==================== block 1
<file path="config.mk">
export PLATFORM = sky130hd
export DESIGN_NAME = instruction_prefetch_unit
export DESIGN_NICKNAME = d
export VERILOG_FILES = /design/src/rtl/instruction_prefetch_unit.sv
export SDC_FILE = /design/constraint.sdc
export NUM_CORES = 1
export LEC_CHECK = 0
export ABC_AREA = 1
export CAP_MARGIN = 10
export CORE_ASPECT_RATIO = 1.5
export CORE_MARGIN = 2
export CORE_UTILIZATION = 34
export CTS_CLUSTER_SIZE = 14
export DETAILED_ROUTE_END_ITERATION = 8
export PLACE_DENSITY = 0.67
export SLEW_MARGIN = 20
export SYNTH_ARGS = -nofsm -noshare
export SYNTH_HDL_FRONTEND = slang
export SYNTH_SLANG_ARGS = --single-unit
</file>
<file path="constraint.sdc">
create_clock -name clk -period 5.7 [get_ports clk]
set_input_delay 1.71 -clock clk [delete_from_list [all_inputs] [get_ports clk]]
set_output_delay 1.71 -clock clk [all_outputs]
set_load 0.02 [all_outputs]
</file>
<file path="src/rtl/instruction_prefetch_unit.sv">
// Instruction fetch stage: issues sequential word reads, one outstanding at a time,
// queues returned instructions with their PCs and hands them to decode via valid/ready.
module instruction_prefetch_unit #(
    parameter int unsigned DEPTH    = 4,
    parameter logic [31:0] RESET_PC = 32'h0000_0000
) (
    input  logic                         clk,
    input  logic                         rst,
    input  logic                         redirect_valid,
    input  logic [31:0]                  redirect_pc,
    output logic                         bus_req,
    output logic [31:0]                  bus_addr,
    input  logic                         bus_gnt,
    input  logic                         bus_rvalid,
    input  logic [31:0]                  bus_rdata,
    output logic                         if_valid,
    output logic [31:0]                  if_instruction,
    output logic [31:0]                  if_pc,
    input  logic                         if_ready,
    output logic [$clog2(DEPTH+1)-1:0]   queue_count
);

    localparam int unsigned AW = $clog2(DEPTH);
    localparam int unsigned CW = $clog2(DEPTH + 1);
    localparam logic [CW-1:0] DEPTH_C = CW'(DEPTH);

    typedef enum logic [1:0] {
        IDLE    = 2'd0,
        REQ     = 2'd1,
        WAIT    = 2'd2,
        DISCARD = 2'd3
    } state_e;

    state_e          state_q, state_d;
    logic [31:0]     fetch_pc_q, fetch_pc_d;
    logic [31:0]     req_pc_q, req_pc_d;
    logic [AW-1:0]   wr_ptr_q, wr_ptr_d;
    logic [AW-1:0]   rd_ptr_q, rd_ptr_d;
    logic [CW-1:0]   count_q, count_d;
    logic [31:0]     last_instr_q, last_pc_q;

    logic [31:0]     instr_mem [DEPTH];
    logic [31:0]     pc_mem    [DEPTH];

    logic            head_valid;
    logic            push;
    logic            pop;
    logic [31:0]     redirect_target;
    logic [CW-1:0]   post_push_count;
    logic            unused_redirect_lsbs;

    assign redirect_target      = {redirect_pc[31:2], 2'b00};
    assign unused_redirect_lsbs = ^redirect_pc[1:0];

    assign head_valid = (count_q != '0);
    // A redirect flushes the queue, so any pop offered in the same cycle is void.
    assign pop = head_valid && if_ready && !redirect_valid;
    assign post_push_count = count_q + CW'(1) - CW'(pop);

    always_comb begin
        state_d    = state_q;
        fetch_pc_d = fetch_pc_q;
        req_pc_d   = req_pc_q;
        push       = 1'b0;
        bus_req    = 1'b0;
        case (state_q)
            IDLE: begin
                if (redirect_valid) begin
                    fetch_pc_d = redirect_target;
                    state_d    = REQ;
                end else if (count_q < DEPTH_C) begin
                    state_d = REQ;
                end
            end
            REQ: begin
                bus_req = 1'b1;
                if (bus_gnt) begin
                    if (redirect_valid) begin
                        // The granted read now targets the old stream; its data is owed but stale.
                        fetch_pc_d = redirect_target;
                        state_d    = DISCARD;
                    end else begin
                        fetch_pc_d = fetch_pc_q + 32'd4;
                        req_pc_d   = fetch_pc_q;
                        state_d    = WAIT;
                    end
                end else if (redirect_valid) begin
                    fetch_pc_d = redirect_target;
                end
            end
            WAIT: begin
                if (bus_rvalid) begin
                    if (redirect_valid) begin
                        fetch_pc_d = redirect_target;
                        state_d    = REQ;
                    end else begin
                        push    = 1'b1;
                        state_d = (post_push_count < DEPTH_C) ? REQ : IDLE;
                    end
                end else if (redirect_valid) begin
                    fetch_pc_d = redirect_target;
                    state_d    = DISCARD;
                end
            end
            DISCARD: begin
                if (redirect_valid) begin
                    fetch_pc_d = redirect_target;
                end
                if (bus_rvalid) begin
                    state_d = REQ;
                end
            end
            default: begin
                state_d = IDLE;
            end
        endcase
    end

    always_comb begin
        count_d  = count_q;
        wr_ptr_d = wr_ptr_q;
        rd_ptr_d = rd_ptr_q;
        if (redirect_valid) begin
            count_d  = '0;
            wr_ptr_d = '0;
            rd_ptr_d = '0;
        end else begin
            count_d  = count_q + CW'(push) - CW'(pop);
            wr_ptr_d = wr_ptr_q + AW'(push);
            rd_ptr_d = rd_ptr_q + AW'(pop);
        end
    end

    always_ff @(posedge clk or posedge rst) begin
        if (rst) begin
            state_q      <= IDLE;
            fetch_pc_q   <= RESET_PC;
            req_pc_q     <= RESET_PC;
            wr_ptr_q     <= '0;
            rd_ptr_q     <= '0;
            count_q      <= '0;
            last_instr_q <= '0;
            last_pc_q    <= '0;
        end else begin
            state_q    <= state_d;
            fetch_pc_q <= fetch_pc_d;
            req_pc_q   <= req_pc_d;
            wr_ptr_q   <= wr_ptr_d;
            rd_ptr_q   <= rd_ptr_d;
            count_q    <= count_d;
            // Shadow of the head so the outputs hold their last value once the queue drains.
            if (head_valid) begin
                last_instr_q <= instr_mem[rd_ptr_q];
                last_pc_q    <= pc_mem[rd_ptr_q];
            end
        end
    end

    always_ff @(posedge clk) begin
        if (push) begin
            instr_mem[wr_ptr_q] <= bus_rdata;
            pc_mem[wr_ptr_q]    <= req_pc_q;
        end
    end

    assign bus_addr       = fetch_pc_q;
    assign if_valid       = head_valid;
    assign if_instruction = head_valid ? instr_mem[rd_ptr_q] : last_instr_q;
    assign if_pc          = head_valid ? pc_mem[rd_ptr_q]    : last_pc_q;
    assign queue_count    = count_q;

    a_count_bound: assert property (@(posedge clk) disable iff (rst) count_q <= DEPTH_C);
    a_push_has_space: assert property (@(posedge clk) disable iff (rst) push |-> (count_q < DEPTH_C));

endmodule

</file>
Fig. 1: block 1, met4 routing
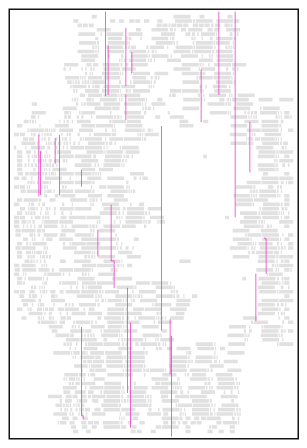
The layer holds 2.9% of the routed length. The longest straight run is 128 um. The layer carries 1,050 um of wire. The wires run mostly vertical.

==> results_dict.tcl <==
# flow metrics
set metrics [dict create \
    port_buffers 168 \
    core_sq_um 45520 \
    area_growth_pct 22.74 \
    cts-hold-fix-buffers 0 \
    top_power_group "registers" \
    clock_area_frac 0.06214 \
    status "finished clean" \
    r2r_setup_slack_ns 3.15 \
    whs_path_depth 0 \
    place_ws_ns 1.274 \
    synthDistinctLibCells 35 \
    worst-setup-path-type "register to output port" \
    routedWlPerCell_um 17.38 \
    chipArea_sq_um 47750 \
    drc_errors 0 \
    cts_made_buffers 37 \
    p_per_area_nw_per_um2 476.0 \
    pwr-share-seq 0.421 \
    wl_met2_um 19380 \
    met1_usage 0.1832 \
    netlist_instances 1357 \
]

==================== block 2
Fig. 2: block 2, routed clock nets over the placement
Bar = 50 um.
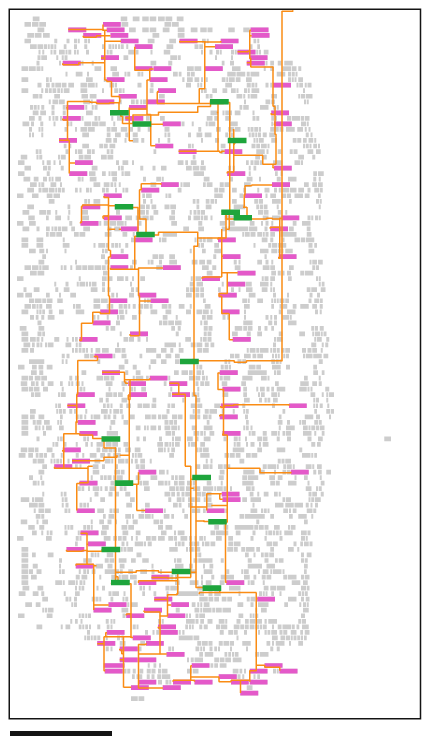
Fig. 3: block 2, pin map
Pins as bars across the die edge, other pins in grey.
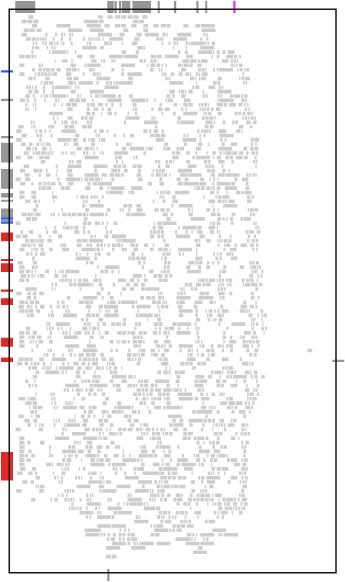
Fig. 4: block 2, met4 routing
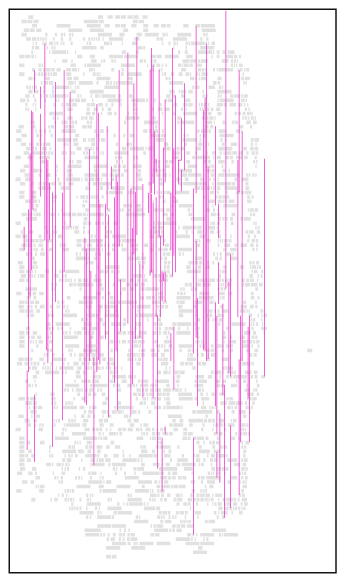
File: src/rtl/muldiv_unit.sv
// muldiv_unit: iterative RV32M/RV64M multiply/divide unit for the EX stage.
// Multiply is radix-2 shift-add over a 2*XLEN product, divide is restoring;
// both take XLEN iterations. Divide-by-zero and signed overflow finish
// without iterating.
// Optional build macro: MULDIV_FAST_MUL_EN -- when defined, all multiply ops
// use a single-cycle (2*XLEN)-bit multiplier and skip the CALC phase.
//
// Handshake: a request is accepted on a rising edge where start=1 and
// ready=1 (IDLE or DONE). busy is high for the whole CALC phase. done is a
// one-cycle pulse while result carries the new value; result then holds
// until the next done. flush aborts an op (no done) and beats start.
module muldiv_unit #(
  parameter int XLEN  = 32,
  parameter int CNT_W = $clog2(XLEN) + 1
) (
  input  logic            clk,
  input  logic            rst,
  input  logic            start,
  input  logic [2:0]      funct3,
  input  logic [XLEN-1:0] op_a,
  input  logic [XLEN-1:0] op_b,
  input  logic            flush,
  output logic            ready,
  output logic            busy,
  output logic            done,
  output logic [XLEN-1:0] result
);

  localparam logic [2:0] F_MUL    = 3'b000;
  localparam logic [2:0] F_MULH   = 3'b001;
  localparam logic [2:0] F_MULHSU = 3'b010;
  localparam logic [2:0] F_DIV    = 3'b100;
  localparam logic [2:0] F_REM    = 3'b110;
  localparam logic [XLEN-1:0] MIN_NEG = {1'b1, {(XLEN-1){1'b0}}};

  typedef enum logic [1:0] {
    S_IDLE = 2'd0,
    S_CALC = 2'd1,
    S_DONE = 2'd2
  } state_e;

  state_e             state_q, state_d;
  logic [CNT_W-1:0]   cnt_q, cnt_d;
  // hi/lo: product halves for multiply, remainder/quotient for divide.
  logic [XLEN-1:0]    hi_q, hi_d, lo_q, lo_d;
  // opnd: multiplicand magnitude, or divisor magnitude.
  logic [XLEN-1:0]    opnd_q, opnd_d;
  logic [2:0]         f3_q, f3_d;
  logic               nega_q, nega_d, negb_q, negb_d;
  logic [XLEN-1:0]    result_q, result_d;

  // Request decode: sign handling and early-out detection on the raw inputs.
  logic            a_signed, b_signed, neg_a_in, neg_b_in, is_div_in;
  logic            div0_in, ovf_in, fast_hit;
  logic [XLEN-1:0] mag_a_in, mag_b_in, fast_val;

  assign a_signed  = (funct3 == F_MULH) || (funct3 == F_MULHSU) ||
                     (funct3 == F_DIV)  || (funct3 == F_REM);
  assign b_signed  = (funct3 == F_MULH) || (funct3 == F_DIV) || (funct3 == F_REM);
  assign neg_a_in  = a_signed & op_a[XLEN-1];
  assign neg_b_in  = b_signed & op_b[XLEN-1];
  assign mag_a_in  = neg_a_in ? -op_a : op_a;
  assign mag_b_in  = neg_b_in ? -op_b : op_b;
  assign is_div_in = funct3[2];
  assign div0_in   = is_div_in && (op_b == '0);
  assign ovf_in    = ((funct3 == F_DIV) || (funct3 == F_REM)) &&
                     (op_a == MIN_NEG) && (op_b == '1);

`ifdef MULDIV_FAST_MUL_EN
  // One extra sign bit lets one signed multiplier serve all four mul flavours.
  logic signed [XLEN:0]     fast_a, fast_b;
  logic signed [2*XLEN-1:0] fast_prod;
  assign fast_a    = {neg_a_in, op_a};
  assign fast_b    = {neg_b_in, op_b};
  assign fast_prod = fast_a * fast_b;
  assign fast_hit  = !is_div_in;
  assign fast_val  = (funct3 == F_MUL) ? fast_prod[XLEN-1:0] : fast_prod[2*XLEN-1:XLEN];
`else
  assign fast_hit  = 1'b0;
  assign fast_val  = '0;
`endif

  // One iteration of each algorithm on the registered datapath.
  logic [XLEN:0]   mul_sum, div_sh;
  logic [XLEN-1:0] div_sub, step_hi, step_lo;
  logic            div_ge;

  assign mul_sum = {1'b0, hi_q} + (lo_q[0] ? {1'b0, opnd_q} : '0);
  assign div_sh  = {hi_q, lo_q[XLEN-1]};
  assign div_ge  = div_sh >= {1'b0, opnd_q};
  // When div_ge the difference is below the divisor, so XLEN bits suffice.
  assign div_sub = div_sh[XLEN-1:0] - opnd_q;
  assign step_hi = f3_q[2] ? (div_ge ? div_sub : div_sh[XLEN-1:0]) : mul_sum[XLEN:1];
  assign step_lo = f3_q[2] ? {lo_q[XLEN-2:0], div_ge} : {mul_sum[0], lo_q[XLEN-1:1]};

  // Sign fix-up applied to the values produced by the final iteration.
  logic [2*XLEN-1:0] prod_fix;
  logic [XLEN-1:0]   quot_fix, rem_fix, final_val;

  assign prod_fix = (nega_q ^ negb_q) ? -{step_hi, step_lo} : {step_hi, step_lo};
  assign quot_fix = (nega_q ^ negb_q) ? -step_lo : step_lo;
  assign rem_fix  = nega_q ? -step_hi : step_hi;

  // Select the architectural result for the registered op.
  always_comb begin
    final_val = '0;
    case (f3_q)
      F_MUL:        final_val = prod_fix[XLEN-1:0];
      3'b001,
      3'b010,
      3'b011:       final_val = prod_fix[2*XLEN-1:XLEN];
      3'b100,
      3'b101:       final_val = quot_fix;
      default:      final_val = rem_fix;
    endcase
  end

  // Next-state, datapath capture/iteration and result update.
  always_comb begin
    state_d  = state_q;
    cnt_d    = cnt_q;
    hi_d     = hi_q;
    lo_d     = lo_q;
    opnd_d   = opnd_q;
    f3_d     = f3_q;
    nega_d   = nega_q;
    negb_d   = negb_q;
    result_d = result_q;
    case (state_q)
      S_IDLE, S_DONE: begin
        if (flush) begin
          state_d = S_IDLE;
        end else if (start) begin
          f3_d   = funct3;
          nega_d = neg_a_in;
          negb_d = neg_b_in;
          cnt_d  = '0;
          hi_d   = '0;
          lo_d   = is_div_in ? mag_a_in : mag_b_in;
          opnd_d = is_div_in ? mag_b_in : mag_a_in;
          if (div0_in) begin
            state_d  = S_DONE;
            result_d = funct3[1] ? op_a : '1;
          end else if (ovf_in) begin
            state_d  = S_DONE;
            result_d = funct3[1] ? '0 : op_a;
          end else if (fast_hit) begin
            state_d  = S_DONE;
            result_d = fast_val;
          end else begin
            state_d  = S_CALC;
          end
        end else begin
          state_d = S_IDLE;
        end
      end
      S_CALC: begin
        if (flush) begin
          state_d = S_IDLE;
        end else begin
          hi_d  = step_hi;
          lo_d  = step_lo;
          cnt_d = cnt_q + CNT_W'(1);
          // This edge performs the XLEN-th iteration: count reaches XLEN.
          if (cnt_q == CNT_W'(XLEN - 1)) begin
            state_d  = S_DONE;
            result_d = final_val;
          end
        end
      end
      default: state_d = S_IDLE;
    endcase
  end

  // State and datapath registers with asynchronous reset.
  always_ff @(posedge clk or posedge rst) begin
    if (rst) begin
      state_q  <= S_IDLE;
      cnt_q    <= '0;
      hi_q     <= '0;
      lo_q     <= '0;
      opnd_q   <= '0;
      f3_q     <= '0;
      nega_q   <= 1'b0;
      negb_q   <= 1'b0;
      result_q <= '0;
    end else begin
      state_q  <= state_d;
      cnt_q    <= cnt_d;
      hi_q     <= hi_d;
      lo_q     <= lo_d;
      opnd_q   <= opnd_d;
      f3_q     <= f3_d;
      nega_q   <= nega_d;
      negb_q   <= negb_d;
      result_q <= result_d;
    end
  end

  assign ready  = (state_q != S_CALC);
  assign busy   = (state_q == S_CALC);
  assign done   = (state_q == S_DONE);
  assign result = result_q;

endmodule
File: config.mk
export PLATFORM = sky130hd
export DESIGN_NAME = muldiv_unit
export DESIGN_NICKNAME = d
export VERILOG_FILES = /design/src/rtl/muldiv_unit.sv
export SDC_FILE = /design/constraint.sdc
export NUM_CORES = 1
export LEC_CHECK = 0
export CAP_MARGIN = 20
export CORE_ASPECT_RATIO = 1.75
export CORE_MARGIN = 3
export CORE_UTILIZATION = 25
export DETAILED_ROUTE_END_ITERATION = 16
export PLACE_DENSITY_LB_ADDON = 0.2
export SETUP_SLACK_MARGIN = 0.3
export SLEW_MARGIN = 40
export SYNTH_ARGS = -nofsm -noshare
export SYNTH_HDL_FRONTEND = slang
export SYNTH_SLANG_ARGS = --single-unit
File: constraint.sdc
create_clock -name clk -period 5.95 [get_ports clk]
set_input_delay 1.4875 -clock clk [delete_from_list [all_inputs] [get_ports clk]]
set_output_delay 1.4875 -clock clk [all_outputs]
set_load 0.02 [all_outputs]
==> results_dict.tcl <==
# flow metrics
set metrics [dict create \
    status "finished clean" \
    synthAoiAreaFrac 0.2922 \
    die_w_um 201.7 \
    ys.flops 141 \
    worst_slack_ns 0.5520 \
    path_buffers 4 \
    initialDrtViolationCount 1304 \
    ys_area_sq_um 16750 \
    holdCritStartpoint "result[2]" \
    maxCapViolations 0 \
    n_all_buffers 237 \
    final_cells 3313 \
    layout_top_cell "nand2_1" \
    path_depth 21 \
    synth-simple-area-share 0.2524 \
    crit_fanout 9 \
    routedWlPerCell_um 26.64 \
    die_h_um 348.5 \
    clock_area_frac 0.02977 \
    cts_buffer_depth 2 \
    logic_area_sq_um 12380 \
    met1_length_um 30010 \
    port_buffers 105 \
    worst-setup-path-type "register to register" \
    ys_sh_mux 0.03659 \
    dr.pass1.iters 7 \
    routabilityCongestion 0.9761 \
    r2r_setup_slack_ns 0.55 \
    clockRootBuffer "clkbuf_16" \
    xor_area_frac 0.08103 \
]
Notes on Fig. 2 above:
Magenta shows flip-flops, count 141. Green shows cells driving clock nets, count 17. Orange shows clock wires, length 2,950 um.
There are 18 routed clock nets.

Notes on Fig. 3 above:
Blue shows funct3, pins 3, direction input, edge left. Red shows op_b, pins 32, direction input, edge left. Magenta shows clk, pins 1, direction input, edge top.
All pins by edge: 63 left, 41 top, 1 bottom, 1 right.

Notes on Fig. 4 above:
The longest straight run is 197 um. The wires run mostly vertical. The layer holds 9.3% of the routed length. 91 nets have wire on it. The layer carries 8,200 um of wire.


==================== block 3
<file path="src/rtl/he_top.sv">
// Hamming SEC encoder: K-bit data in, {parity, data} codeword out through a
// two-stage valid/ready pipeline with one-shot single-bit error injection.
module he_top #(
  parameter  int K = 8,
  localparam int M = (K == 1)    ? 2  :
                     (K <= 4)    ? 3  :
                     (K <= 11)   ? 4  :
                     (K <= 26)   ? 5  :
                     (K <= 57)   ? 6  :
                     (K <= 120)  ? 7  :
                     (K <= 247)  ? 8  :
                     (K <= 502)  ? 9  :
                     (K <= 1013) ? 10 : 11
) (
  input  logic         clk,
  input  logic         rst,
  input  logic [K-1:0] din,
  input  logic         din_vld,
  output logic         din_rdy,
  output logic [K+M-1:0] cout,
  output logic         cout_vld,
  input  logic         cout_rdy,
  input  logic         inj_req,
  input  logic [M-1:0] inj_pos,
  output logic         inj_pend
);

  logic           s1_vld;
  logic [K-1:0]   s1_data;
  logic           s2_vld;
  logic           s1_adv;
  logic [M-1:0]   inj_pos_q;
  logic [M-1:0]   parity;
  logic [K+M-1:0] inj_mask;

  // Hamming position of data bit d: the (d+1)-th positive non-power-of-two.
  function automatic logic [M-1:0] data_pos(input int d);
    int cnt;
    data_pos = '0;
    cnt = 0;
    for (int x = 3; x < 2**M; x++) begin
      if ((x & (x - 1)) != 0) begin
        if (cnt == d) data_pos = M'(x);
        cnt++;
      end
    end
  endfunction

  assign s1_adv   = s1_vld & (~s2_vld | cout_rdy);
  assign din_rdy  = ~s1_vld | s1_adv;
  assign cout_vld = s2_vld;

  always_comb begin
    logic [M-1:0] pos;
    pos    = '0;
    parity = '0;
    for (int d = 0; d < K; d++) begin
      pos = data_pos(d);
      for (int j = 0; j < M; j++) begin
        if (pos[j]) parity[j] = parity[j] ^ s1_data[d];
      end
    end
  end

  // Out-of-range positions shift the one off the top, leaving an empty mask.
  assign inj_mask = inj_pend ? ((K+M)'(1) << inj_pos_q) : '0;

  always_ff @(posedge clk or negedge rst) begin
    if (!rst) begin
      s1_vld  <= 1'b0;
      s1_data <= '0;
    end else if (din_vld && din_rdy) begin
      s1_vld  <= 1'b1;
      s1_data <= din;
    end else if (s1_adv) begin
      s1_vld  <= 1'b0;
    end
  end

  always_ff @(posedge clk or negedge rst) begin
    if (!rst) begin
      s2_vld <= 1'b0;
      cout   <= '0;
    end else if (s1_adv) begin
      s2_vld <= 1'b1;
      cout   <= {parity, s1_data} ^ inj_mask;
    end else if (cout_rdy) begin
      s2_vld <= 1'b0;
    end
  end

  // A new request always wins, so a request coinciding with a load re-arms
  // for the following word while the load consumes the old one.
  always_ff @(posedge clk or negedge rst) begin
    if (!rst) begin
      inj_pend  <= 1'b0;
      inj_pos_q <= '0;
    end else if (inj_req) begin
      inj_pend  <= 1'b1;
      inj_pos_q <= inj_pos;
    end else if (s1_adv) begin
      inj_pend  <= 1'b0;
    end
  end

endmodule

</file>
<file path="config.mk">
export PLATFORM = sky130hd
export DESIGN_NAME = he_top
export DESIGN_NICKNAME = d
export VERILOG_FILES = /design/src/rtl/he_top.sv
export SDC_FILE = /design/constraint.sdc
export NUM_CORES = 1
export LEC_CHECK = 0
export CAP_MARGIN = 15
export CORE_AREA = 2 2 71 60
export DETAILED_ROUTE_END_ITERATION = 10
export DIE_AREA = 0 0 73 62
export HOLD_SLACK_MARGIN = 0.02
export PLACE_DENSITY_LB_ADDON = 0.25
export REMOVE_ABC_BUFFERS = 1
export SLEW_MARGIN = 40
export SYNTH_ARGS = -nofsm -noshare
export SYNTH_HDL_FRONTEND = slang
export SYNTH_SLANG_ARGS = --single-unit
</file>
<file path="constraint.sdc">
create_clock -name clk -period 1.75 [get_ports clk]
set_input_delay 0.175 -clock clk [delete_from_list [all_inputs] [get_ports clk]]
set_output_delay 0.175 -clock clk [all_outputs]
set_load 0.05 [all_outputs]
</file>
Fig. 5: block 3, pin map
Pins as bars across the die edge, other pins in grey.
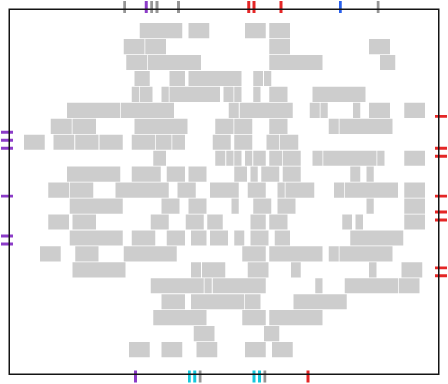
Cyan shows inj_pos, pins 4, direction input, edge bottom. Purple shows din, pins 8, direction input, edge 6 left, 1 top, 1 bottom. Blue shows clk, pins 1, direction input, edge top. Red shows cout, pins 12, direction output, edge 8 right, 3 top, 1 bottom.

==> results_dict.tcl <==
# flow metrics
set metrics [dict create \
    status "finished clean" \
    synth-edff-count 0 \
    crit_fanout 3 \
    drive_gt1_frac 0.1419 \
    met1_length_um 1178 \
    die_h_um 62 \
    routed_wl_um 2423 \
    port_buffers 31 \
    routedWlPerCell_um 12.49 \
    top_cells_by_count "dfrtp_1, xnor2_1, nand2_1" \
    maxCapViolations 0 \
    ys.flops 27 \
    crit_chain "clkdlybuf4s50_1" \
    path_buffers 1 \
    post_cts_buffers 0 \
    grt_pass1_wl_um 4091 \
    reg_top3 "cout: 12 flops, s1_data: 8 flops, inj_pos_q: 4 flops" \
    clock_buffers 4 \
    worst-setup-path-type "register to output port" \
    switchingPower_mw 0.8546 \
    async_flop_share 1.000 \
    slowest_delay_ns 0.81 \
    finalCoreUtilization 0.4388 \
    hold_violations 0 \
    worst_slack_ns 0.1155 \
]

==================== block 4
Fig. 6: block 4, routed clock nets over the placement
Bar = 20 um.
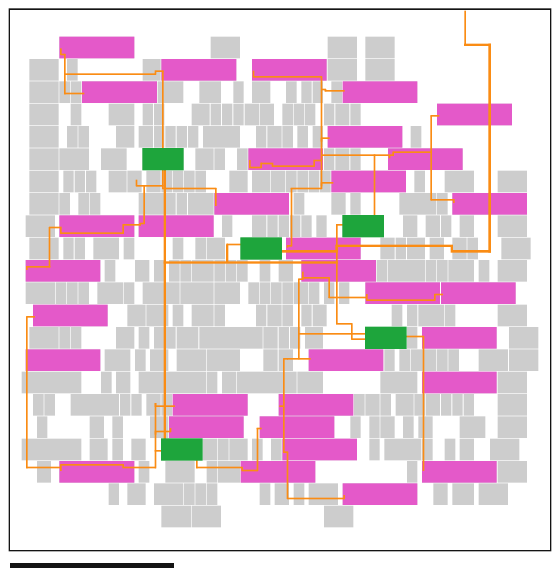
[config.mk]
export PLATFORM = sky130hd
export DESIGN_NAME = lector_destinos_flat
export DESIGN_NICKNAME = d
export VERILOG_FILES = /design/src/rtl/lector_destinos_if.sv /design/src/rtl/lector_destinos.sv /design/src/flat_wrapper.sv
export SDC_FILE = /design/constraint.sdc
export NUM_CORES = 1
export LEC_CHECK = 0
export ABC_AREA = 1
export CORE_UTILIZATION = 51
export DETAILED_ROUTE_END_ITERATION = 6
export MAX_ROUTING_LAYER = met4
export PLACE_DENSITY = 0.83
export SLEW_MARGIN = 10
export SYNTH_ARGS = -nofsm -noshare
export SYNTH_HDL_FRONTEND = slang
export SYNTH_SLANG_ARGS = --single-unit
[constraint.sdc]
create_clock -name clk -period 5.67 [get_ports clk]
set_input_delay 1.701 -clock clk [delete_from_list [all_inputs] [get_ports clk]]
set_output_delay 1.701 -clock clk [all_outputs]
set_load 0.05 [all_outputs]
[src/rtl/lector_destinos_if.sv]
//------------------------------------------------------------------------------
// Module   : lector_destinos_if
// Brief    : Destination-FIFO read side plus merged output stream bundle.
// Revision : 1.0 - initial release
//------------------------------------------------------------------------------
`default_nettype none

interface lector_destinos_if #(
    parameter int BW    = 6,
    parameter int CNT_W = 5
);
    logic             init;
    logic             D0_empty;
    logic             D1_empty;
    logic             D0_error_output;
    logic             D1_error_output;
    logic [BW-1:0]    D0_data_out;
    logic [BW-1:0]    D1_data_out;
    logic             D0_rd;
    logic             D1_rd;
    logic             out_ready;
    logic             out_valid;
    logic [BW-1:0]    out_data;
    logic             out_dest;
    logic [CNT_W-1:0] count_D0;
    logic [CNT_W-1:0] count_D1;
    logic             error_seen;
    logic             idle;

    // master: the reader (pops the FIFOs, sources the output stream)
    modport master (
        input  init, D0_empty, D1_empty, D0_error_output, D1_error_output,
        input  D0_data_out, D1_data_out, out_ready,
        output D0_rd, D1_rd, out_valid, out_data, out_dest,
        output count_D0, count_D1, error_seen, idle
    );

    modport slave (
        output init, D0_empty, D1_empty, D0_error_output, D1_error_output,
        output D0_data_out, D1_data_out, out_ready,
        input  D0_rd, D1_rd, out_valid, out_data, out_dest,
        input  count_D0, count_D1, error_seen, idle
    );
endinterface

`default_nettype wire

[src/rtl/lector_destinos.sv]
//------------------------------------------------------------------------------
// Module   : lector_destinos
// Brief    : Round-robin drain of destination FIFOs D0/D1 into one
//            flow-controlled stream with per-destination delivery counters.
// Revision : 1.0 - initial release
//------------------------------------------------------------------------------
`default_nettype none

module lector_destinos #(
    parameter int BW    = 6,
    parameter int CNT_W = 5
) (
    input  wire logic         clk,
    input  wire logic         reset_L,
    lector_destinos_if.master bus
);

    typedef enum logic [1:0] {
        S_IDLE = 2'd0,
        S_READ = 2'd1,
        S_HALT = 2'd2
    } state_t;

    localparam logic [CNT_W-1:0] c_cnt_max = '1;

    state_t                r_state;
    logic                  r_rr_next;
    logic                  r_inflight;
    logic                  r_inflight_dest;
    logic [1:0]            r_count;
    logic [1:0][BW-1:0]    r_buf_data;
    logic [1:0]            r_buf_dest;
    logic [CNT_W-1:0]      r_cnt0;
    logic [CNT_W-1:0]      r_cnt1;
    logic                  r_error_seen;
    logic                  r_idle;

    logic                  w_err;
    logic                  w_elig0;
    logic                  w_elig1;
    logic                  w_xfer;
    logic [2:0]            w_occ;
    logic                  w_rd0;
    logic                  w_rd1;
    logic [BW-1:0]         w_cap_data;

    assign w_err      = bus.D0_error_output | bus.D1_error_output;
    assign w_elig0    = !bus.D0_empty && !bus.D0_error_output;
    assign w_elig1    = !bus.D1_empty && !bus.D1_error_output;
    assign w_xfer     = (r_count != 2'd0) && bus.out_ready;
    assign w_cap_data = r_inflight_dest ? bus.D1_data_out : bus.D0_data_out;

    // Occupancy at the end of this cycle, so a head leaving now frees its slot
    // for a new pop and the stream sustains one word per cycle.
    assign w_occ = {1'b0, r_count} + {2'b00, r_inflight} - {2'b00, w_xfer};

    // rd is decoded from registered state and the live empty flags so a pop is
    // never issued toward a FIFO that has just been drained.
    always_comb begin
        w_rd0 = 1'b0;
        w_rd1 = 1'b0;
        if (r_state == S_READ && w_occ < 3'd2) begin
            if (w_elig0 && w_elig1) begin
                w_rd0 = !r_rr_next;
                w_rd1 = r_rr_next;
            end else if (w_elig0) begin
                w_rd0 = 1'b1;
            end else if (w_elig1) begin
                w_rd1 = 1'b1;
            end
        end
    end

    always_ff @(posedge clk or negedge reset_L) begin
        if (!reset_L) begin
            r_state         <= S_IDLE;
            r_rr_next       <= 1'b0;
            r_inflight      <= 1'b0;
            r_inflight_dest <= 1'b0;
            r_count         <= 2'd0;
            r_buf_data      <= '0;
            r_buf_dest      <= '0;
            r_cnt0          <= '0;
            r_cnt1          <= '0;
            r_error_seen    <= 1'b0;
            r_idle          <= 1'b0;
        end else begin
            if (w_err) begin
                r_state <= S_HALT;
            end else begin
                case (r_state)
                    S_IDLE: if (!bus.D0_empty || !bus.D1_empty) r_state <= S_READ;
                    S_READ: if (bus.D0_empty && bus.D1_empty && !r_inflight &&
                                r_count == 2'd0) r_state <= S_IDLE;
                    S_HALT: if (bus.init) r_state <= S_IDLE;
                    default: r_state <= S_IDLE;
                endcase
            end

            if (w_rd0)      r_rr_next <= 1'b1;
            else if (w_rd1) r_rr_next <= 1'b0;

            r_inflight <= w_rd0 | w_rd1;
            if (w_rd0 | w_rd1) r_inflight_dest <= w_rd1;

            // Two-entry buffer, entry 0 is the head.
            case ({w_xfer, r_inflight})
                2'b11: begin
                    if (r_count == 2'd2) begin
                        r_buf_data[0] <= r_buf_data[1];
                        r_buf_dest[0] <= r_buf_dest[1];
                        r_buf_data[1] <= w_cap_data;
                        r_buf_dest[1] <= r_inflight_dest;
                    end else begin
                        r_buf_data[0] <= w_cap_data;
                        r_buf_dest[0] <= r_inflight_dest;
                    end
                end
                2'b10: begin
                    r_buf_data[0] <= r_buf_data[1];
                    r_buf_dest[0] <= r_buf_dest[1];
                    r_count       <= r_count - 2'd1;
                end
                2'b01: begin
                    if (r_count == 2'd0) begin
                        r_buf_data[0] <= w_cap_data;
                        r_buf_dest[0] <= r_inflight_dest;
                    end else begin
                        r_buf_data[1] <= w_cap_data;
                        r_buf_dest[1] <= r_inflight_dest;
                    end
                    r_count <= r_count + 2'd1;
                end
                default: ;
            endcase

            if (bus.init) begin
                r_cnt0 <= '0;
                r_cnt1 <= '0;
            end else if (w_xfer) begin
                if (!r_buf_dest[0] && r_cnt0 != c_cnt_max) r_cnt0 <= r_cnt0 + 1'b1;
                if (r_buf_dest[0] && r_cnt1 != c_cnt_max)  r_cnt1 <= r_cnt1 + 1'b1;
            end

            if (w_err)         r_error_seen <= 1'b1;
            else if (bus.init) r_error_seen <= 1'b0;

            r_idle <= (r_state == S_IDLE) && bus.D0_empty && bus.D1_empty &&
                      (r_count == 2'd0) && !r_inflight;
        end
    end

    assign bus.D0_rd      = w_rd0;
    assign bus.D1_rd      = w_rd1;
    assign bus.out_valid  = (r_count != 2'd0);
    assign bus.out_data   = r_buf_data[0];
    assign bus.out_dest   = r_buf_dest[0];
    assign bus.count_D0   = r_cnt0;
    assign bus.count_D1   = r_cnt1;
    assign bus.error_seen = r_error_seen;
    assign bus.idle       = r_idle;

endmodule

`default_nettype wire
[src/flat_wrapper.sv]
// flat-port wrapper written by rule: the top's interface ports become plain ports
module lector_destinos_flat 
#(
    parameter int BW    = 6,
    parameter int CNT_W = 5
)
  (clk, reset_L, bus_init, bus_D0_empty, bus_D1_empty, bus_D0_error_output, bus_D1_error_output, bus_D0_data_out, bus_D1_data_out, bus_out_ready, bus_D0_rd, bus_D1_rd, bus_out_valid, bus_out_data, bus_out_dest, bus_count_D0, bus_count_D1, bus_error_seen, bus_idle);
  lector_destinos_if #(.BW(BW), .CNT_W(CNT_W)) bus_i ();
  input  wire logic clk;
  input  wire logic reset_L;
  input wire logic [$bits(bus_i.init)-1:0] bus_init;
  input wire logic [$bits(bus_i.D0_empty)-1:0] bus_D0_empty;
  input wire logic [$bits(bus_i.D1_empty)-1:0] bus_D1_empty;
  input wire logic [$bits(bus_i.D0_error_output)-1:0] bus_D0_error_output;
  input wire logic [$bits(bus_i.D1_error_output)-1:0] bus_D1_error_output;
  input wire logic [$bits(bus_i.D0_data_out)-1:0] bus_D0_data_out;
  input wire logic [$bits(bus_i.D1_data_out)-1:0] bus_D1_data_out;
  input wire logic [$bits(bus_i.out_ready)-1:0] bus_out_ready;
  output wire logic [$bits(bus_i.D0_rd)-1:0] bus_D0_rd;
  output wire logic [$bits(bus_i.D1_rd)-1:0] bus_D1_rd;
  output wire logic [$bits(bus_i.out_valid)-1:0] bus_out_valid;
  output wire logic [$bits(bus_i.out_data)-1:0] bus_out_data;
  output wire logic [$bits(bus_i.out_dest)-1:0] bus_out_dest;
  output wire logic [$bits(bus_i.count_D0)-1:0] bus_count_D0;
  output wire logic [$bits(bus_i.count_D1)-1:0] bus_count_D1;
  output wire logic [$bits(bus_i.error_seen)-1:0] bus_error_seen;
  output wire logic [$bits(bus_i.idle)-1:0] bus_idle;
  assign bus_i.init = bus_init;
  assign bus_i.D0_empty = bus_D0_empty;
  assign bus_i.D1_empty = bus_D1_empty;
  assign bus_i.D0_error_output = bus_D0_error_output;
  assign bus_i.D1_error_output = bus_D1_error_output;
  assign bus_i.D0_data_out = bus_D0_data_out;
  assign bus_i.D1_data_out = bus_D1_data_out;
  assign bus_i.out_ready = bus_out_ready;
  assign bus_D0_rd = bus_i.D0_rd;
  assign bus_D1_rd = bus_i.D1_rd;
  assign bus_out_valid = bus_i.out_valid;
  assign bus_out_data = bus_i.out_data;
  assign bus_out_dest = bus_i.out_dest;
  assign bus_count_D0 = bus_i.count_D0;
  assign bus_count_D1 = bus_i.count_D1;
  assign bus_error_seen = bus_i.error_seen;
  assign bus_idle = bus_i.idle;
  lector_destinos #(.BW(BW), .CNT_W(CNT_W)) u_core (.clk(clk), .reset_L(reset_L), .bus(bus_i));
endmodule
==> results_dict.tcl <==
# flow metrics
set metrics [dict create \
    p_int_mw 0.5731 \
    clock_area_frac 0.03176 \
    top_power_group "combinational logic" \
    hold_path.class "register to register" \
    synth-seq-area-share 0.3981 \
    initCoreUtil 0.5501 \
    status "finished clean" \
    use_met3 0.05690 \
    clkSinkCount 33 \
    largest_area_cell "dfrtp_1" \
    htree_levels 2 \
    grt_pass1_vias 1714 \
    crit_required_ns 3.97 \
    synth-edff-count 0 \
    worst_slack_ns 0.4069 \
    max_freq_ghz 0.1900 \
]
About Fig. 6:
Orange shows clock wires, length 473 um. Magenta shows flip-flops, count 33. Green shows cells driving clock nets, count 5.
Position of the flops: widely spread. There are 6 routed clock nets.


==================== block 5
## src/rtl/updown_counter_n.sv

```systemverilog
// Parametrised up/down counter with parallel load, wrap or saturate at the bounds,
// and registered one-cycle carry/borrow pulses for cascading.
module updown_counter_n #(
    parameter int unsigned WIDTH    = 8,
    parameter int unsigned MAX      = 2**WIDTH - 1,
    parameter int unsigned SATURATE = 0
) (
    input  logic             clk,
    input  logic             reset,
    input  logic             en,
    input  logic             sel,
    input  logic             load,
    input  logic [WIDTH-1:0] load_val,
    output logic [WIDTH-1:0] out,
    output logic             at_max,
    output logic             at_zero,
    output logic             carry,
    output logic             borrow
);

    localparam logic [WIDTH-1:0] MAX_V = WIDTH'(MAX);
    localparam logic [WIDTH-1:0] ONE_V = WIDTH'(1);
    localparam logic             SAT_V = (SATURATE != 0);

    // Reject configurations outside the supported range at elaboration.
    if (WIDTH < 2 || MAX < 1 || (64'(MAX) >> WIDTH) != 64'd0) begin : g_param_check
        $error("updown_counter_n: unsupported WIDTH/MAX combination");
    end

    logic [WIDTH-1:0] out_nxt;
    logic             carry_nxt;
    logic             borrow_nxt;

    // Next-state selection: load beats count, count beats hold.
    always_comb begin
        out_nxt    = out;
        carry_nxt  = 1'b0;
        borrow_nxt = 1'b0;
        if (load) begin
            out_nxt = (load_val > MAX_V) ? MAX_V : load_val;
        end else if (en) begin
            if (sel) begin
                if (out == MAX_V) begin
                    carry_nxt = 1'b1;
                    out_nxt   = SAT_V ? MAX_V : '0;
                end else begin
                    out_nxt = out + ONE_V;
                end
            end else begin
                if (out == '0) begin
                    borrow_nxt = 1'b1;
                    out_nxt    = SAT_V ? '0 : MAX_V;
                end else begin
                    out_nxt = out - ONE_V;
                end
            end
        end
    end

    always_ff @(posedge clk) begin
        if (reset) begin
            out    <= '0;
            carry  <= 1'b0;
            borrow <= 1'b0;
        end else begin
            out    <= out_nxt;
            carry  <= carry_nxt;
            borrow <= borrow_nxt;
        end
    end

    assign at_max  = (out == MAX_V);
    assign at_zero = (out == '0);

endmodule

```

## config.mk

```make
export PLATFORM = sky130hd
export DESIGN_NAME = updown_counter_n
export DESIGN_NICKNAME = d
export VERILOG_FILES = /design/src/rtl/updown_counter_n.sv
export SDC_FILE = /design/constraint.sdc
export NUM_CORES = 1
export LEC_CHECK = 0
export ABC_AREA = 1
export CAP_MARGIN = 20
export CORE_MARGIN = 2
export CORE_UTILIZATION = 47
export CTS_BUF_LIST = sky130_fd_sc_hd__clkbuf_16
export DETAILED_ROUTE_END_ITERATION = 6
export PLACE_DENSITY = 0.81
export REMOVE_ABC_BUFFERS = 1
export SLEW_MARGIN = 40
export SYNTH_ARGS = -nofsm -noshare
export SYNTH_HDL_FRONTEND = slang
export SYNTH_SLANG_ARGS = --single-unit
```

## constraint.sdc

```tcl
create_clock -name clk -period 1.7 [get_ports clk]
set_clock_uncertainty 0.1 [all_clocks]
set_input_delay 0.34 -clock clk [delete_from_list [all_inputs] [get_ports clk]]
set_output_delay 0.34 -clock clk [all_outputs]
set_load 0.02 [all_outputs]
```

Fig. 7: block 5, routed clock nets over the placement
Bar = 10 um.
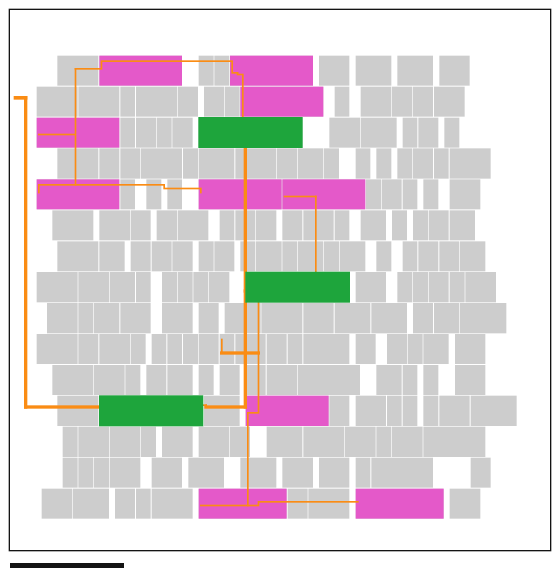
Orange shows clock wires, length 186 um. Green shows cells driving clock nets, count 3. Magenta shows flip-flops, count 10.
There are 4 routed clock nets.

==> results_dict.tcl <==
# flow metrics
set metrics [dict create \
    gr-usage-all-layers 0.3544 \
    logic_area_sq_um 595.6 \
    violations "setup timing" \
    xor_area_frac 0.01969 \
    grt_pass1_wl_um 5444 \
    cts-hold-fix-buffers 0 \
    post-route-period-util 1.010 \
    vias 1269 \
    netlist_instances 144 \
    wl_met2_um 1712 \
    switchingPower_mw 0.3754 \
    clkTransAtPathRegs_ns 0.04 \
    cts_tree "built" \
    p_per_area_nw_per_um2 765.2 \
    status "finished with violations" \
    period_needed_ns 1.717 \
    p_int_mw 0.7458 \
    top_cells_by_count "nand2_1, nand3_1, inv_1, nor2_1" \
    setup_viol 1 \
    worst-setup-path-type "register to output port" \
    ant_nets 0 \
    relSlewSlack 0.7814 \
    max_freq_ghz 0.5823 \
    routedWlPerCell_um 15.82 \
    worst_slack_ns -0.01719 \
]

==================== block 6
Fig. 8: block 6, routed clock nets over the placement
Bar = 20 um.
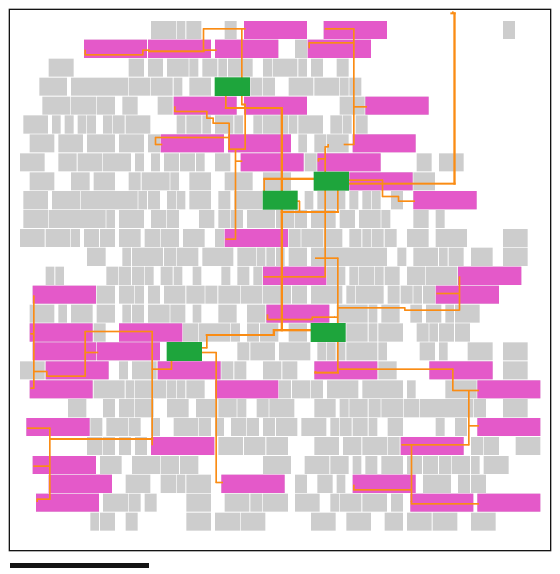
[config.mk]
export PLATFORM = sky130hd
export DESIGN_NAME = zrle_decoder
export DESIGN_NICKNAME = d
export VERILOG_FILES = /design/src/rtl/ebpc_pkg.sv /design/src/rtl/zrle_decoder.sv
export SDC_FILE = /design/constraint.sdc
export NUM_CORES = 1
export LEC_CHECK = 0
export CORE_UTILIZATION = 59
export CTS_BUF_LIST = sky130_fd_sc_hd__clkbuf_2 sky130_fd_sc_hd__clkbuf_4 sky130_fd_sc_hd__clkbuf_8
export CTS_CLUSTER_DIAMETER = 200
export DETAILED_ROUTE_END_ITERATION = 8
export PLACE_DENSITY = 0.91
export SLEW_MARGIN = 5
export SYNTH_ARGS = -nofsm -noshare
export SYNTH_HDL_FRONTEND = slang
export SYNTH_SLANG_ARGS = --single-unit
[constraint.sdc]
create_clock -name clk_i -period 5.2 [get_ports clk_i]
set_input_delay 1.56 -clock clk_i [delete_from_list [all_inputs] [get_ports clk_i]]
set_output_delay 1.56 -clock clk_i [all_outputs]
set_load 0.02 [all_outputs]
[src/rtl/ebpc_pkg.sv]
// ebpc_pkg -- shared parameters for the encoded bit-plane compression blocks.
//   DATA_W           : encoded input word width
//   LOG_MAX_ZRLE_LEN : run-length field width L
//   MAX_ZRLE_LEN     : longest zero run one symbol can describe
//   LEN_W            : width of the per-frame decoded bit count
package ebpc_pkg;
  localparam int DATA_W           = 8;
  localparam int LOG_MAX_ZRLE_LEN = 4;
  localparam int MAX_ZRLE_LEN     = 2 ** LOG_MAX_ZRLE_LEN;
  localparam int LEN_W            = 16;
endpackage

[src/rtl/zrle_decoder.sv]
// zrle_decoder -- zero run-length decoder, one decoded bit per cycle.
//
// Symbols, read MSB first from a left-aligned 2*DATA_W-bit buffer:
//   '1'          -> a single 1 bit
//   '0' + L bits -> f+1 zero bits (1..MAX_ZRLE_LEN)
// A frame carries len_i decoded bits; anything left in the buffer after the
// last bit is padding and is dropped.
//
// Ports:
//   clk_i, rst_ni         clock, asynchronous active-low reset
//   start_i, len_i        start a frame of len_i decoded bits (IDLE only)
//   data_i, vld_i, rdy_o  encoded word input handshake
//   is_one_o, last_o,
//   vld_o, rdy_i          decoded bit output handshake
//   idle_o                no frame in progress
//   err_o                 sticky: a zero run was cut short by the frame end
module zrle_decoder
  import ebpc_pkg::*;
(
  input  logic              clk_i,
  input  logic              rst_ni,
  input  logic              start_i,
  input  logic [LEN_W-1:0]  len_i,
  input  logic [DATA_W-1:0] data_i,
  input  logic              vld_i,
  output logic              rdy_o,
  output logic              is_one_o,
  output logic              last_o,
  output logic              vld_o,
  input  logic              rdy_i,
  output logic              idle_o,
  output logic              err_o
);

  localparam int L      = LOG_MAX_ZRLE_LEN;
  localparam int BUF_W  = 2 * DATA_W;
  localparam int FILL_W = $clog2(BUF_W + 1);

  localparam logic [FILL_W-1:0] ONE_LEN  = FILL_W'(1);
  localparam logic [FILL_W-1:0] ZERO_LEN = FILL_W'(1 + L);
  localparam logic [FILL_W-1:0] WORD_LEN = FILL_W'(DATA_W);

  // A zero symbol must fit in the half of the buffer that is guaranteed to
  // be refilled, otherwise the decoder could starve with rdy_o low.
  if (DATA_W < 1 + L) begin : g_width_check
    $error("zrle_decoder: DATA_W must be at least 1 + LOG_MAX_ZRLE_LEN");
  end

  typedef enum logic [1:0] {
    ST_IDLE,
    ST_DECODE,
    ST_ZEROS
  } state_e;

  state_e             state_q, state_d;
  logic [BUF_W-1:0]   buf_q, buf_d;
  logic [FILL_W-1:0]  fill_q, fill_d;
  logic [L-1:0]       run_q, run_d;
  logic [LEN_W-1:0]   rem_q, rem_d;
  logic               err_q, err_d;

  logic               msb;
  logic [L-1:0]       field;
  logic               transfer;
  logic               accept;
  logic [FILL_W-1:0]  consume;
  logic [BUF_W-1:0]   buf_shift;
  logic [FILL_W-1:0]  fill_shift;

  assign msb   = buf_q[BUF_W-1];
  assign field = buf_q[BUF_W-2 -: L];

  // Outputs depend on registered state only.
  always_comb begin
    // NOTE: every always_comb output gets a default first so no path can infer a latch.
    vld_o = 1'b0;
    unique case (state_q)
      ST_DECODE: vld_o = msb ? (fill_q >= ONE_LEN) : (fill_q >= ZERO_LEN);
      ST_ZEROS:  vld_o = 1'b1;
      default:   vld_o = 1'b0;
    endcase
  end

  assign is_one_o = (state_q == ST_DECODE) && msb;
  assign last_o   = (state_q != ST_IDLE) && (rem_q == LEN_W'(1));
  assign rdy_o    = (state_q != ST_IDLE) && (fill_q <= WORD_LEN);
  assign idle_o   = (state_q == ST_IDLE);
  assign err_o    = err_q;

  assign transfer = vld_o && rdy_i;
  assign accept   = vld_i && rdy_o;

  // Bits leaving the buffer this cycle; only DECODE transfers consume.
  always_comb begin
    consume = '0;
    if (state_q == ST_DECODE && transfer) begin
      consume = msb ? ONE_LEN : ZERO_LEN;
    end
  end

  assign buf_shift  = buf_q << consume;
  assign fill_shift = fill_q - consume;

  always_comb begin
    state_d = state_q;
    buf_d   = buf_q;
    fill_d  = fill_q;
    run_d   = run_q;
    rem_d   = rem_q;
    err_d   = err_q;

    // New word lands right behind whatever survives this cycle's consumption.
    // rdy_o guarantees fill_shift <= DATA_W, so the buffer never overflows.
    if (accept) begin
      buf_d  = buf_shift | ({data_i, {DATA_W{1'b0}}} >> fill_shift);
      fill_d = fill_shift + WORD_LEN;
    end else begin
      buf_d  = buf_shift;
      fill_d = fill_shift;
    end

    unique case (state_q)
      ST_IDLE: begin
        if (start_i && (len_i != '0)) begin
          state_d = ST_DECODE;
          rem_d   = len_i;
          err_d   = 1'b0;
        end
      end
      ST_DECODE: begin
        if (transfer && !msb && (field != '0)) begin
          state_d = ST_ZEROS;
          run_d   = field;
        end
      end
      ST_ZEROS: begin
        if (transfer) begin
          run_d = run_q - L'(1);
          if (run_q == L'(1)) begin
            state_d = ST_DECODE;
          end
        end
      end
      default: state_d = ST_IDLE;
    endcase

    if (transfer) begin
      rem_d = rem_q - LEN_W'(1);
      if (last_o) begin
        // Frame ends here: drop padding and any zeros still owed.
        state_d = ST_IDLE;
        buf_d   = '0;
        fill_d  = '0;
        run_d   = '0;
        if ((state_q == ST_DECODE && !msb && field != '0) ||
            (state_q == ST_ZEROS && run_q > L'(1))) begin
          err_d = 1'b1;
        end
      end
    end
  end

  always_ff @(posedge clk_i or negedge rst_ni) begin
    if (!rst_ni) begin
      state_q <= ST_IDLE;
      buf_q   <= '0;
      fill_q  <= '0;
      run_q   <= '0;
      rem_q   <= '0;
      err_q   <= 1'b0;
    end else begin
      // NOTE: sequential state uses non-blocking assignments so every register samples pre-edge values.
      state_q <= state_d;
      buf_q   <= buf_d;
      fill_q  <= fill_d;
      run_q   <= run_d;
      rem_q   <= rem_d;
      err_q   <= err_d;
    end
  end

endmodule

==> results_dict.tcl <==
# flow metrics
set metrics [dict create \
    status "finished clean" \
    initialDrtViolationCount 336 \
    p_leak_nw 1.553 \
    top_layer "met4" \
    logic_family "AND-OR/OR-AND gates" \
    buffer_area_frac 0.09851 \
    top_usage_layer "met2" \
    netlist.area_leader.share 0.3259 \
    clock_latency_ns 0.31 \
    placed_cell_area_sq_um 3746 \
    hold_path.class "register to register" \
    worst_path_max_delay_cell "clkdlybuf4s50_1" \
    async_flop_share 1.000 \
    p_int_mw 1.327 \
    flops 44 \
    swShare 0.4939 \
    clock_skew_ns 0.01203 \
    syn-cell-area_sq_um 3378 \
    initCoreUtil 0.6135 \
]
Notes on Fig. 8 above:
Green shows cells driving clock nets, count 5. Magenta shows flip-flops, count 44. Orange shows clock wires, length 563 um.
Position of the flops: widely spread. There are 6 routed clock nets.


==================== block 7
Fig. 9: block 7, track usage over the die
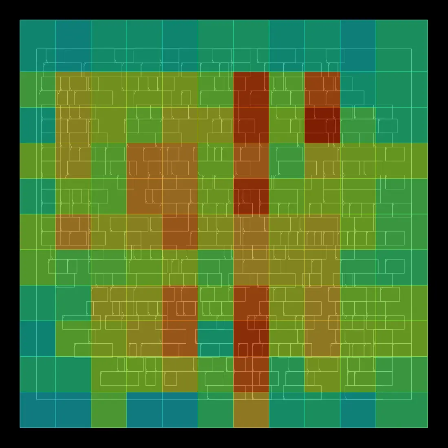
Fig. 10: block 7, pin map
Pins as bars across the die edge, other pins in grey.
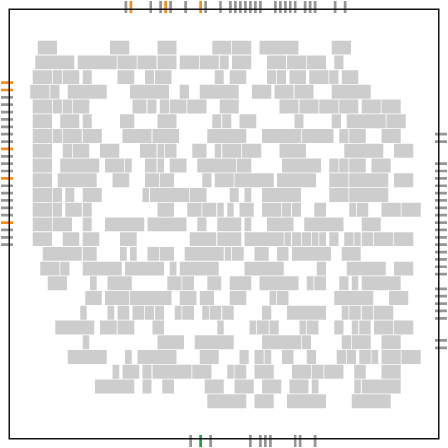
## config.mk

```make
export PLATFORM = sky130hd
export DESIGN_NAME = mem_port_arbiter_8085
export DESIGN_NICKNAME = d
export VERILOG_FILES = /design/src/rtl/arb8085_pkg.sv /design/src/rtl/arb_timeout_counter.sv /design/src/rtl/mem_port_arbiter_8085.sv
export SDC_FILE = /design/constraint.sdc
export NUM_CORES = 1
export LEC_CHECK = 0
export CAP_MARGIN = 25
export CORE_MARGIN = 3
export CORE_UTILIZATION = 40
export CTS_CLUSTER_DIAMETER = 120
export CTS_CLUSTER_SIZE = 14
export DETAILED_ROUTE_END_ITERATION = 8
export PLACE_DENSITY = 0.73
export SYNTH_ARGS = -nofsm -noshare
export SYNTH_HDL_FRONTEND = slang
export SYNTH_HIERARCHICAL = 1
export SYNTH_SLANG_ARGS = --single-unit
```

## constraint.sdc

```tcl
create_clock -name clk -period 3.1 [get_ports clk]
set_input_delay 0.62 -clock clk [delete_from_list [all_inputs] [get_ports clk]]
set_output_delay 0.62 -clock clk [all_outputs]
set_load 0.03 [all_outputs]
```

## src/rtl/arb8085_pkg.sv

```systemverilog
// Shared definitions for the 8085 memory-port arbiter.
//   state_t : arbiter FSM encoding
//   owner_t : which requester holds (or last held) the memory port
//   DEF_TIMEOUT : default cycles allowed in an access before it is aborted
package arb8085_pkg;

    typedef enum logic [1:0] {
        IDLE    = 2'd0,
        CPU_ACC = 2'd1,
        DMA_ACC = 2'd2,
        DONE    = 2'd3
    } state_t;

    typedef enum logic {
        OWN_CPU = 1'b0,
        OWN_DMA = 1'b1
    } owner_t;

    localparam int DEF_TIMEOUT = 15;

endpackage

```

## src/rtl/arb_timeout_counter.sv

```systemverilog
// Access watchdog for the memory-port arbiter.
//   clk, reset : clock, synchronous active-high reset
//   clear      : restart count at zero (takes priority over enable)
//   enable     : advance count by one
//   tc         : count has reached TIMEOUT-1
module arb_timeout_counter #(
    parameter int TIMEOUT = 15
) (
    input  logic clk,
    input  logic reset,
    input  logic clear,
    input  logic enable,
    output logic tc
);

    localparam logic [7:0] TC_VAL = 8'(TIMEOUT - 1);

    logic [7:0] count;

    always_ff @(posedge clk) begin
        if (reset || clear)
            count <= 8'd0;
        else if (enable)
            count <= count + 8'd1;
    end

    assign tc = (count == TC_VAL);

endmodule

```

## src/rtl/mem_port_arbiter_8085.sv

```systemverilog
// Shares one memory port between the 8085 CPU controller and a DMA/host loader.
// One owner per access, round-robin on contention, watchdog abort on no mem_ready.
//   cpu_read/cpu_write/cpu_addr/cpu_wdata : CPU request (held while cpu_stall)
//   cpu_rdata/cpu_ack/cpu_stall           : CPU response and freeze
//   dma_req/dma_we/dma_addr/dma_wdata     : DMA request
//   dma_rdata/dma_done                    : DMA response
//   mem_en/mem_we/mem_addr/mem_wdata      : registered memory command
//   mem_rdata/mem_ready                   : memory response
//   bus_err                               : sticky timeout flag, cleared by reset only
module mem_port_arbiter_8085
    import arb8085_pkg::*;
#(
    parameter int AW      = 8,
    parameter int DW      = 8,
    parameter int TIMEOUT = DEF_TIMEOUT
) (
    input  logic          clk,
    input  logic          reset,
    input  logic          cpu_read,
    input  logic          cpu_write,
    input  logic [AW-1:0] cpu_addr,
    input  logic [DW-1:0] cpu_wdata,
    output logic [DW-1:0] cpu_rdata,
    output logic          cpu_ack,
    output logic          cpu_stall,
    input  logic          dma_req,
    input  logic          dma_we,
    input  logic [AW-1:0] dma_addr,
    input  logic [DW-1:0] dma_wdata,
    output logic [DW-1:0] dma_rdata,
    output logic          dma_done,
    output logic          mem_en,
    output logic          mem_we,
    output logic [AW-1:0] mem_addr,
    output logic [DW-1:0] mem_wdata,
    input  logic [DW-1:0] mem_rdata,
    input  logic          mem_ready,
    output logic          bus_err
);

    state_t state, state_nxt;
    owner_t last_owner;

    logic cpu_req;
    logic grant_cpu, grant_dma;
    logic acc_done, acc_abort;
    logic tmr_clr, tmr_en, tmr_tc;
    logic [DW-1:0] rd_val;

    // A simultaneous read+write is treated as a write (mem_we follows cpu_write).
    assign cpu_req   = cpu_read | cpu_write;
    assign cpu_stall = cpu_req & ~cpu_ack;
    // Aborted reads return all ones so software sees a recognisable value.
    assign rd_val    = acc_done ? mem_rdata : {DW{1'b1}};

    arb_timeout_counter #(.TIMEOUT(TIMEOUT)) u_tmr (
        .clk    (clk),
        .reset  (reset),
        .clear  (tmr_clr),
        .enable (tmr_en),
        .tc     (tmr_tc)
    );

    always_ff @(posedge clk) begin
        if (reset)
            state <= IDLE;
        else
            state <= state_nxt;
    end

    always_comb begin
        state_nxt = state;
        grant_cpu = 1'b0;
        grant_dma = 1'b0;
        acc_done  = 1'b0;
        acc_abort = 1'b0;
        tmr_clr   = 1'b0;
        tmr_en    = 1'b0;
        case (state)
            IDLE: begin
                // On a tie the port goes to whoever did not have it last.
                if (cpu_req && dma_req) begin
                    grant_cpu = (last_owner == OWN_DMA);
                    grant_dma = (last_owner == OWN_CPU);
                end else begin
                    grant_cpu = cpu_req;
                    grant_dma = dma_req;
                end
                tmr_clr = grant_cpu | grant_dma;
                if (grant_cpu)      state_nxt = CPU_ACC;
                else if (grant_dma) state_nxt = DMA_ACC;
            end
            CPU_ACC, DMA_ACC: begin
                if (mem_ready) begin
                    acc_done  = 1'b1;
                    state_nxt = DONE;
                end else if (tmr_tc) begin
                    acc_abort = 1'b1;
                    state_nxt = DONE;
                end else begin
                    tmr_en = 1'b1;
                end
            end
            DONE:    state_nxt = IDLE;
            default: state_nxt = IDLE;
        endcase
    end

    always_ff @(posedge clk) begin
        if (reset) begin
            mem_en     <= 1'b0;
            mem_we     <= 1'b0;
            mem_addr   <= '0;
            mem_wdata  <= '0;
            cpu_rdata  <= '0;
            dma_rdata  <= '0;
            cpu_ack    <= 1'b0;
            dma_done   <= 1'b0;
            bus_err    <= 1'b0;
            last_owner <= OWN_DMA;
        end else begin
            cpu_ack  <= 1'b0;
            dma_done <= 1'b0;
            if (grant_cpu) begin
                mem_en     <= 1'b1;
                mem_we     <= cpu_write;
                mem_addr   <= cpu_addr;
                mem_wdata  <= cpu_wdata;
                last_owner <= OWN_CPU;
            end else if (grant_dma) begin
                mem_en     <= 1'b1;
                mem_we     <= dma_we;
                mem_addr   <= dma_addr;
                mem_wdata  <= dma_wdata;
                last_owner <= OWN_DMA;
            end
            if (acc_done || acc_abort) begin
                mem_en <= 1'b0;
                if (acc_abort)
                    bus_err <= 1'b1;
                if (state == CPU_ACC) begin
                    cpu_ack <= 1'b1;
                    if (!mem_we) cpu_rdata <= rd_val;
                end else begin
                    dma_done <= 1'b1;
                    if (!mem_we) dma_rdata <= rd_val;
                end
            end
        end
    end

endmodule

```

==> results_dict.tcl <==
# flow metrics
set metrics [dict create \
    status "finished clean" \
    path_depth 4 \
    met1_length_um 2531 \
    yosys_cells 237 \
    vias_per_cell 5.459 \
    crit_start "cpu_write" \
    endpoint_kind "output port" \
    area_growth_pct 42.46 \
    flops 48 \
    synth_dominant_cell_count "dfxtp_1" \
    top_power_group "combinational logic" \
    netlist_instances 237 \
    synthDistinctLibCells 40 \
    n_all_buffers 90 \
    gr-usage-all-layers 0.1875 \
    dr.pass1.iters 4 \
    worst-r2r-cell-count 9 \
    synth-simple-area-share 0.2100 \
    pwr-share-seq 0.346 \
]
## Picture notes: Fig. 9
Most Used Layer, Global Route: met2
met1 global-route usage: 0.2368
Wirelength per Cell: 15.16 um

## Picture notes: Fig. 10
Green shows reset, pins 1, direction input, edge bottom. Orange shows cpu_wdata, pins 8, direction input, edge 5 left, 3 top.
All pins by edge: 27 top, 25 right, 23 left, 10 bottom.


==================== block 8
File: src/rtl/params_pkg.sv
// Shared parameters and types for the memory arbiter slice.
package params_pkg;

  localparam int unsigned ADDR_WIDTH = 32;
  localparam int unsigned LINE_BYTES = 16;

  typedef enum logic [1:0] {
    IDLE,
    ISSUE,
    WAIT
  } arb_state_e;

  // Width of a port index; a single-port arbiter still needs one bit.
  function automatic int unsigned ptr_width(input int unsigned n);
    return (n > 1) ? $clog2(n) : 1;
  endfunction

endpackage

File: src/rtl/rr_picker.sv
// Round-robin picker: the lowest requesting index at or above rr_ptr wins,
// otherwise the lowest requesting index below rr_ptr (wrap-around).
module rr_picker #(
  parameter int unsigned NUM_PORTS = 2,
  localparam int unsigned PTR_W = params_pkg::ptr_width(NUM_PORTS)
) (
  input  logic [NUM_PORTS-1:0] req,
  input  logic [PTR_W-1:0]     rr_ptr,
  output logic [NUM_PORTS-1:0] winner,
  output logic                 valid
);

  // Two-pass search: upper segment first, then the wrapped lower segment.
  always_comb begin
    winner = '0;
    valid  = 1'b0;
    for (int unsigned i = 0; i < NUM_PORTS; i++) begin
      if (!valid && req[i] && (PTR_W'(i) >= rr_ptr)) begin
        winner[i] = 1'b1;
        valid     = 1'b1;
      end
    end
    for (int unsigned i = 0; i < NUM_PORTS; i++) begin
      if (!valid && req[i] && (PTR_W'(i) < rr_ptr)) begin
        winner[i] = 1'b1;
        valid     = 1'b1;
      end
    end
  end

endmodule

File: src/rtl/mem_arbiter.sv
// Round-robin line-memory arbiter: N requester ports share one downstream
// memory port, one transaction outstanding at a time (IDLE/ISSUE/WAIT).
// Optional macro MEM_ARB_PERF_EN adds per-port grant counters on
// debug_gnt_cnt_o.
module mem_arbiter #(
  parameter int unsigned NUM_PORTS  = 2,
  parameter int unsigned ADDR_WIDTH = params_pkg::ADDR_WIDTH,
  parameter int unsigned LINE_BYTES = params_pkg::LINE_BYTES,
  localparam int unsigned LINE_WIDTH = 8 * LINE_BYTES
) (
  input  logic                                  clk_i,
  input  logic                                  rst_i,
  input  logic [NUM_PORTS-1:0]                  req_i,
  input  logic [NUM_PORTS-1:0]                  we_i,
  input  logic [NUM_PORTS-1:0][ADDR_WIDTH-1:0]  addr_i,
  input  logic [NUM_PORTS-1:0][LINE_WIDTH-1:0]  wdata_i,
  output logic [NUM_PORTS-1:0]                  gnt_o,
  output logic [NUM_PORTS-1:0]                  rvalid_o,
  output logic [LINE_WIDTH-1:0]                 rdata_o,
  output logic                                  mem_req_o,
  output logic                                  mem_we_o,
  output logic [ADDR_WIDTH-1:0]                 mem_addr_o,
  output logic [LINE_WIDTH-1:0]                 mem_wdata_o,
  input  logic                                  mem_gnt_i,
  input  logic                                  mem_rvalid_i,
  input  logic [LINE_WIDTH-1:0]                 mem_rdata_i
`ifdef MEM_ARB_PERF_EN
  ,
  output logic [NUM_PORTS-1:0][31:0]            debug_gnt_cnt_o
`endif
);

  import params_pkg::*;

  localparam int unsigned PTR_W = ptr_width(NUM_PORTS);

  arb_state_e              state, state_nxt;
  logic [PTR_W-1:0]        rr_ptr, lat_idx, pick_idx, ptr_inc;
  logic                    lat_we;
  logic [ADDR_WIDTH-1:0]   lat_addr;
  logic [LINE_WIDTH-1:0]   lat_wdata;
  logic [NUM_PORTS-1:0]    pick_oh;
  logic                    pick_valid;
  logic                    issue_gnt, done;

  rr_picker #(.NUM_PORTS(NUM_PORTS)) u_picker (
    .req    (req_i),
    .rr_ptr (rr_ptr),
    .winner (pick_oh),
    .valid  (pick_valid)
  );

  // One-hot winner to index; pointer advance wraps at the last port.
  always_comb begin
    pick_idx = '0;
    for (int unsigned i = 0; i < NUM_PORTS; i++) begin
      if (pick_oh[i]) pick_idx = PTR_W'(i);
    end
    ptr_inc = (32'(lat_idx) == NUM_PORTS - 1) ? '0 : lat_idx + 1'b1;
  end

  // Grant only in ISSUE; completion either in WAIT or folded into ISSUE.
  always_comb begin
    issue_gnt = (state == ISSUE) && mem_gnt_i;
    done      = (issue_gnt && mem_rvalid_i) || ((state == WAIT) && mem_rvalid_i);
  end

  // State register.
  always_ff @(posedge clk_i or negedge rst_i) begin
    if (!rst_i) state <= IDLE;
    else        state <= state_nxt;
  end

  // Next-state and all outputs; downstream fields forced to 0 outside ISSUE.
  always_comb begin
    state_nxt   = state;
    gnt_o       = '0;
    rvalid_o    = '0;
    rdata_o     = '0;
    mem_req_o   = 1'b0;
    mem_we_o    = 1'b0;
    mem_addr_o  = '0;
    mem_wdata_o = '0;
    case (state)
      IDLE:    if (pick_valid) state_nxt = ISSUE;
      ISSUE: begin
        mem_req_o   = 1'b1;
        mem_we_o    = lat_we;
        mem_addr_o  = lat_addr;
        mem_wdata_o = lat_wdata;
        if (mem_gnt_i) state_nxt = mem_rvalid_i ? IDLE : WAIT;
      end
      WAIT:    if (mem_rvalid_i) state_nxt = IDLE;
      default: state_nxt = IDLE;
    endcase
    if (issue_gnt) gnt_o[lat_idx] = 1'b1;
    if (done) begin
      rvalid_o[lat_idx] = 1'b1;
      rdata_o           = mem_rdata_i;
    end
  end

  // Latch the winning request on arbitration; advance pointer on completion.
  always_ff @(posedge clk_i or negedge rst_i) begin
    if (!rst_i) begin
      rr_ptr    <= '0;
      lat_idx   <= '0;
      lat_we    <= 1'b0;
      lat_addr  <= '0;
      lat_wdata <= '0;
    end else begin
      if ((state == IDLE) && pick_valid) begin
        lat_idx   <= pick_idx;
        lat_we    <= we_i[pick_idx];
        lat_addr  <= addr_i[pick_idx];
        lat_wdata <= wdata_i[pick_idx];
      end
      if (done) rr_ptr <= ptr_inc;
    end
  end

`ifdef MEM_ARB_PERF_EN
  logic [NUM_PORTS-1:0][31:0] gnt_cnt;

  // Per-port grant counters, free-running with natural 32-bit wrap.
  always_ff @(posedge clk_i or negedge rst_i) begin
    if (!rst_i) begin
      gnt_cnt <= '0;
    end else begin
      for (int unsigned i = 0; i < NUM_PORTS; i++) begin
        if (gnt_o[i]) gnt_cnt[i] <= gnt_cnt[i] + 32'd1;
      end
    end
  end

  assign debug_gnt_cnt_o = gnt_cnt;
`endif

endmodule
File: config.mk
export PLATFORM = sky130hd
export DESIGN_NAME = mem_arbiter
export DESIGN_NICKNAME = d
export VERILOG_FILES = /design/src/rtl/params_pkg.sv /design/src/rtl/rr_picker.sv /design/src/rtl/mem_arbiter.sv
export SDC_FILE = /design/constraint.sdc
export NUM_CORES = 1
export LEC_CHECK = 0
export CORE_AREA = 4 4 288 290
export DETAILED_ROUTE_END_ITERATION = 10
export DIE_AREA = 0 0 292 294
export HOLD_SLACK_MARGIN = 0.05
export PLACE_DENSITY = 0.34
export SLEW_MARGIN = 25
export SYNTH_ARGS = -nofsm -noshare
export SYNTH_HDL_FRONTEND = slang
export SYNTH_SLANG_ARGS = --single-unit
export TNS_END_PERCENT = 10
File: constraint.sdc
create_clock -name clk_i -period 2.2 [get_ports clk_i]
set_input_delay 0.22 -clock clk_i [delete_from_list [all_inputs] [get_ports clk_i]]
set_output_delay 0.22 -clock clk_i [all_outputs]
set_load 0.05 [all_outputs]
Fig. 11: block 8, pin map
Pins as bars across the die edge, other pins in grey.
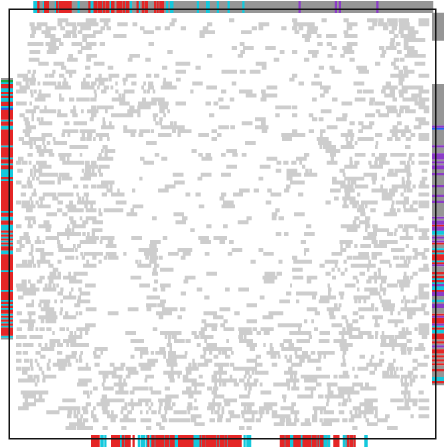
Cyan shows mem_wdata_o, pins 128, direction output, edge 50 bottom, 40 left, 23 top, 15 right. Green shows mem_gnt_i, pins 1, direction input, edge left. Purple shows mem_addr_o, pins 32, direction output, edge 28 right, 4 top. Red shows wdata_i, pins 256, direction input, edge 100 bottom, 88 left, 41 top, 27 right. Blue shows rvalid_o, pins 2, direction output, edge 1 right, 1 left.

==> results_dict.tcl <==
# flow metrics
set metrics [dict create \
    r2r-end "lat_wdata[102]" \
    area_growth_pct 133.8 \
    synthAoiAreaFrac 0.2601 \
    violations "setup timing" \
    endpoint_kind "output port" \
    async_flop_share 1.000 \
    crit_family "buffers and inverters" \
    final_cells 3078 \
    worst_slack_ns -0.1355 \
    crit_arrival_ns 2.12 \
    setup_viol 167 \
    chipArea_sq_um 85850 \
    combPwrFrac 0.757 \
    status "finished with violations" \
    logic_area_sq_um 5872 \
]
Fig. 12: block 8, routed clock nets over the placement
Bar = 100 um.
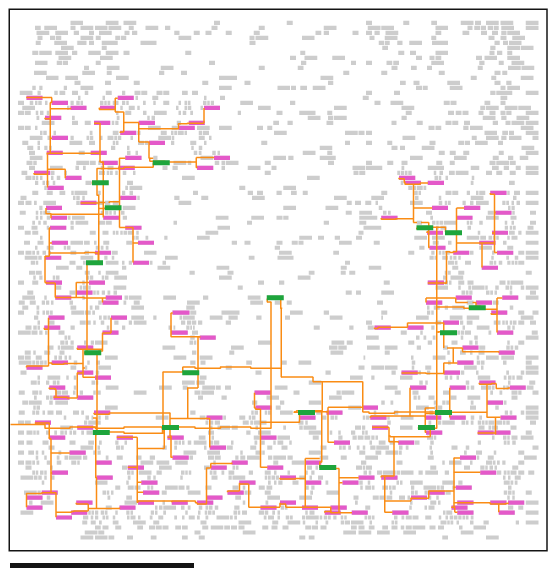
Green shows cells driving clock nets, count 17. Magenta shows flip-flops, count 165. Orange shows clock wires, length 3,410 um.
There are 18 routed clock nets.


==================== block 9
Fig. 13: block 9, routed clock nets over the placement
Bar = 20 um.
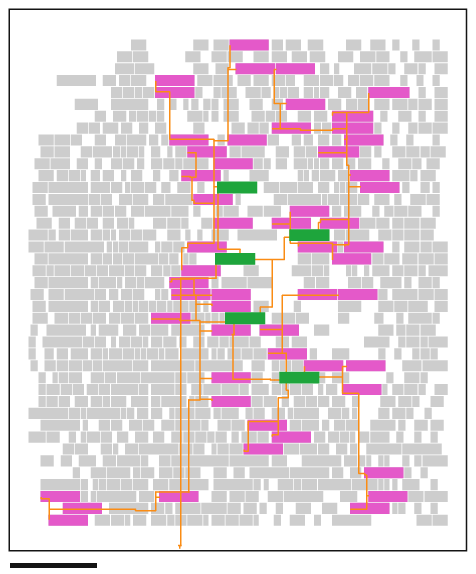
Fig. 14: block 9, track usage over the die
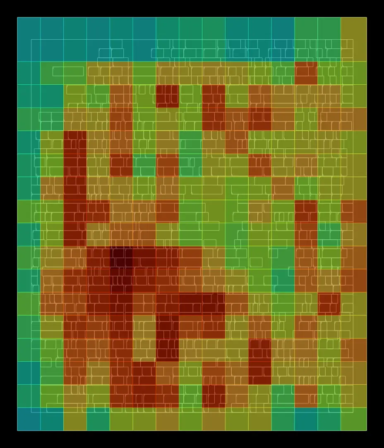
$ cat config.mk
export PLATFORM = sky130hd
export DESIGN_NAME = branch_resolve
export DESIGN_NICKNAME = d
export VERILOG_FILES = /design/src/rtl/branch_pkg.sv /design/src/rtl/branch_target_add.sv /design/src/rtl/branch_resolve.sv
export SDC_FILE = /design/constraint.sdc
export NUM_CORES = 1
export LEC_CHECK = 0
export CAP_MARGIN = 30
export CORE_ASPECT_RATIO = 1.2
export CORE_MARGIN = 4
export CORE_UTILIZATION = 39
export DETAILED_ROUTE_END_ITERATION = 10
export PLACE_DENSITY = 0.78
export SKIP_LAST_GASP = 1
export SLEW_MARGIN = 40
export SYNTH_ARGS = -nofsm -noshare
export SYNTH_HDL_FRONTEND = slang
export SYNTH_SLANG_ARGS = --single-unit
$ cat constraint.sdc
create_clock -name clk -period 1.8 [get_ports clk]
set_input_delay 0.18 -clock clk [delete_from_list [all_inputs] [get_ports clk]]
set_output_delay 0.18 -clock clk [all_outputs]
set_load 0.03 [all_outputs]
$ cat src/rtl/branch_pkg.sv
// Shared definitions for the branch resolution unit: branch opcodes,
// the resolver FSM state type and a small opcode decode helper.
package branch_pkg;

   localparam logic [5:0] OP_BEQ = 6'b000100;
   localparam logic [5:0] OP_BNE = 6'b000101;

   typedef enum logic [1:0] {
      ST_IDLE = 2'd0,
      ST_WAIT = 2'd1,
      ST_DONE = 2'd2
   } state_t;

   // True for the two conditional branch opcodes handled in ID.
   function automatic logic is_branch_op(input logic [5:0] op);
      return (op == OP_BEQ) || (op == OP_BNE);
   endfunction

endpackage

$ cat src/rtl/branch_target_add.sv
// Branch target adder: plain 32-bit sum, wraps modulo 2^32, no carry out.
module branch_target_add (
   input  logic [31:0] i_a,
   input  logic [31:0] i_b,
   output logic [31:0] o_sum
);

   // Carry out is intentionally discarded so the target wraps.
   assign o_sum = i_a + i_b;

endmodule

$ cat src/rtl/branch_resolve.sv
// ID-stage branch resolver for BEQ/BNE. Waits (stalling IF/ID) for
// forwarded operands, resolves the branch, then raises a one-cycle
// pc_src/if_flush pulse for taken branches. A wait that runs past
// MAX_WAIT cycles gives up and sets the sticky wait_err flag.
//
// Handshake: id_valid qualifies the ID-stage instruction every cycle.
// While stall is 1 the upstream pipeline must hold id_* inputs steady;
// dropping id_valid while waiting abandons the branch. The instruction is
// consumed (resolved) in the cycle where it is a branch, id_valid=1 and both
// operand ready flags are 1 with no stall asserted.
module branch_resolve
   import branch_pkg::*;
#(
   parameter int CNT_W    = 16,
   parameter int MAX_WAIT = 3
) (
   input  logic             clk,
   input  logic             rst_n,
   input  logic             id_valid,
   input  logic [5:0]       id_opcode,
   input  logic [31:0]      pc_plus4,
   input  logic [31:0]      offset_sh,
   input  logic [31:0]      rs_data,
   input  logic [31:0]      rt_data,
   input  logic             rs_ready,
   input  logic             rt_ready,
   output logic             stall,
   output logic             pc_src,
   output logic [31:0]      branch_target,
   output logic             if_flush,
   output logic [CNT_W-1:0] taken_count,
   output logic             wait_err,
   output logic [1:0]       dbg_state
);

   localparam int WCW = (MAX_WAIT < 1) ? 1 : $clog2(MAX_WAIT + 1);
   localparam logic [WCW-1:0] MAX_CNT = WCW'(MAX_WAIT);
   localparam logic [CNT_W-1:0] CNT_SAT = {CNT_W{1'b1}};

   state_t           r_state;
   logic [WCW-1:0]   r_wait_cnt;
   logic [31:0]      r_target;
   logic             r_pc_src;
   logic             r_if_flush;
   logic [CNT_W-1:0] r_taken_count;
   logic             r_wait_err;

   logic        w_is_branch;
   logic        w_ready;
   logic        w_equal;
   logic        w_taken;
   logic        w_cnt_max;
   logic        w_resolve;
   logic        w_stall;
   logic [31:0] w_target;

   branch_target_add u_target_add (
      .i_a   (pc_plus4),
      .i_b   (offset_sh),
      .o_sum (w_target)
   );

   assign w_is_branch = id_valid & is_branch_op(id_opcode);
   assign w_ready     = rs_ready & rt_ready;
   assign w_equal     = (rs_data == rt_data);
   assign w_taken     = (id_opcode == OP_BEQ) ? w_equal : ~w_equal;
   assign w_cnt_max   = (r_wait_cnt == MAX_CNT);
   // A branch resolves in IDLE or WAIT once both operands are ready.
   assign w_resolve   = ((r_state == ST_IDLE) & w_is_branch & w_ready) |
                        ((r_state == ST_WAIT) & id_valid & w_ready);

   // Stall while a branch is waiting on operands; released on the give-up
   // cycle, on abort and during reset.
   always_comb begin
      w_stall = 1'b0;
      case (r_state)
         ST_IDLE: w_stall = w_is_branch & ~w_ready;
         ST_WAIT: w_stall = id_valid & ~w_ready & ~w_cnt_max;
         default: w_stall = 1'b0;
      endcase
      if (!rst_n) w_stall = 1'b0;
   end

   // Resolver FSM with its registered outputs.
   always_ff @(posedge clk or negedge rst_n) begin
      if (!rst_n) begin
         r_state       <= ST_IDLE;
         r_wait_cnt    <= '0;
         r_target      <= '0;
         r_pc_src      <= 1'b0;
         r_if_flush    <= 1'b0;
         r_taken_count <= '0;
         r_wait_err    <= 1'b0;
      end else begin
         r_pc_src   <= 1'b0;
         r_if_flush <= 1'b0;
         if (w_resolve) begin
            r_target   <= w_target;
            r_pc_src   <= w_taken;
            r_if_flush <= w_taken;
            if (w_taken && (r_taken_count != CNT_SAT))
               r_taken_count <= r_taken_count + CNT_W'(1);
         end
         case (r_state)
            ST_IDLE: begin
               if (w_is_branch) begin
                  if (w_ready) begin
                     r_state <= ST_DONE;
                  end else begin
                     r_state    <= ST_WAIT;
                     r_wait_cnt <= '0;
                  end
               end
            end
            ST_WAIT: begin
               if (!id_valid) begin
                  r_state <= ST_IDLE;
               end else if (w_ready) begin
                  r_state <= ST_DONE;
               end else if (w_cnt_max) begin
                  r_wait_err <= 1'b1;
                  r_state    <= ST_IDLE;
               end else begin
                  r_wait_cnt <= r_wait_cnt + WCW'(1);
               end
            end
            ST_DONE: r_state <= ST_IDLE;
            default: r_state <= ST_IDLE;
         endcase
      end
   end

   assign stall         = w_stall;
   assign pc_src        = r_pc_src;
   assign if_flush      = r_if_flush;
   assign branch_target = r_target;
   assign taken_count   = r_taken_count;
   assign wait_err      = r_wait_err;
   assign dbg_state     = r_state;

endmodule

==> results_dict.tcl <==
# flow metrics
set metrics [dict create \
    status "finished with violations" \
    violations "setup timing" \
    r2r_setup_slack_ns -0.03 \
    vias_per_cell 5.527 \
    port_buffers 192 \
    placed_cell_area_sq_um 7338 \
    setup_viol 20 \
    netlist_instances 507 \
    place_ws_ns -0.9254 \
    combPwrFrac 0.499 \
    tap_cells 129 \
    ant_nets 0 \
    ctsResizeCount 324 \
    worst_slack_ns -0.1976 \
    final_cells 968 \
    relSlewSlack 0.5381 \
    crit_family "AND-OR/OR-AND gates" \
    p_per_area_nw_per_um2 619.3 \
    vias 5350 \
    synthesis.nets 680 \
    ys_area_sq_um 4343 \
    antenna_found_initial 0 \
    row_count 41 \
    yosys_cells 507 \
    crit_fanout 3 \
    largest_class "multi-input combinational cells" \
]
Notes on Fig. 13 above:
Magenta shows flip-flops, count 54. Orange shows clock wires, length 684 um. Green shows cells driving clock nets, count 5.
There are 6 routed clock nets.

Notes on Fig. 14 above:
met1 global-route usage: 0.2558
GRT Util Overall: 0.2494
final core occ: 0.7751
Most Used Layer, Global Route: met2
Wirelength per Cell: 18.68 um


==================== block 10
--- src/rtl/colorsched_pkg.sv ---
// Shared types and constants for the ColorCalc frame scheduler.
package colorsched_pkg;

    typedef enum logic [1:0] {IDLE, ISSUE, DRAIN, OUTPUT} sched_state_t;

    typedef logic [23:0] rgb_t;

    localparam int CC_LAT_DEFAULT = 3;

    // Note-index width that stays legal for a single-note frame.
    function automatic int idx_width(input int n);
        return (n > 1) ? $clog2(n) : 1;
    endfunction

endpackage

--- src/rtl/color_frame_buffer.sv ---
// Per-note colour buffer: N rgb_t entries, one registered read port.
// Write port 1 exists only when COLORSCHED_SKIP_ZERO_EN is defined.
module color_frame_buffer
    import colorsched_pkg::*;
#(
    parameter int  N     = 12,
    localparam int IDX_W = idx_width(N)
) (
    input  logic             clk,
    input  logic             rst_n,
    input  logic             we0,
    input  logic [IDX_W-1:0] waddr0,
    input  rgb_t             wdata0,
`ifdef COLORSCHED_SKIP_ZERO_EN
    input  logic             we1,
    input  logic [IDX_W-1:0] waddr1,
    input  rgb_t             wdata1,
`endif
    input  logic             re,
    input  logic [IDX_W-1:0] raddr,
    output rgb_t             rdata
);

    rgb_t mem [N];
    rgb_t rd_val;

    // Forward a same-cycle write so a read never returns the pre-write entry.
    always_comb begin
        rd_val = mem[raddr];
        if (we0 && (waddr0 == raddr)) begin
            rd_val = wdata0;
        end
`ifdef COLORSCHED_SKIP_ZERO_EN
        if (we1 && (waddr1 == raddr)) begin
            rd_val = wdata1;
        end
`endif
    end

    always_ff @(posedge clk or negedge rst_n) begin
        if (!rst_n) begin
            for (int i = 0; i < N; i++) begin
                mem[i] <= '0;
            end
            rdata <= '0;
        end else begin
            if (we0) begin
                mem[waddr0] <= wdata0;
            end
`ifdef COLORSCHED_SKIP_ZERO_EN
            if (we1) begin
                mem[waddr1] <= wdata1;
            end
`endif
            if (re) begin
                rdata <= rd_val;
            end
        end
    end

endmodule

--- src/rtl/color_calc_scheduler.sv ---
// Time-shares one ColorCalc pipeline across N notes per frame and streams the results out.
// COLORSCHED_SKIP_ZERO_EN: zero fast-amplitude notes bypass ColorCalc and write black directly.
module color_calc_scheduler
    import colorsched_pkg::*;
#(
    parameter int  W      = 5,
    parameter int  D      = 11,
    parameter int  N      = 12,
    parameter int  CC_LAT = CC_LAT_DEFAULT,
    localparam int AW     = W + D,
    localparam int HW     = D - 1,
    localparam int IDX_W  = idx_width(N),
    localparam int CW     = $clog2(CC_LAT + 2)
) (
    input  logic             clk,
    input  logic             rst_n,
    input  logic             frame_start,
    input  logic [N*AW-1:0]  noteAmplitude_i,
    input  logic [N*AW-1:0]  noteAmplitudeFast_i,
    input  logic [N*HW-1:0]  noteHue_i,
    output logic [AW-1:0]    cc_amp_o,
    output logic [AW-1:0]    cc_ampFast_o,
    output logic [HW-1:0]    cc_hue_o,
    output logic             cc_start_o,
    input  rgb_t             cc_rgb_i,
    input  logic             cc_data_v_i,
    output rgb_t             led_rgb_o,
    output logic [IDX_W-1:0] led_idx_o,
    output logic             led_valid_o,
    output logic             led_last_o,
    input  logic             led_ready_i,
    output logic             busy_o,
    output logic             frame_drop_o
);

    localparam logic [IDX_W-1:0] LAST_IDX = IDX_W'(N - 1);

    sched_state_t     state, state_nxt;
    logic [N*AW-1:0]  snap_amp, snap_fast;
    logic [N*HW-1:0]  snap_hue;
    logic [IDX_W-1:0] issue_idx, issue_k, cc_idx, rd_addr;
    logic [IDX_W-1:0] idx_pipe [CC_LAT];
    logic [CW-1:0]    inflight, inflight_nxt;
    logic [AW-1:0]    src_amp, src_fast;
    logic [HW-1:0]    src_hue;
    logic             issue_now, start_nxt, ret_we, out_hs, load_out;

    // Note 0 is taken straight from the inputs so it issues in the cycle after frame_start.
    always_comb begin
        state_nxt = state;
        issue_now = 1'b0;
        issue_k   = issue_idx;
        if (state == ISSUE) begin
            src_amp  = snap_amp[int'(issue_idx)*AW +: AW];
            src_fast = snap_fast[int'(issue_idx)*AW +: AW];
            src_hue  = snap_hue[int'(issue_idx)*HW +: HW];
        end else begin
            src_amp  = noteAmplitude_i[AW-1:0];
            src_fast = noteAmplitudeFast_i[AW-1:0];
            src_hue  = noteHue_i[HW-1:0];
        end

        ret_we       = cc_data_v_i && (inflight != '0);
        inflight_nxt = inflight;
        if (cc_start_o && !ret_we) begin
            inflight_nxt = inflight + CW'(1);
        end else if (!cc_start_o && ret_we) begin
            inflight_nxt = inflight - CW'(1);
        end

        out_hs   = led_valid_o && led_ready_i;
        load_out = 1'b0;
        rd_addr  = led_idx_o + IDX_W'(1);

        case (state)
            IDLE: begin
                if (frame_start) begin
                    issue_now = 1'b1;
                    issue_k   = '0;
                    state_nxt = (N == 1) ? DRAIN : ISSUE;
                end
            end
            ISSUE: begin
                issue_now = 1'b1;
                if (issue_idx == LAST_IDX) begin
                    state_nxt = DRAIN;
                end
            end
            DRAIN: begin
                if (inflight_nxt == '0) begin
                    state_nxt = OUTPUT;
                    load_out  = 1'b1;
                    rd_addr   = '0;
                end
            end
            OUTPUT: begin
                if (out_hs) begin
                    if (led_idx_o == LAST_IDX) begin
                        state_nxt = IDLE;
                    end else begin
                        load_out = 1'b1;
                    end
                end
            end
            default: state_nxt = IDLE;
        endcase
    end

`ifdef COLORSCHED_SKIP_ZERO_EN
    logic skip_we;
    assign start_nxt = issue_now && (src_fast != '0);
    assign skip_we   = issue_now && (src_fast == '0);
`else
    assign start_nxt = issue_now;
`endif

    always_ff @(posedge clk or negedge rst_n) begin
        if (!rst_n) begin
            state <= IDLE;
        end else begin
            state <= state_nxt;
        end
    end

    always_ff @(posedge clk) begin
        if ((state == IDLE) && frame_start) begin
            snap_amp  <= noteAmplitude_i;
            snap_fast <= noteAmplitudeFast_i;
            snap_hue  <= noteHue_i;
        end
    end

    // Issue registers, index pipeline, in-flight count and the LED-side handshake.
    always_ff @(posedge clk or negedge rst_n) begin
        if (!rst_n) begin
            cc_start_o   <= 1'b0;
            cc_amp_o     <= '0;
            cc_ampFast_o <= '0;
            cc_hue_o     <= '0;
            cc_idx       <= '0;
            issue_idx    <= '0;
            inflight     <= '0;
            for (int i = 0; i < CC_LAT; i++) begin
                idx_pipe[i] <= '0;
            end
            led_valid_o  <= 1'b0;
            led_last_o   <= 1'b0;
            led_idx_o    <= '0;
            busy_o       <= 1'b0;
            frame_drop_o <= 1'b0;
        end else begin
            cc_start_o <= start_nxt;
            if (issue_now) begin
                cc_amp_o     <= src_amp;
                cc_ampFast_o <= src_fast;
                cc_hue_o     <= src_hue;
                cc_idx       <= issue_k;
                issue_idx    <= issue_k + IDX_W'(1);
            end
            inflight    <= inflight_nxt;
            idx_pipe[0] <= cc_start_o ? cc_idx : '0;
            for (int i = 1; i < CC_LAT; i++) begin
                idx_pipe[i] <= idx_pipe[i-1];
            end
            busy_o       <= (state_nxt != IDLE);
            frame_drop_o <= frame_start && (state != IDLE);
            if (load_out) begin
                led_valid_o <= 1'b1;
                led_idx_o   <= rd_addr;
                led_last_o  <= (rd_addr == LAST_IDX);
            end else if (out_hs) begin
                led_valid_o <= 1'b0;
                led_last_o  <= 1'b0;
            end
        end
    end

    color_frame_buffer #(.N(N)) u_buf (
        .clk    (clk),
        .rst_n  (rst_n),
        .we0    (ret_we),
        .waddr0 (idx_pipe[CC_LAT-1]),
        .wdata0 (cc_rgb_i),
`ifdef COLORSCHED_SKIP_ZERO_EN
        .we1    (skip_we),
        .waddr1 (issue_k),
        .wdata1 (24'h0),
`endif
        .re     (load_out),
        .raddr  (rd_addr),
        .rdata  (led_rgb_o)
    );

endmodule

--- config.mk ---
export PLATFORM = sky130hd
export DESIGN_NAME = color_calc_scheduler
export DESIGN_NICKNAME = d
export VERILOG_FILES = /design/src/rtl/colorsched_pkg.sv /design/src/rtl/color_frame_buffer.sv /design/src/rtl/color_calc_scheduler.sv
export SDC_FILE = /design/constraint.sdc
export NUM_CORES = 1
export LEC_CHECK = 0
export CORE_MARGIN = 2
export CORE_UTILIZATION = 54
export DETAILED_ROUTE_END_ITERATION = 12
export PLACE_DENSITY = 0.84
export REMOVE_ABC_BUFFERS = 1
export SLEW_MARGIN = 0
export SYNTH_ARGS = -nofsm -noshare
export SYNTH_HDL_FRONTEND = slang
export SYNTH_SLANG_ARGS = --single-unit
--- constraint.sdc ---
create_clock -name clk -period 32.5 [get_ports clk]
set_clock_uncertainty 0.15 [all_clocks]
set_input_delay 3.25 -clock clk [delete_from_list [all_inputs] [get_ports clk]]
set_output_delay 3.25 -clock clk [all_outputs]
set_load 0.01 [all_outputs]
Fig. 15: block 10, track usage over the die
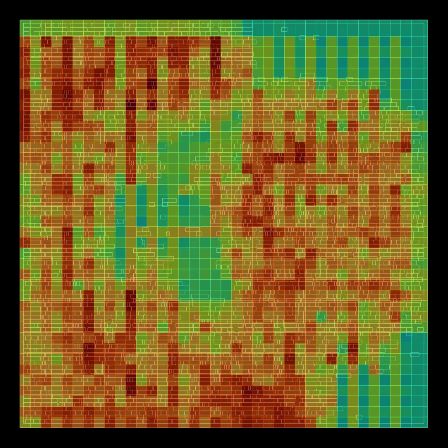
Wirelength per Cell: 29.49 um
met2 Track Usage GR: 0.5125
met1 global-route usage: 0.3763
Most Used Layer, Global Route: met2
GRT Util Overall: 0.3106

==> results_dict.tcl <==
# flow metrics
set metrics [dict create \
    status "finished clean" \
    synth_dominant_cell_count "edfxtp_1" \
    reg2reg_from "inflight[0]" \
    async_flop_share 0.4350 \
    post-route-period-util 0.2103 \
    routabilityCongestion 0.8832 \
    largest_reg_flops 288 \
    place_hpwl_um 70630 \
    initialDrtViolationCount 2882 \
    grt_pass1_wl_um 161400 \
    largest_class "flip-flops and latches" \
    port_buffers 607 \
    htree_levels 3 \
    use_met3 0.08290 \
    fin_area_sq_um 47040 \
    synthAdderAreaFrac 0.001689 \
    max_freq_ghz 0.1463 \
    wl_met3_um 9948 \
    relSlewSlack 0.1627 \
    area_growth_pct 26.97 \
    hold_end "idx_pipe[7]" \
    whs_path_depth 0 \
    place_ws_ns 24.99 \
    reg_top3 "u_buf.mem: 288 flops, snap_amp: 192 flops, snap_fast: 192 flops" \
    crit_end "snap_amp[172]" \
]

==================== block 11
===== src/rtl/i2s_rx_fifo.sv =====
// Receive-side stereo pair buffer for the I2S core: captures one left/right
// pair per completed frame from core state edges and queues it for a valid/ready consumer.
module i2s_rx_fifo #(
  parameter int DEPTH = 8,
  parameter int AW    = 3
) (
  input  logic          clk,
  input  logic          rst,
  input  logic          enable,
  input  logic [2:0]    cst,
  input  logic [31:0]   dout_l,
  input  logic [31:0]   dout_r,
  output logic          m_valid,
  input  logic          m_ready,
  output logic [31:0]   m_data_l,
  output logic [31:0]   m_data_r,
  output logic [AW:0]   level,
  output logic          overflow,
  input  logic          clr_overflow,
  output logic [7:0]    drop_cnt
);

  typedef enum logic [2:0] {
    IDLE_R    = 3'd0,
    CHANNEL_R = 3'd1,
    START_R   = 3'd2,
    IDLE_L    = 3'd3,
    CHANNEL_L = 3'd4,
    START_L   = 3'd5
  } core_state_t;

  core_state_t cur;
  core_state_t cst_d;

  logic          have_l;
  logic [31:0]   hold_l;
  logic [63:0]   mem [DEPTH];
  logic [AW-1:0] wr_ptr;
  logic [AW-1:0] rd_ptr;

  logic left_done;
  logic right_done;
  logic push_req;
  logic pop;
  logic accept;
  logic drop;

  assign cur        = core_state_t'(cst);
  assign left_done  = (cst_d == CHANNEL_L) && (cur == IDLE_L);
  assign right_done = (cst_d == CHANNEL_R) && (cur == IDLE_R);

  // A right word without a captured left word is an orphan and is simply ignored.
  assign push_req = right_done && enable && have_l;
  assign pop      = m_valid && m_ready;
  assign accept   = push_req && ((level < (AW+1)'(DEPTH)) || pop);
  assign drop     = push_req && !accept;

  assign m_valid  = (level != '0);
  assign m_data_l = mem[rd_ptr][63:32];
  assign m_data_r = mem[rd_ptr][31:0];

  always_ff @(posedge clk) begin
    if (rst) begin
      cst_d  <= IDLE_R;
      have_l <= 1'b0;
      hold_l <= '0;
    end else begin
      cst_d <= cur;
      if (!enable) begin
        have_l <= 1'b0;
      end else if (left_done) begin
        hold_l <= dout_l;
        have_l <= 1'b1;
      end else if (right_done) begin
        have_l <= 1'b0;
      end
    end
  end

  always_ff @(posedge clk) begin
    if (accept) begin
      mem[wr_ptr] <= {hold_l, dout_r};
    end
  end

  always_ff @(posedge clk) begin
    if (rst) begin
      wr_ptr <= '0;
      rd_ptr <= '0;
      level  <= '0;
    end else begin
      if (accept) wr_ptr <= wr_ptr + 1'b1;
      if (pop)    rd_ptr <= rd_ptr + 1'b1;
      if (accept && !pop)      level <= level + 1'b1;
      else if (pop && !accept) level <= level - 1'b1;
    end
  end

  // A drop in the same cycle as a clear restarts the count at one.
  always_ff @(posedge clk) begin
    if (rst) begin
      overflow <= 1'b0;
      drop_cnt <= '0;
    end else if (drop) begin
      overflow <= 1'b1;
      if (clr_overflow)          drop_cnt <= 8'd1;
      else if (drop_cnt != '1)   drop_cnt <= drop_cnt + 1'b1;
    end else if (clr_overflow) begin
      overflow <= 1'b0;
      drop_cnt <= '0;
    end
  end

endmodule


===== config.mk =====
export PLATFORM = sky130hd
export DESIGN_NAME = i2s_rx_fifo
export DESIGN_NICKNAME = d
export VERILOG_FILES = /design/src/rtl/i2s_rx_fifo.sv
export SDC_FILE = /design/constraint.sdc
export NUM_CORES = 1
export LEC_CHECK = 0
export ABC_AREA = 1
export CORE_MARGIN = 3
export CORE_UTILIZATION = 36
export CTS_CLUSTER_SIZE = 30
export DETAILED_ROUTE_END_ITERATION = 8
export HOLD_SLACK_MARGIN = 0.12
export PLACE_DENSITY_LB_ADDON = 0.08
export SYNTH_ARGS = -nofsm -noshare
export SYNTH_HDL_FRONTEND = slang
export SYNTH_SLANG_ARGS = --single-unit

===== constraint.sdc =====
create_clock -name clk -period 11.4 [get_ports clk]
set_input_delay 2.28 -clock clk [delete_from_list [all_inputs] [get_ports clk]]
set_output_delay 2.28 -clock clk [all_outputs]
set_load 0.05 [all_outputs]

Fig. 16: block 11, met4 routing
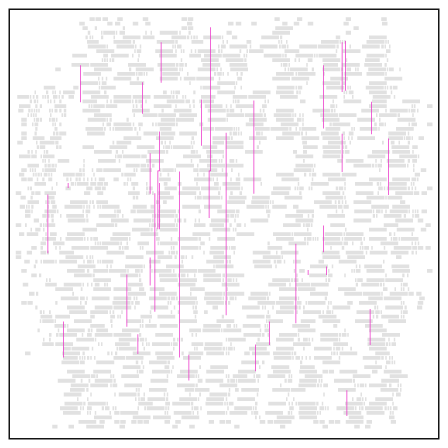
The layer holds 2.0% of the routed length. The wires run mostly vertical.

==> results_dict.tcl <==
# flow metrics
set metrics [dict create \
    status "finished clean" \
    diodes 2 \
    gr-usage-all-layers 0.1699 \
    worst-setup-path-type "register to output port" \
    crit_arrival_ns 4.46 \
    top_cells_by_count "edfxtp_1, nor2_1, nand2_1" \
    setup_viol 0 \
    logic_area_sq_um 5071 \
    avgSynthCellArea_sq_um 12.53 \
    use_met3 0.03365 \
    crit_required_ns 9.12 \
    clkSinkCount 570 \
    dr.pass1.iters 5 \
    netlist.area_leader.share 0.6931 \
    tightestPinTransition_ns 1.088 \
    crit_chain "clkinv_8 -> buf_4 -> nor2_1 -> o32ai_1 -> nand2_1 -> nand2_1 -> clkdlybuf4s50_1" \
    reg_top3 "mem: 512 flops, hold_l: 32 flops, drop_cnt: 8 flops" \
    synth_dominant_cell_count "edfxtp_1" \
    worstSetupStartpointType "register" \
    xor_area_frac 0.001579 \
]

==================== block 12
Fig. 17: block 12, pin map
Pins as bars across the die edge, other pins in grey.
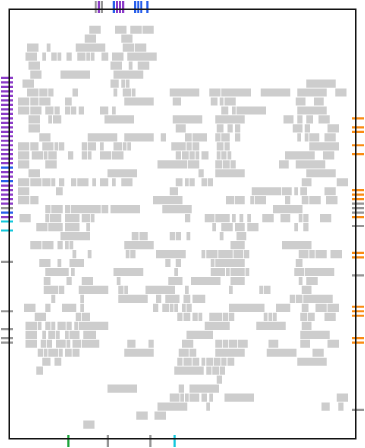
Fig. 18: block 12, sequential cells coloured by netlist name
Other sequential cells in the stronger grey, the rest of the logic in the fainter grey.
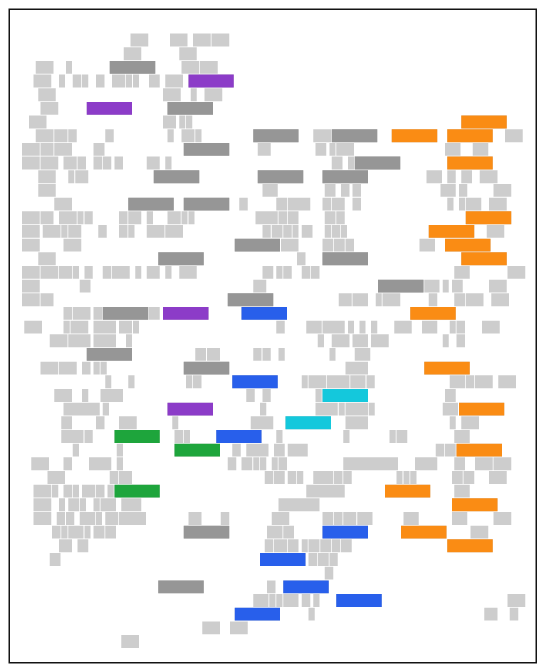
Fig. 19: block 12, routed metal, one colour a layer
Bar = 20 um.
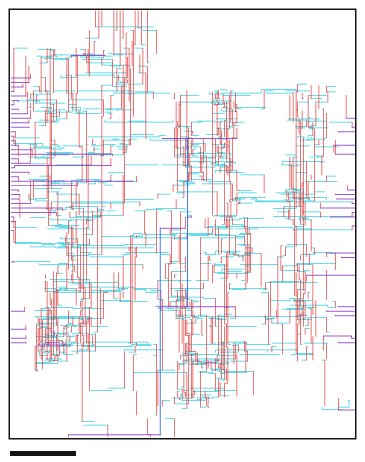
**src/rtl/uart_pkg.sv**
```systemverilog
// Shared definitions for the UART transmit scheduler: state encoding,
// data/counter widths and the round-robin pointer advance helper.
package uart_pkg;

  localparam int UART_DATA_W = 8;
  localparam int FRAMES_W    = 16;
  localparam int ID_W        = 3;

  localparam logic [1:0] ST_IDLE      = 2'd0;
  localparam logic [1:0] ST_WAIT_BUSY = 2'd1;
  localparam logic [1:0] ST_WAIT_DONE = 2'd2;
  localparam logic [1:0] ST_GAP       = 2'd3;

  // Pointer moves to the requester just after the one granted, wrapping at nreq.
  function automatic logic [ID_W-1:0] next_ptr(input logic [ID_W-1:0] k, input int nreq);
    if (k == ID_W'(nreq - 1)) begin
      return '0;
    end
    return k + ID_W'(1);
  endfunction

endpackage

```
**src/rtl/uart_rr_arb.sv**
```systemverilog
// Combinational round-robin pick: first set request at or above ptr,
// wrapping at NREQ. Produces a one-hot grant and the granted index.
module uart_rr_arb
  import uart_pkg::*;
#(
  parameter int NREQ = 4
) (
  input  logic [NREQ-1:0] req,
  input  logic [ID_W-1:0] ptr,
  output logic [NREQ-1:0] grant,
  output logic [ID_W-1:0] grant_idx,
  output logic            valid
);

  logic [2*NREQ-1:0] rot2;
  logic [NREQ-1:0]   rot_req;
  logic [ID_W-1:0]   off;
  logic [ID_W:0]     sum;

  // Rotating the doubled vector puts the pointer's requester at bit 0.
  assign rot2    = {req, req} >> ptr;
  assign rot_req = rot2[NREQ-1:0];

  always_comb begin
    valid = 1'b0;
    off   = '0;
    for (int i = 0; i < NREQ; i++) begin
      if (!valid && rot_req[i]) begin
        valid = 1'b1;
        off   = ID_W'(i);
      end
    end
  end

  always_comb begin
    sum = {1'b0, ptr} + {1'b0, off};
    if (sum >= (ID_W + 1)'(NREQ)) begin
      sum = sum - (ID_W + 1)'(NREQ);
    end
  end

  assign grant_idx = sum[ID_W-1:0];

  for (genvar gi = 0; gi < NREQ; gi++) begin : g_grant
    assign grant[gi] = valid && (grant_idx == ID_W'(gi));
  end

endmodule

```
**src/rtl/uart_tx_sched.sv**
```systemverilog
// Round-robin scheduler sharing one UART transmit engine among NREQ byte
// requesters, with a start timeout and a minimum idle gap between frames.
module uart_tx_sched
  import uart_pkg::*;
#(
  parameter int NREQ     = 4,
  parameter int GAP      = 2,
  parameter int START_TO = 15
) (
  input  logic                        clk,
  input  logic                        rst,
  input  logic                        enable_i,
  input  logic [NREQ-1:0]             req_i,
  input  logic [UART_DATA_W*NREQ-1:0] data_i,
  output logic [NREQ-1:0]             ack_o,
  output logic                        tx_start_o,
  output logic [UART_DATA_W-1:0]      tx_data_o,
  input  logic                        tx_busy_i,
  input  logic                        tx_done_i,
  output logic [ID_W-1:0]             grant_id_o,
  output logic                        busy_o,
  output logic                        err_o,
  input  logic                        clr_err_i,
  output logic [FRAMES_W-1:0]         frames_o
);

  localparam logic [7:0] GAP_CNT  = 8'(GAP);
  localparam logic [7:0] TO_LIMIT = 8'(START_TO);

  logic [1:0]             state_reg;
  logic [ID_W-1:0]        ptr_reg;
  logic [7:0]             to_cnt_reg;
  logic [7:0]             gap_cnt_reg;
  logic [NREQ-1:0]        ack_reg;
  logic                   start_reg;
  logic [UART_DATA_W-1:0] data_reg;
  logic [ID_W-1:0]        id_reg;
  logic                   err_reg;
  logic [FRAMES_W-1:0]    frames_reg;

  logic [NREQ-1:0]        grant_oh;
  logic [ID_W-1:0]        grant_idx;
  logic                   grant_valid;
  logic [UART_DATA_W-1:0] sel_byte;
  logic                   frame_end;

  uart_rr_arb #(
    .NREQ(NREQ)
  ) u_arb (
    .req      (req_i),
    .ptr      (ptr_reg),
    .grant    (grant_oh),
    .grant_idx(grant_idx),
    .valid    (grant_valid)
  );

  always_comb begin
    sel_byte = '0;
    for (int i = 0; i < NREQ; i++) begin
      if (grant_oh[i]) begin
        sel_byte = data_i[UART_DATA_W*i +: UART_DATA_W];
      end
    end
  end

  // A done pulse while still waiting for busy counts as a completed frame.
  assign frame_end = tx_done_i && (state_reg == ST_WAIT_BUSY || state_reg == ST_WAIT_DONE);

  always_ff @(posedge clk or negedge rst) begin
    if (!rst) begin
      state_reg   <= ST_IDLE;
      ptr_reg     <= '0;
      to_cnt_reg  <= '0;
      gap_cnt_reg <= '0;
      ack_reg     <= '0;
      start_reg   <= 1'b0;
      data_reg    <= '0;
      id_reg      <= '0;
      err_reg     <= 1'b0;
      frames_reg  <= '0;
    end else begin
      ack_reg   <= '0;
      start_reg <= 1'b0;
      if (clr_err_i) begin
        err_reg <= 1'b0;
      end

      if (frame_end) begin
        frames_reg  <= frames_reg + FRAMES_W'(1);
        gap_cnt_reg <= '0;
        state_reg   <= (GAP > 0) ? ST_GAP : ST_IDLE;
      end else begin
        case (state_reg)
          ST_IDLE: begin
            if (enable_i && grant_valid) begin
              data_reg   <= sel_byte;
              ack_reg    <= grant_oh;
              start_reg  <= 1'b1;
              id_reg     <= grant_idx;
              ptr_reg    <= next_ptr(grant_idx, NREQ);
              to_cnt_reg <= '0;
              state_reg  <= ST_WAIT_BUSY;
            end
          end
          ST_WAIT_BUSY: begin
            if (tx_busy_i) begin
              state_reg <= ST_WAIT_DONE;
            end else if (to_cnt_reg + 8'd1 == TO_LIMIT) begin
              // Engine never started: the byte is lost, set wins over clear.
              err_reg   <= 1'b1;
              state_reg <= ST_IDLE;
            end else begin
              to_cnt_reg <= to_cnt_reg + 8'd1;
            end
          end
          ST_WAIT_DONE: begin
            state_reg <= ST_WAIT_DONE;
          end
          default: begin
            if (gap_cnt_reg + 8'd1 == GAP_CNT) begin
              state_reg <= ST_IDLE;
            end else begin
              gap_cnt_reg <= gap_cnt_reg + 8'd1;
            end
          end
        endcase
      end
    end
  end

  assign ack_o      = ack_reg;
  assign tx_start_o = start_reg;
  assign tx_data_o  = data_reg;
  assign grant_id_o = id_reg;
  assign busy_o     = (state_reg != ST_IDLE);
  assign err_o      = err_reg;
  assign frames_o   = frames_reg;

endmodule

```
**config.mk**
```make
export PLATFORM = sky130hd
export DESIGN_NAME = uart_tx_sched
export DESIGN_NICKNAME = d
export VERILOG_FILES = /design/src/rtl/uart_pkg.sv /design/src/rtl/uart_rr_arb.sv /design/src/rtl/uart_tx_sched.sv
export SDC_FILE = /design/constraint.sdc
export NUM_CORES = 1
export LEC_CHECK = 0
export CORE_ASPECT_RATIO = 1.25
export CORE_MARGIN = 2
export CORE_UTILIZATION = 25
export CTS_BUF_LIST = sky130_fd_sc_hd__clkbuf_2
export CTS_CLUSTER_DIAMETER = 200
export DETAILED_ROUTE_END_ITERATION = 8
export PLACE_DENSITY_LB_ADDON = 0.08
export SYNTH_ARGS = -nofsm -noshare
export SYNTH_HDL_FRONTEND = slang
export SYNTH_SLANG_ARGS = --single-unit
```
**constraint.sdc**
```tcl
create_clock -name clk -period 5.3 [get_ports clk]
set_clock_uncertainty 0.2 [all_clocks]
set_input_delay 0.53 -clock clk [delete_from_list [all_inputs] [get_ports clk]]
set_output_delay 0.53 -clock clk [all_outputs]
set_load 0.02 [all_outputs]
```
==> results_dict.tcl <==
# flow metrics
set metrics [dict create \
    status "finished clean" \
    synth-simple-area-share 0.2006 \
    clockRootBuffer "clkbuf_2" \
    grt_max_degree 55 \
    final_cell_mix "clkdlybuf4s50_1, dfrtp_1, nor2_1" \
    grt_use_met2 0.2065 \
    synthesis.nets 402 \
    vias_per_cell 4.677 \
    ctsResizeCount 0 \
    nets 474 \
    fin_area_sq_um 4145 \
    place_hpwl_um 5819 \
    crit_arrival_ns 4.22 \
    worst-r2r-cell-count 14 \
    crit_family "AND-OR/OR-AND gates" \
    reg2reg_from "ptr_reg[0]" \
]
Notes on Fig. 17 above:
Green shows clk, pins 1, direction input, edge bottom. Orange shows frames_o, pins 16, direction output, edge right. Purple shows data_i, pins 32, direction input, edge 28 left, 4 top. Blue shows tx_data_o, pins 8, direction output, edge 5 top, 3 left. Cyan shows grant_id_o, pins 3, direction output, edge 2 left, 1 bottom.
All pins by edge: 39 left, 22 right, 11 top, 4 bottom.

Notes on Fig. 18 above:
Cyan shows state_reg, flops 2. Orange shows frames_o, flops 16. Green shows ptr_reg, flops 3. Blue shows gap_cnt_reg, flops 8, where bottom middle. Purple shows ack_o, flops 4.

Notes on Fig. 19 above:
Red shows met2, wire length 3,740 um. Blue shows met4, wire length 114 um. Purple shows met3, wire length 480 um. Cyan shows met1, wire length 3,460 um.


==================== block 13
## src/rtl/hpgp_itl_pkg.sv

```systemverilog
// Shared constants, FSM state encoding and the row/column interleave map
// for the HPGP interleaver frame buffer.
package hpgp_itl_pkg;

    localparam int unsigned DEF_DEPTH = 256;
    localparam int unsigned DEF_ROWS  = 16;
    localparam int unsigned DEF_COLS  = 16;
    localparam int unsigned DEF_ID_W  = 6;

    typedef logic [1:0] state_t;

    localparam state_t ST_IDLE  = 2'd0;
    localparam state_t ST_WR    = 2'd1;
    localparam state_t ST_READY = 2'd2;

    // k = c*rows + r  ->  ((r + off) mod rows) * cols + c
    function automatic int unsigned itl_addr(input int unsigned k,
                                             input int unsigned off,
                                             input int unsigned rows = DEF_ROWS,
                                             input int unsigned cols = DEF_COLS);
        int unsigned r;
        int unsigned c;
        r = k % rows;
        c = k / rows;
        return (((r + off) % rows) * cols) + c;
    endfunction

endpackage

```

## src/rtl/hpgp_itl_addr_gen.sv

```systemverilog
// Combinational read-index to interleaved-address translation.
module hpgp_itl_addr_gen
    import hpgp_itl_pkg::*;
#(
    parameter  int unsigned DEPTH = DEF_DEPTH,
    parameter  int unsigned ROWS  = DEF_ROWS,
    parameter  int unsigned COLS  = DEF_COLS,
    localparam int unsigned AW    = $clog2(DEPTH),
    localparam int unsigned RW    = $clog2(ROWS)
) (
    input  logic [AW-1:0] k,
    input  logic [RW-1:0] off,
    output logic [AW-1:0] addr_c
);

    assign addr_c = AW'(itl_addr(32'(k), 32'(off), ROWS, COLS));

endmodule

```

## src/rtl/hpgp_itl_frame_buffer.sv

```systemverilog
// Single-frame bit buffer with natural and block-interleaved readout.
// Optional sticky protocol-error output enabled by defining HPGP_ITL_ERR_EN.
module hpgp_itl_frame_buffer
    import hpgp_itl_pkg::*;
#(
    parameter  int unsigned DEPTH = DEF_DEPTH,
    parameter  int unsigned ROWS  = DEF_ROWS,
    parameter  int unsigned COLS  = DEF_COLS,
    parameter  int unsigned ID_W  = DEF_ID_W,
    localparam int unsigned AW    = $clog2(DEPTH),
    localparam int unsigned RW    = $clog2(ROWS)
) (
    input  logic            clk,
    input  logic            n_rst,
    input  logic [ID_W-1:0] link_id,
    input  logic            din,
    input  logic            din_vld,
    input  logic            request,
    output logic            rdata,
    output logic            rdata_itl,
    output logic            rvld,
    output logic            ready,
    output logic            done
`ifdef HPGP_ITL_ERR_EN
    ,
    output logic            err
`endif
);

    state_t        state, state_nx;
    logic [AW-1:0] wptr, wptr_nx;
    logic [AW-1:0] rptr, rptr_nx;
    logic [RW-1:0] off, off_nx;
    logic          we_c, rd_c, last_rd_c;
    logic [AW-1:0] itl_addr_c;
    logic          mem [DEPTH];

    hpgp_itl_addr_gen #(
        .DEPTH (DEPTH),
        .ROWS  (ROWS),
        .COLS  (COLS)
    ) u_addr_gen (
        .k      (rptr),
        .off    (off),
        .addr_c (itl_addr_c)
    );

    // Next-state and pointer logic; wptr is always 0 while idle
    always_comb begin
        state_nx  = state;
        wptr_nx   = wptr;
        rptr_nx   = rptr;
        off_nx    = off;
        we_c      = 1'b0;
        rd_c      = 1'b0;
        last_rd_c = 1'b0;
        case (state)
            ST_IDLE: begin
                if (din_vld) begin
                    we_c     = 1'b1;
                    off_nx   = RW'(link_id);
                    wptr_nx  = AW'(1);
                    state_nx = ST_WR;
                end
            end
            ST_WR: begin
                we_c = 1'b1;
                if (wptr == AW'(DEPTH - 1)) begin
                    wptr_nx  = '0;
                    state_nx = ST_READY;
                end else begin
                    wptr_nx = wptr + AW'(1);
                end
            end
            ST_READY: begin
                if (request) begin
                    rd_c = 1'b1;
                    if (rptr == AW'(DEPTH - 1)) begin
                        last_rd_c = 1'b1;
                        rptr_nx   = '0;
                        state_nx  = ST_IDLE;
                    end else begin
                        rptr_nx = rptr + AW'(1);
                    end
                end
            end
            default: state_nx = ST_IDLE;
        endcase
    end

    always_ff @(posedge clk) begin
        if (!n_rst) begin
            state <= ST_IDLE;
            wptr  <= '0;
            rptr  <= '0;
            off   <= '0;
        end else begin
            state <= state_nx;
            wptr  <= wptr_nx;
            rptr  <= rptr_nx;
            off   <= off_nx;
        end
    end

    always_ff @(posedge clk) begin
        if (!n_rst) begin
            rvld      <= 1'b0;
            done      <= 1'b0;
            ready     <= 1'b0;
            rdata     <= 1'b0;
            rdata_itl <= 1'b0;
        end else begin
            rvld  <= rd_c;
            done  <= last_rd_c;
            ready <= (state_nx == ST_READY);
            if (rd_c) begin
                rdata     <= mem[rptr];
                rdata_itl <= mem[itl_addr_c];
            end
        end
    end

    // Storage is intentionally not cleared by reset
    always_ff @(posedge clk) begin
        if (n_rst && we_c) begin
            mem[wptr] <= din;
        end
    end

`ifdef HPGP_ITL_ERR_EN
    always_ff @(posedge clk) begin
        if (!n_rst) begin
            err <= 1'b0;
        end else if ((din_vld && (state != ST_IDLE)) || (request && (state != ST_READY))) begin
            err <= 1'b1;
        end
    end
`endif

endmodule
```

## config.mk

```make
export PLATFORM = sky130hd
export DESIGN_NAME = hpgp_itl_frame_buffer
export DESIGN_NICKNAME = d
export VERILOG_FILES = /design/src/rtl/hpgp_itl_pkg.sv /design/src/rtl/hpgp_itl_addr_gen.sv /design/src/rtl/hpgp_itl_frame_buffer.sv
export SDC_FILE = /design/constraint.sdc
export NUM_CORES = 1
export LEC_CHECK = 0
export ABC_AREA = 1
export CAP_MARGIN = 0
export CELL_PAD_IN_SITES_DETAIL_PLACEMENT = 0
export CELL_PAD_IN_SITES_GLOBAL_PLACEMENT = 1
export CORE_MARGIN = 2
export CORE_UTILIZATION = 48
export DETAILED_ROUTE_END_ITERATION = 10
export PLACE_DENSITY = 0.91
export SLEW_MARGIN = 10
export SYNTH_ARGS = -nofsm -noshare
export SYNTH_HDL_FRONTEND = slang
export SYNTH_HIERARCHICAL = 1
export SYNTH_SLANG_ARGS = --single-unit
```

## constraint.sdc

```tcl
create_clock -name clk -period 2.49 [get_ports clk]
set_clock_uncertainty 0.1 [all_clocks]
set_input_delay 0.249 -clock clk [delete_from_list [all_inputs] [get_ports clk]]
set_output_delay 0.249 -clock clk [all_outputs]
set_load 0.02 [all_outputs]
```

Fig. 20: block 13, pin map
Pins as bars across the die edge, other pins in grey.
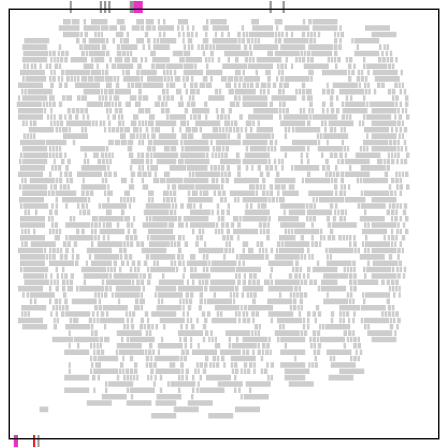
Red shows clk, pins 1, direction input, edge bottom. Magenta shows link_id, pins 6, direction input, edge 4 top, 2 bottom.
All pins by edge: 12 top, 4 bottom.

==> results_dict.tcl <==
# flow metrics
set metrics [dict create \
    netlist.area_leader.share 0.4989 \
    nets 1961 \
    clkTransAtPathRegs_ns 0.06 \
    dr.pass1.iters 7 \
    initialDrtViolationCount 1865 \
    crit_family "simple AND/OR/NAND/NOR gates" \
    synthAdderAreaFrac 0.007795 \
    diodes 0 \
    inverters_excl_clock 48 \
    comb-power_mw 0.323 \
    yosys_cells 1937 \
    grt_pass1_vias 13432 \
    crit_top_cell "nand3_1" \
    warning_count 31 \
    worst-setup-path-type "register to register" \
    routabilityCongestion 0.9721 \
    n_all_buffers 114 \
    worst-r2r-cell-count 13 \
    xor_area_frac 0.001137 \
    met1_usage 0.3921 \
    hold_path.class "primary input to register" \
    routed_wl_um 50630 \
    cts_buffer_depth 3 \
    area_growth_pct 12.33 \
    status "finished clean" \
    p_clk_mw 4.55 \
    row_count 65 \
    r2r-end "rdata" \
    synth-edff-count 256 \
]
Fig. 21: block 13, sequential cells coloured by netlist name
Other sequential cells in the stronger grey, the rest of the logic in the fainter grey.
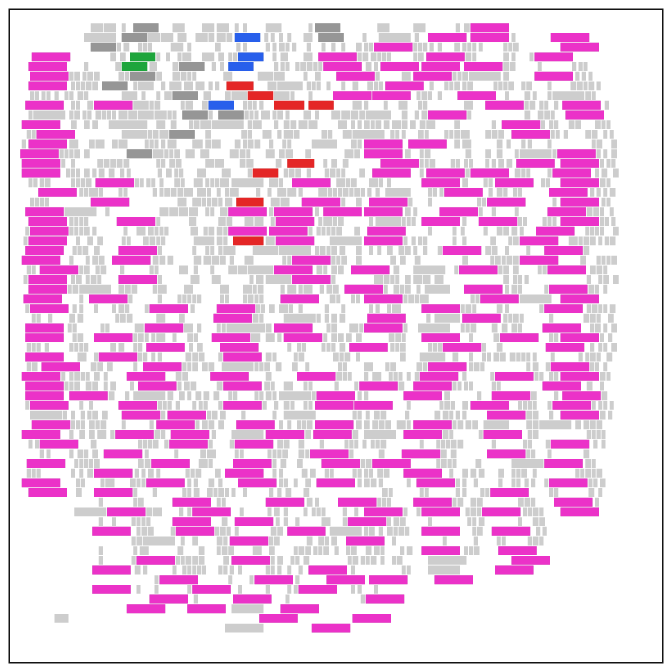
Red shows rptr, flops 8, where top middle. Green shows state, flops 2. Blue shows off, flops 4. Magenta shows mem, flops 256, where widely spread.


==================== block 14
===== src/rtl/gpio_cmd_pkg.sv =====
// Shared definitions for the GPO/GPI command interface.
// Used by the command master, the command decoder and the benches.
package gpio_cmd_pkg;

  localparam int CMD_MSB  = 31;
  localparam int CMD_LSB  = 24;
  localparam int ENB_BIT  = 23;
  localparam int DATA_MSB = 22;

  typedef enum logic [7:0] {
    RESET        = 8'd0,
    EN_TX        = 8'd1,
    EN_RX        = 8'd2,
    PH_SEL       = 8'd3,
    RUN_BER      = 8'd4,
    STOP_BER     = 8'd5,
    RD_BER_SAMP  = 8'd6,
    RD_BER_ERR   = 8'd7,
    RD_BER_HIGH  = 8'd8,
    RUN_MEM      = 8'd9,
    RD_MEM       = 8'd10,
    RD_MEM_PTR   = 8'd11,
    IS_MEM_FULL  = 8'd12
  } gpio_cmd_e;

  localparam logic [2:0] ST_IDLE   = 3'd0;
  localparam logic [2:0] ST_SETUP  = 3'd1;
  localparam logic [2:0] ST_STROBE = 3'd2;
  localparam logic [2:0] ST_SETTLE = 3'd3;
  localparam logic [2:0] ST_RESP   = 3'd4;

endpackage


===== src/rtl/gpio_cmd_master.sv =====
// Command initiator: drives one GPO command word with an enable
// pulse, waits for the decoder to settle, returns the GPI word.
module gpio_cmd_master
  import gpio_cmd_pkg::*;
#(
  parameter int NB_GPIOS     = 32,
  parameter int NB_CMD       = 8,
  parameter int NB_DATA      = 23,
  parameter int ENB_HIGH_CYC = 2,
  parameter int SETTLE_CYC   = 4
) (
  input  logic                clk100,
  input  logic                i_resetn,
  input  logic                i_req_valid,
  output logic                o_req_ready,
  input  logic [NB_CMD-1:0]   i_req_cmd,
  input  logic [NB_DATA-1:0]  i_req_data,
  output logic                o_rsp_valid,
  input  logic                i_rsp_ready,
  output logic [NB_CMD-1:0]   o_rsp_cmd,
  output logic [NB_GPIOS-1:0] o_rsp_data,
  output logic [NB_GPIOS-1:0] o_gpo,
  input  logic [NB_GPIOS-1:0] i_gpi,
  output logic                o_busy
);

  localparam int ENB = NB_DATA;
  localparam int MAXC =
    (ENB_HIGH_CYC > SETTLE_CYC) ? ENB_HIGH_CYC : SETTLE_CYC;
  localparam int CW = $clog2(MAXC + 1);
  localparam logic [CW-1:0] H_LD = CW'(ENB_HIGH_CYC - 1);
  localparam logic [CW-1:0] S_LD = CW'(SETTLE_CYC - 1);

  logic [2:0]          r_state;
  logic [CW-1:0]       r_cnt;
  logic [NB_GPIOS-1:0] r_gpo;
  logic                r_rsp_valid;
  logic [NB_CMD-1:0]   r_rsp_cmd;
  logic [NB_GPIOS-1:0] r_rsp_data;
  logic                w_cnt_zero;

  assign w_cnt_zero  = (r_cnt == '0);
  assign o_req_ready = (r_state == ST_IDLE);
  assign o_busy      = (r_state != ST_IDLE);
  assign o_gpo       = r_gpo;
  assign o_rsp_valid = r_rsp_valid;
  assign o_rsp_cmd   = r_rsp_cmd;
  assign o_rsp_data  = r_rsp_data;

  // Sequencer: setup word, enable pulse, settle, then hold response.
  always_ff @(posedge clk100 or negedge i_resetn) begin
    if (!i_resetn) begin
      r_state     <= ST_IDLE;
      r_cnt       <= '0;
      r_gpo       <= '0;
      r_rsp_valid <= 1'b0;
      r_rsp_cmd   <= '0;
      r_rsp_data  <= '0;
    end else begin
      unique case (r_state)
        ST_IDLE: begin
          if (i_req_valid) begin
            r_gpo   <= {i_req_cmd, 1'b0, i_req_data};
            r_state <= ST_SETUP;
          end
        end
        ST_SETUP: begin
          r_gpo[ENB] <= 1'b1;
          r_cnt      <= H_LD;
          r_state    <= ST_STROBE;
        end
        ST_STROBE: begin
          if (w_cnt_zero) begin
            r_gpo[ENB] <= 1'b0;
            r_cnt      <= S_LD;
            r_state    <= ST_SETTLE;
          end else begin
            r_cnt <= r_cnt - 1'b1;
          end
        end
        ST_SETTLE: begin
          if (w_cnt_zero) begin
            r_rsp_data  <= i_gpi;
            r_rsp_cmd   <= r_gpo[NB_GPIOS-1 -: NB_CMD];
            r_rsp_valid <= 1'b1;
            r_state     <= ST_RESP;
          end else begin
            r_cnt <= r_cnt - 1'b1;
          end
        end
        ST_RESP: begin
          if (i_rsp_ready) begin
            r_rsp_valid <= 1'b0;
            r_state     <= ST_IDLE;
          end
        end
        default: begin
          r_state <= ST_IDLE;
        end
      endcase
    end
  end

endmodule


===== config.mk =====
export PLATFORM = sky130hd
export DESIGN_NAME = gpio_cmd_master
export DESIGN_NICKNAME = d
export VERILOG_FILES = /design/src/rtl/gpio_cmd_pkg.sv /design/src/rtl/gpio_cmd_master.sv
export SDC_FILE = /design/constraint.sdc
export NUM_CORES = 1
export LEC_CHECK = 0
export CAP_MARGIN = 25
export CORE_ASPECT_RATIO = 0.9
export CORE_UTILIZATION = 46
export CTS_BUF_LIST = sky130_fd_sc_hd__clkbuf_4
export DETAILED_ROUTE_END_ITERATION = 8
export GPL_TIMING_DRIVEN = 0
export PLACE_DENSITY_LB_ADDON = 0.25
export SYNTH_ARGS = -nofsm -noshare
export SYNTH_HDL_FRONTEND = slang
export SYNTH_SLANG_ARGS = --single-unit

===== constraint.sdc =====
create_clock -name clk100 -period 3 [get_ports clk100]
set_input_delay 0.3 -clock clk100 [delete_from_list [all_inputs] [get_ports clk100]]
set_output_delay 0.3 -clock clk100 [all_outputs]
set_load 0.02 [all_outputs]

Fig. 22: block 14, sequential cells coloured by netlist name
Other sequential cells in the stronger grey, the rest of the logic in the fainter grey.
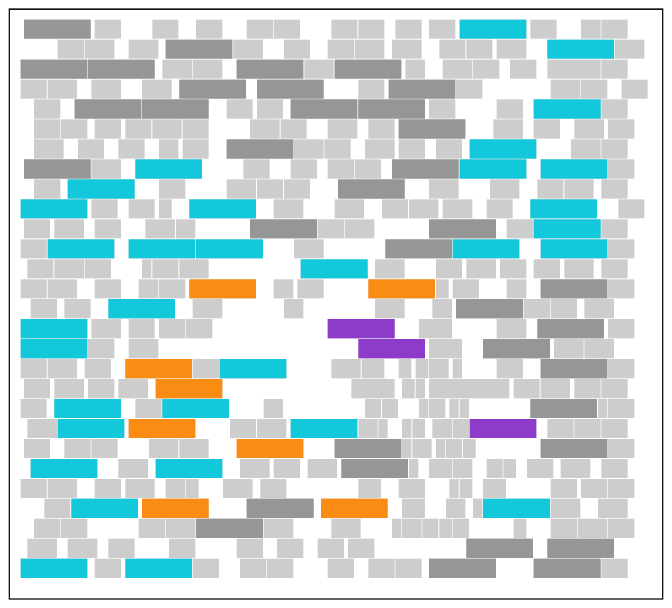
Purple shows r_cnt, flops 3. Cyan shows o_gpo, flops 32, where widely spread. Orange shows o_rsp_cmd, flops 8.
Another 36 sequential cells are not coloured.

Fig. 23: block 14, routed metal, one colour a layer
Bar = 20 um.
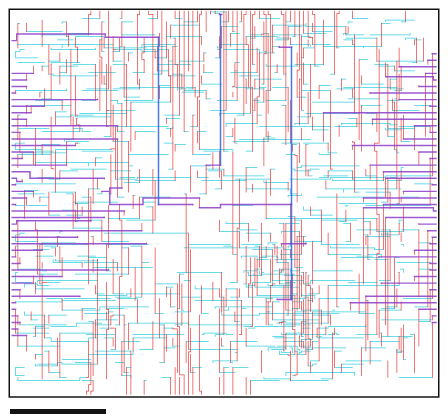
Cyan shows met1, wire length 2,670 um. Red shows met2, wire length 3,090 um. Blue shows met4, wire length 118 um. Purple shows met3, wire length 742 um.

==> results_dict.tcl <==
# flow metrics
set metrics [dict create \
    status "finished clean" \
    routed_wl_um 6621 \
    dp_cells 433 \
    async_flop_share 1.000 \
    die_h_um 80.14 \
    port_buffers 141 \
    crit_fanout 7 \
    slowest_delay_ns 0.65 \
    endpoint_kind "output port" \
    synth_warnings 0 \
    r2r-end "o_rsp_data[8]" \
    dr.pass1.iters 6 \
    logic_area_sq_um 1023 \
    cts_buffer_depth 2 \
    synthAoiAreaFrac 0.03769 \
    ctsResizeCount 0 \
    netlist.area_leader.share 0.6335 \
    n_all_buffers 154 \
    clock_skew_ns 0.01431 \
    clkTransAtPathRegs_ns 0.12 \
]


==> layout pictures side by side <==
Routed metal, one colour a layer.
(a)
Bar = 20 um.
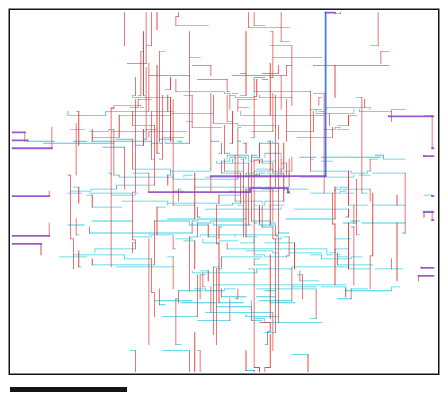
(b)
Bar = 10 um.
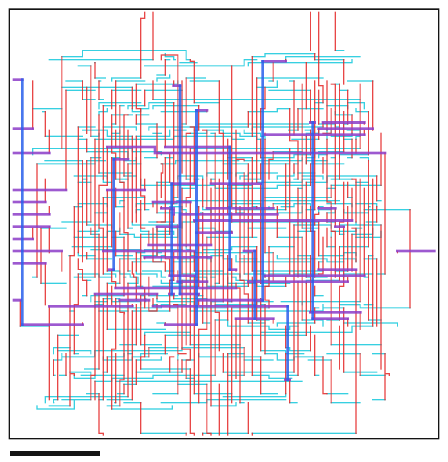
(c)
Bar = 20 um.
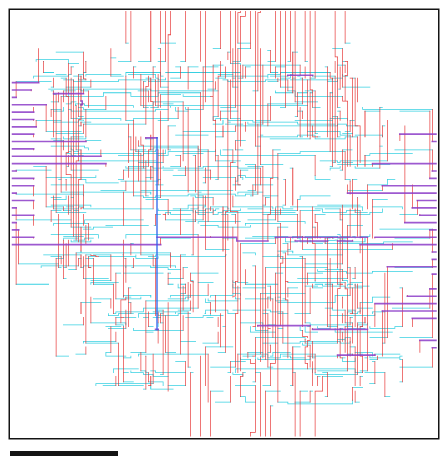
(d)
Bar = 20 um.
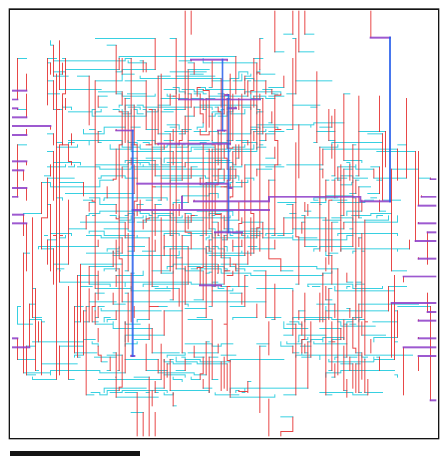
(a) -> block 3
(d) -> block 4
(b) -> block 5
(c) -> block 7
Of these, smallest die: (b)

Key to (b):
Cyan shows met1, wire length 1,380 um. Red shows met2, wire length 1,710 um. Purple shows met3, wire length 310 um. Blue shows met4, wire length 176 um.


==> screenshots <==
Routed clock nets over the placement.
image #1
Bar = 20 um.
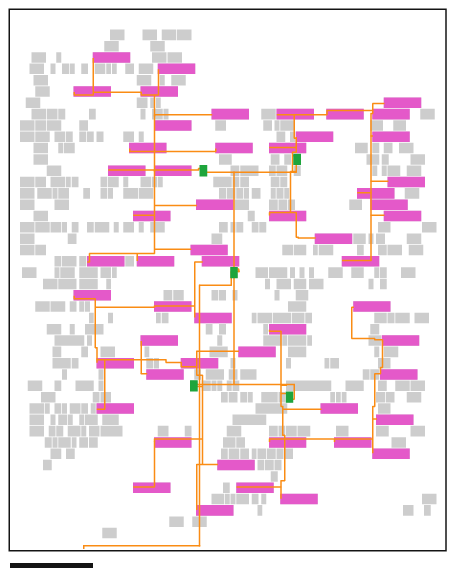
image #2
Bar = 100 um.
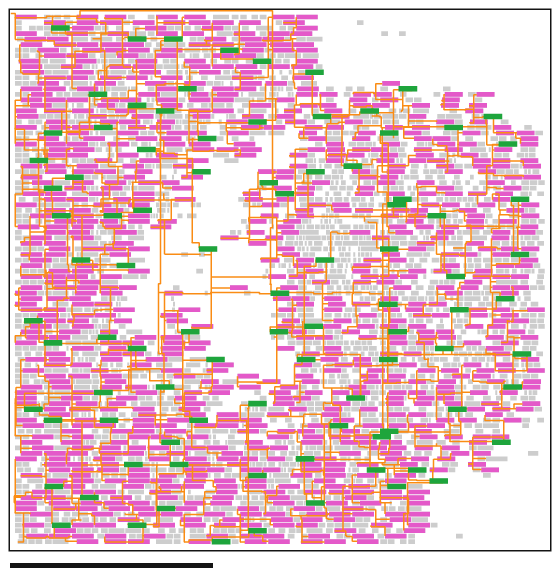
image #3
Bar = 20 um.
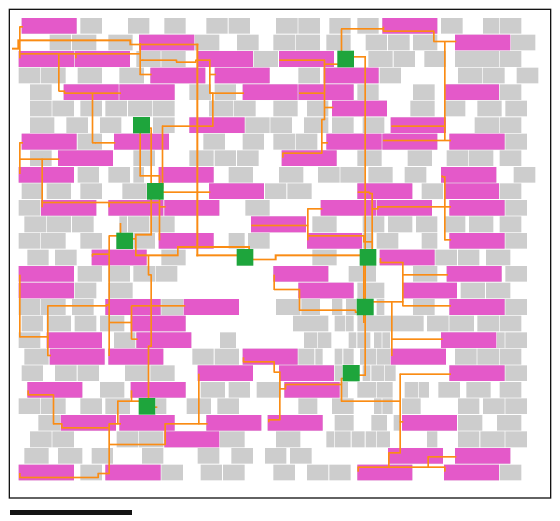
image #4
Bar = 100 um.
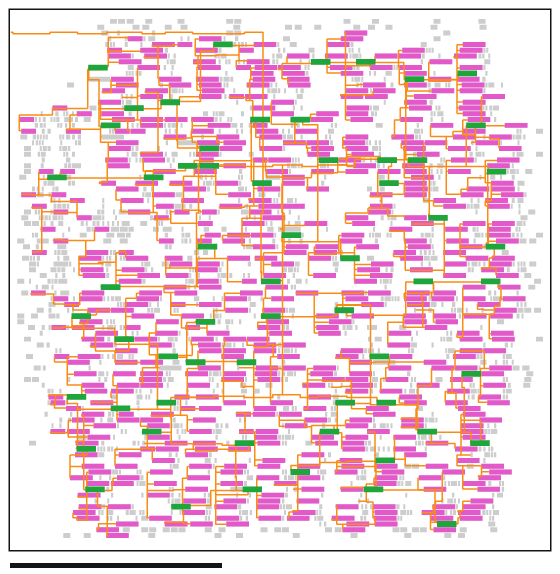
image #5
Bar = 20 um.
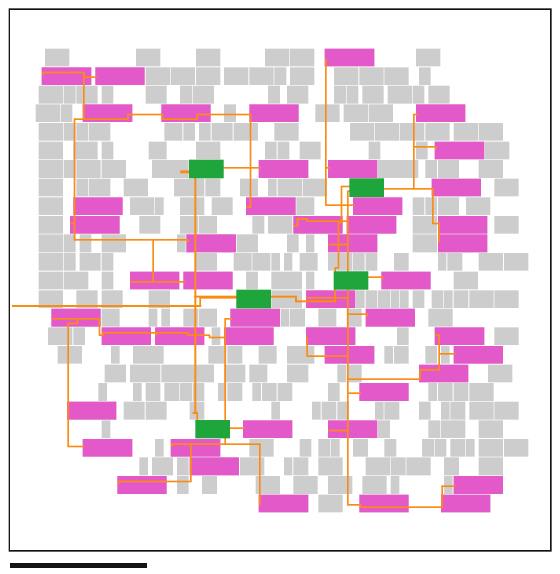
image #6
Bar = 50 um.
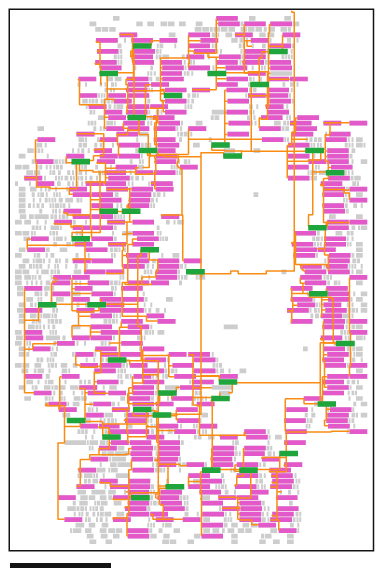
- block 7 = image #5
- block 14 = image #3
- block 11 = image #4
- block 12 = image #1
- block 10 = image #2
- block 1 = image #6

Key to image #2:
Green shows cells driving clock nets, count 92. Orange shows clock wires, length 10,500 um. Magenta shows flip-flops, count 892.
Position of the flops: widely spread.

Power is estimated from default activity; no workload was simulated.
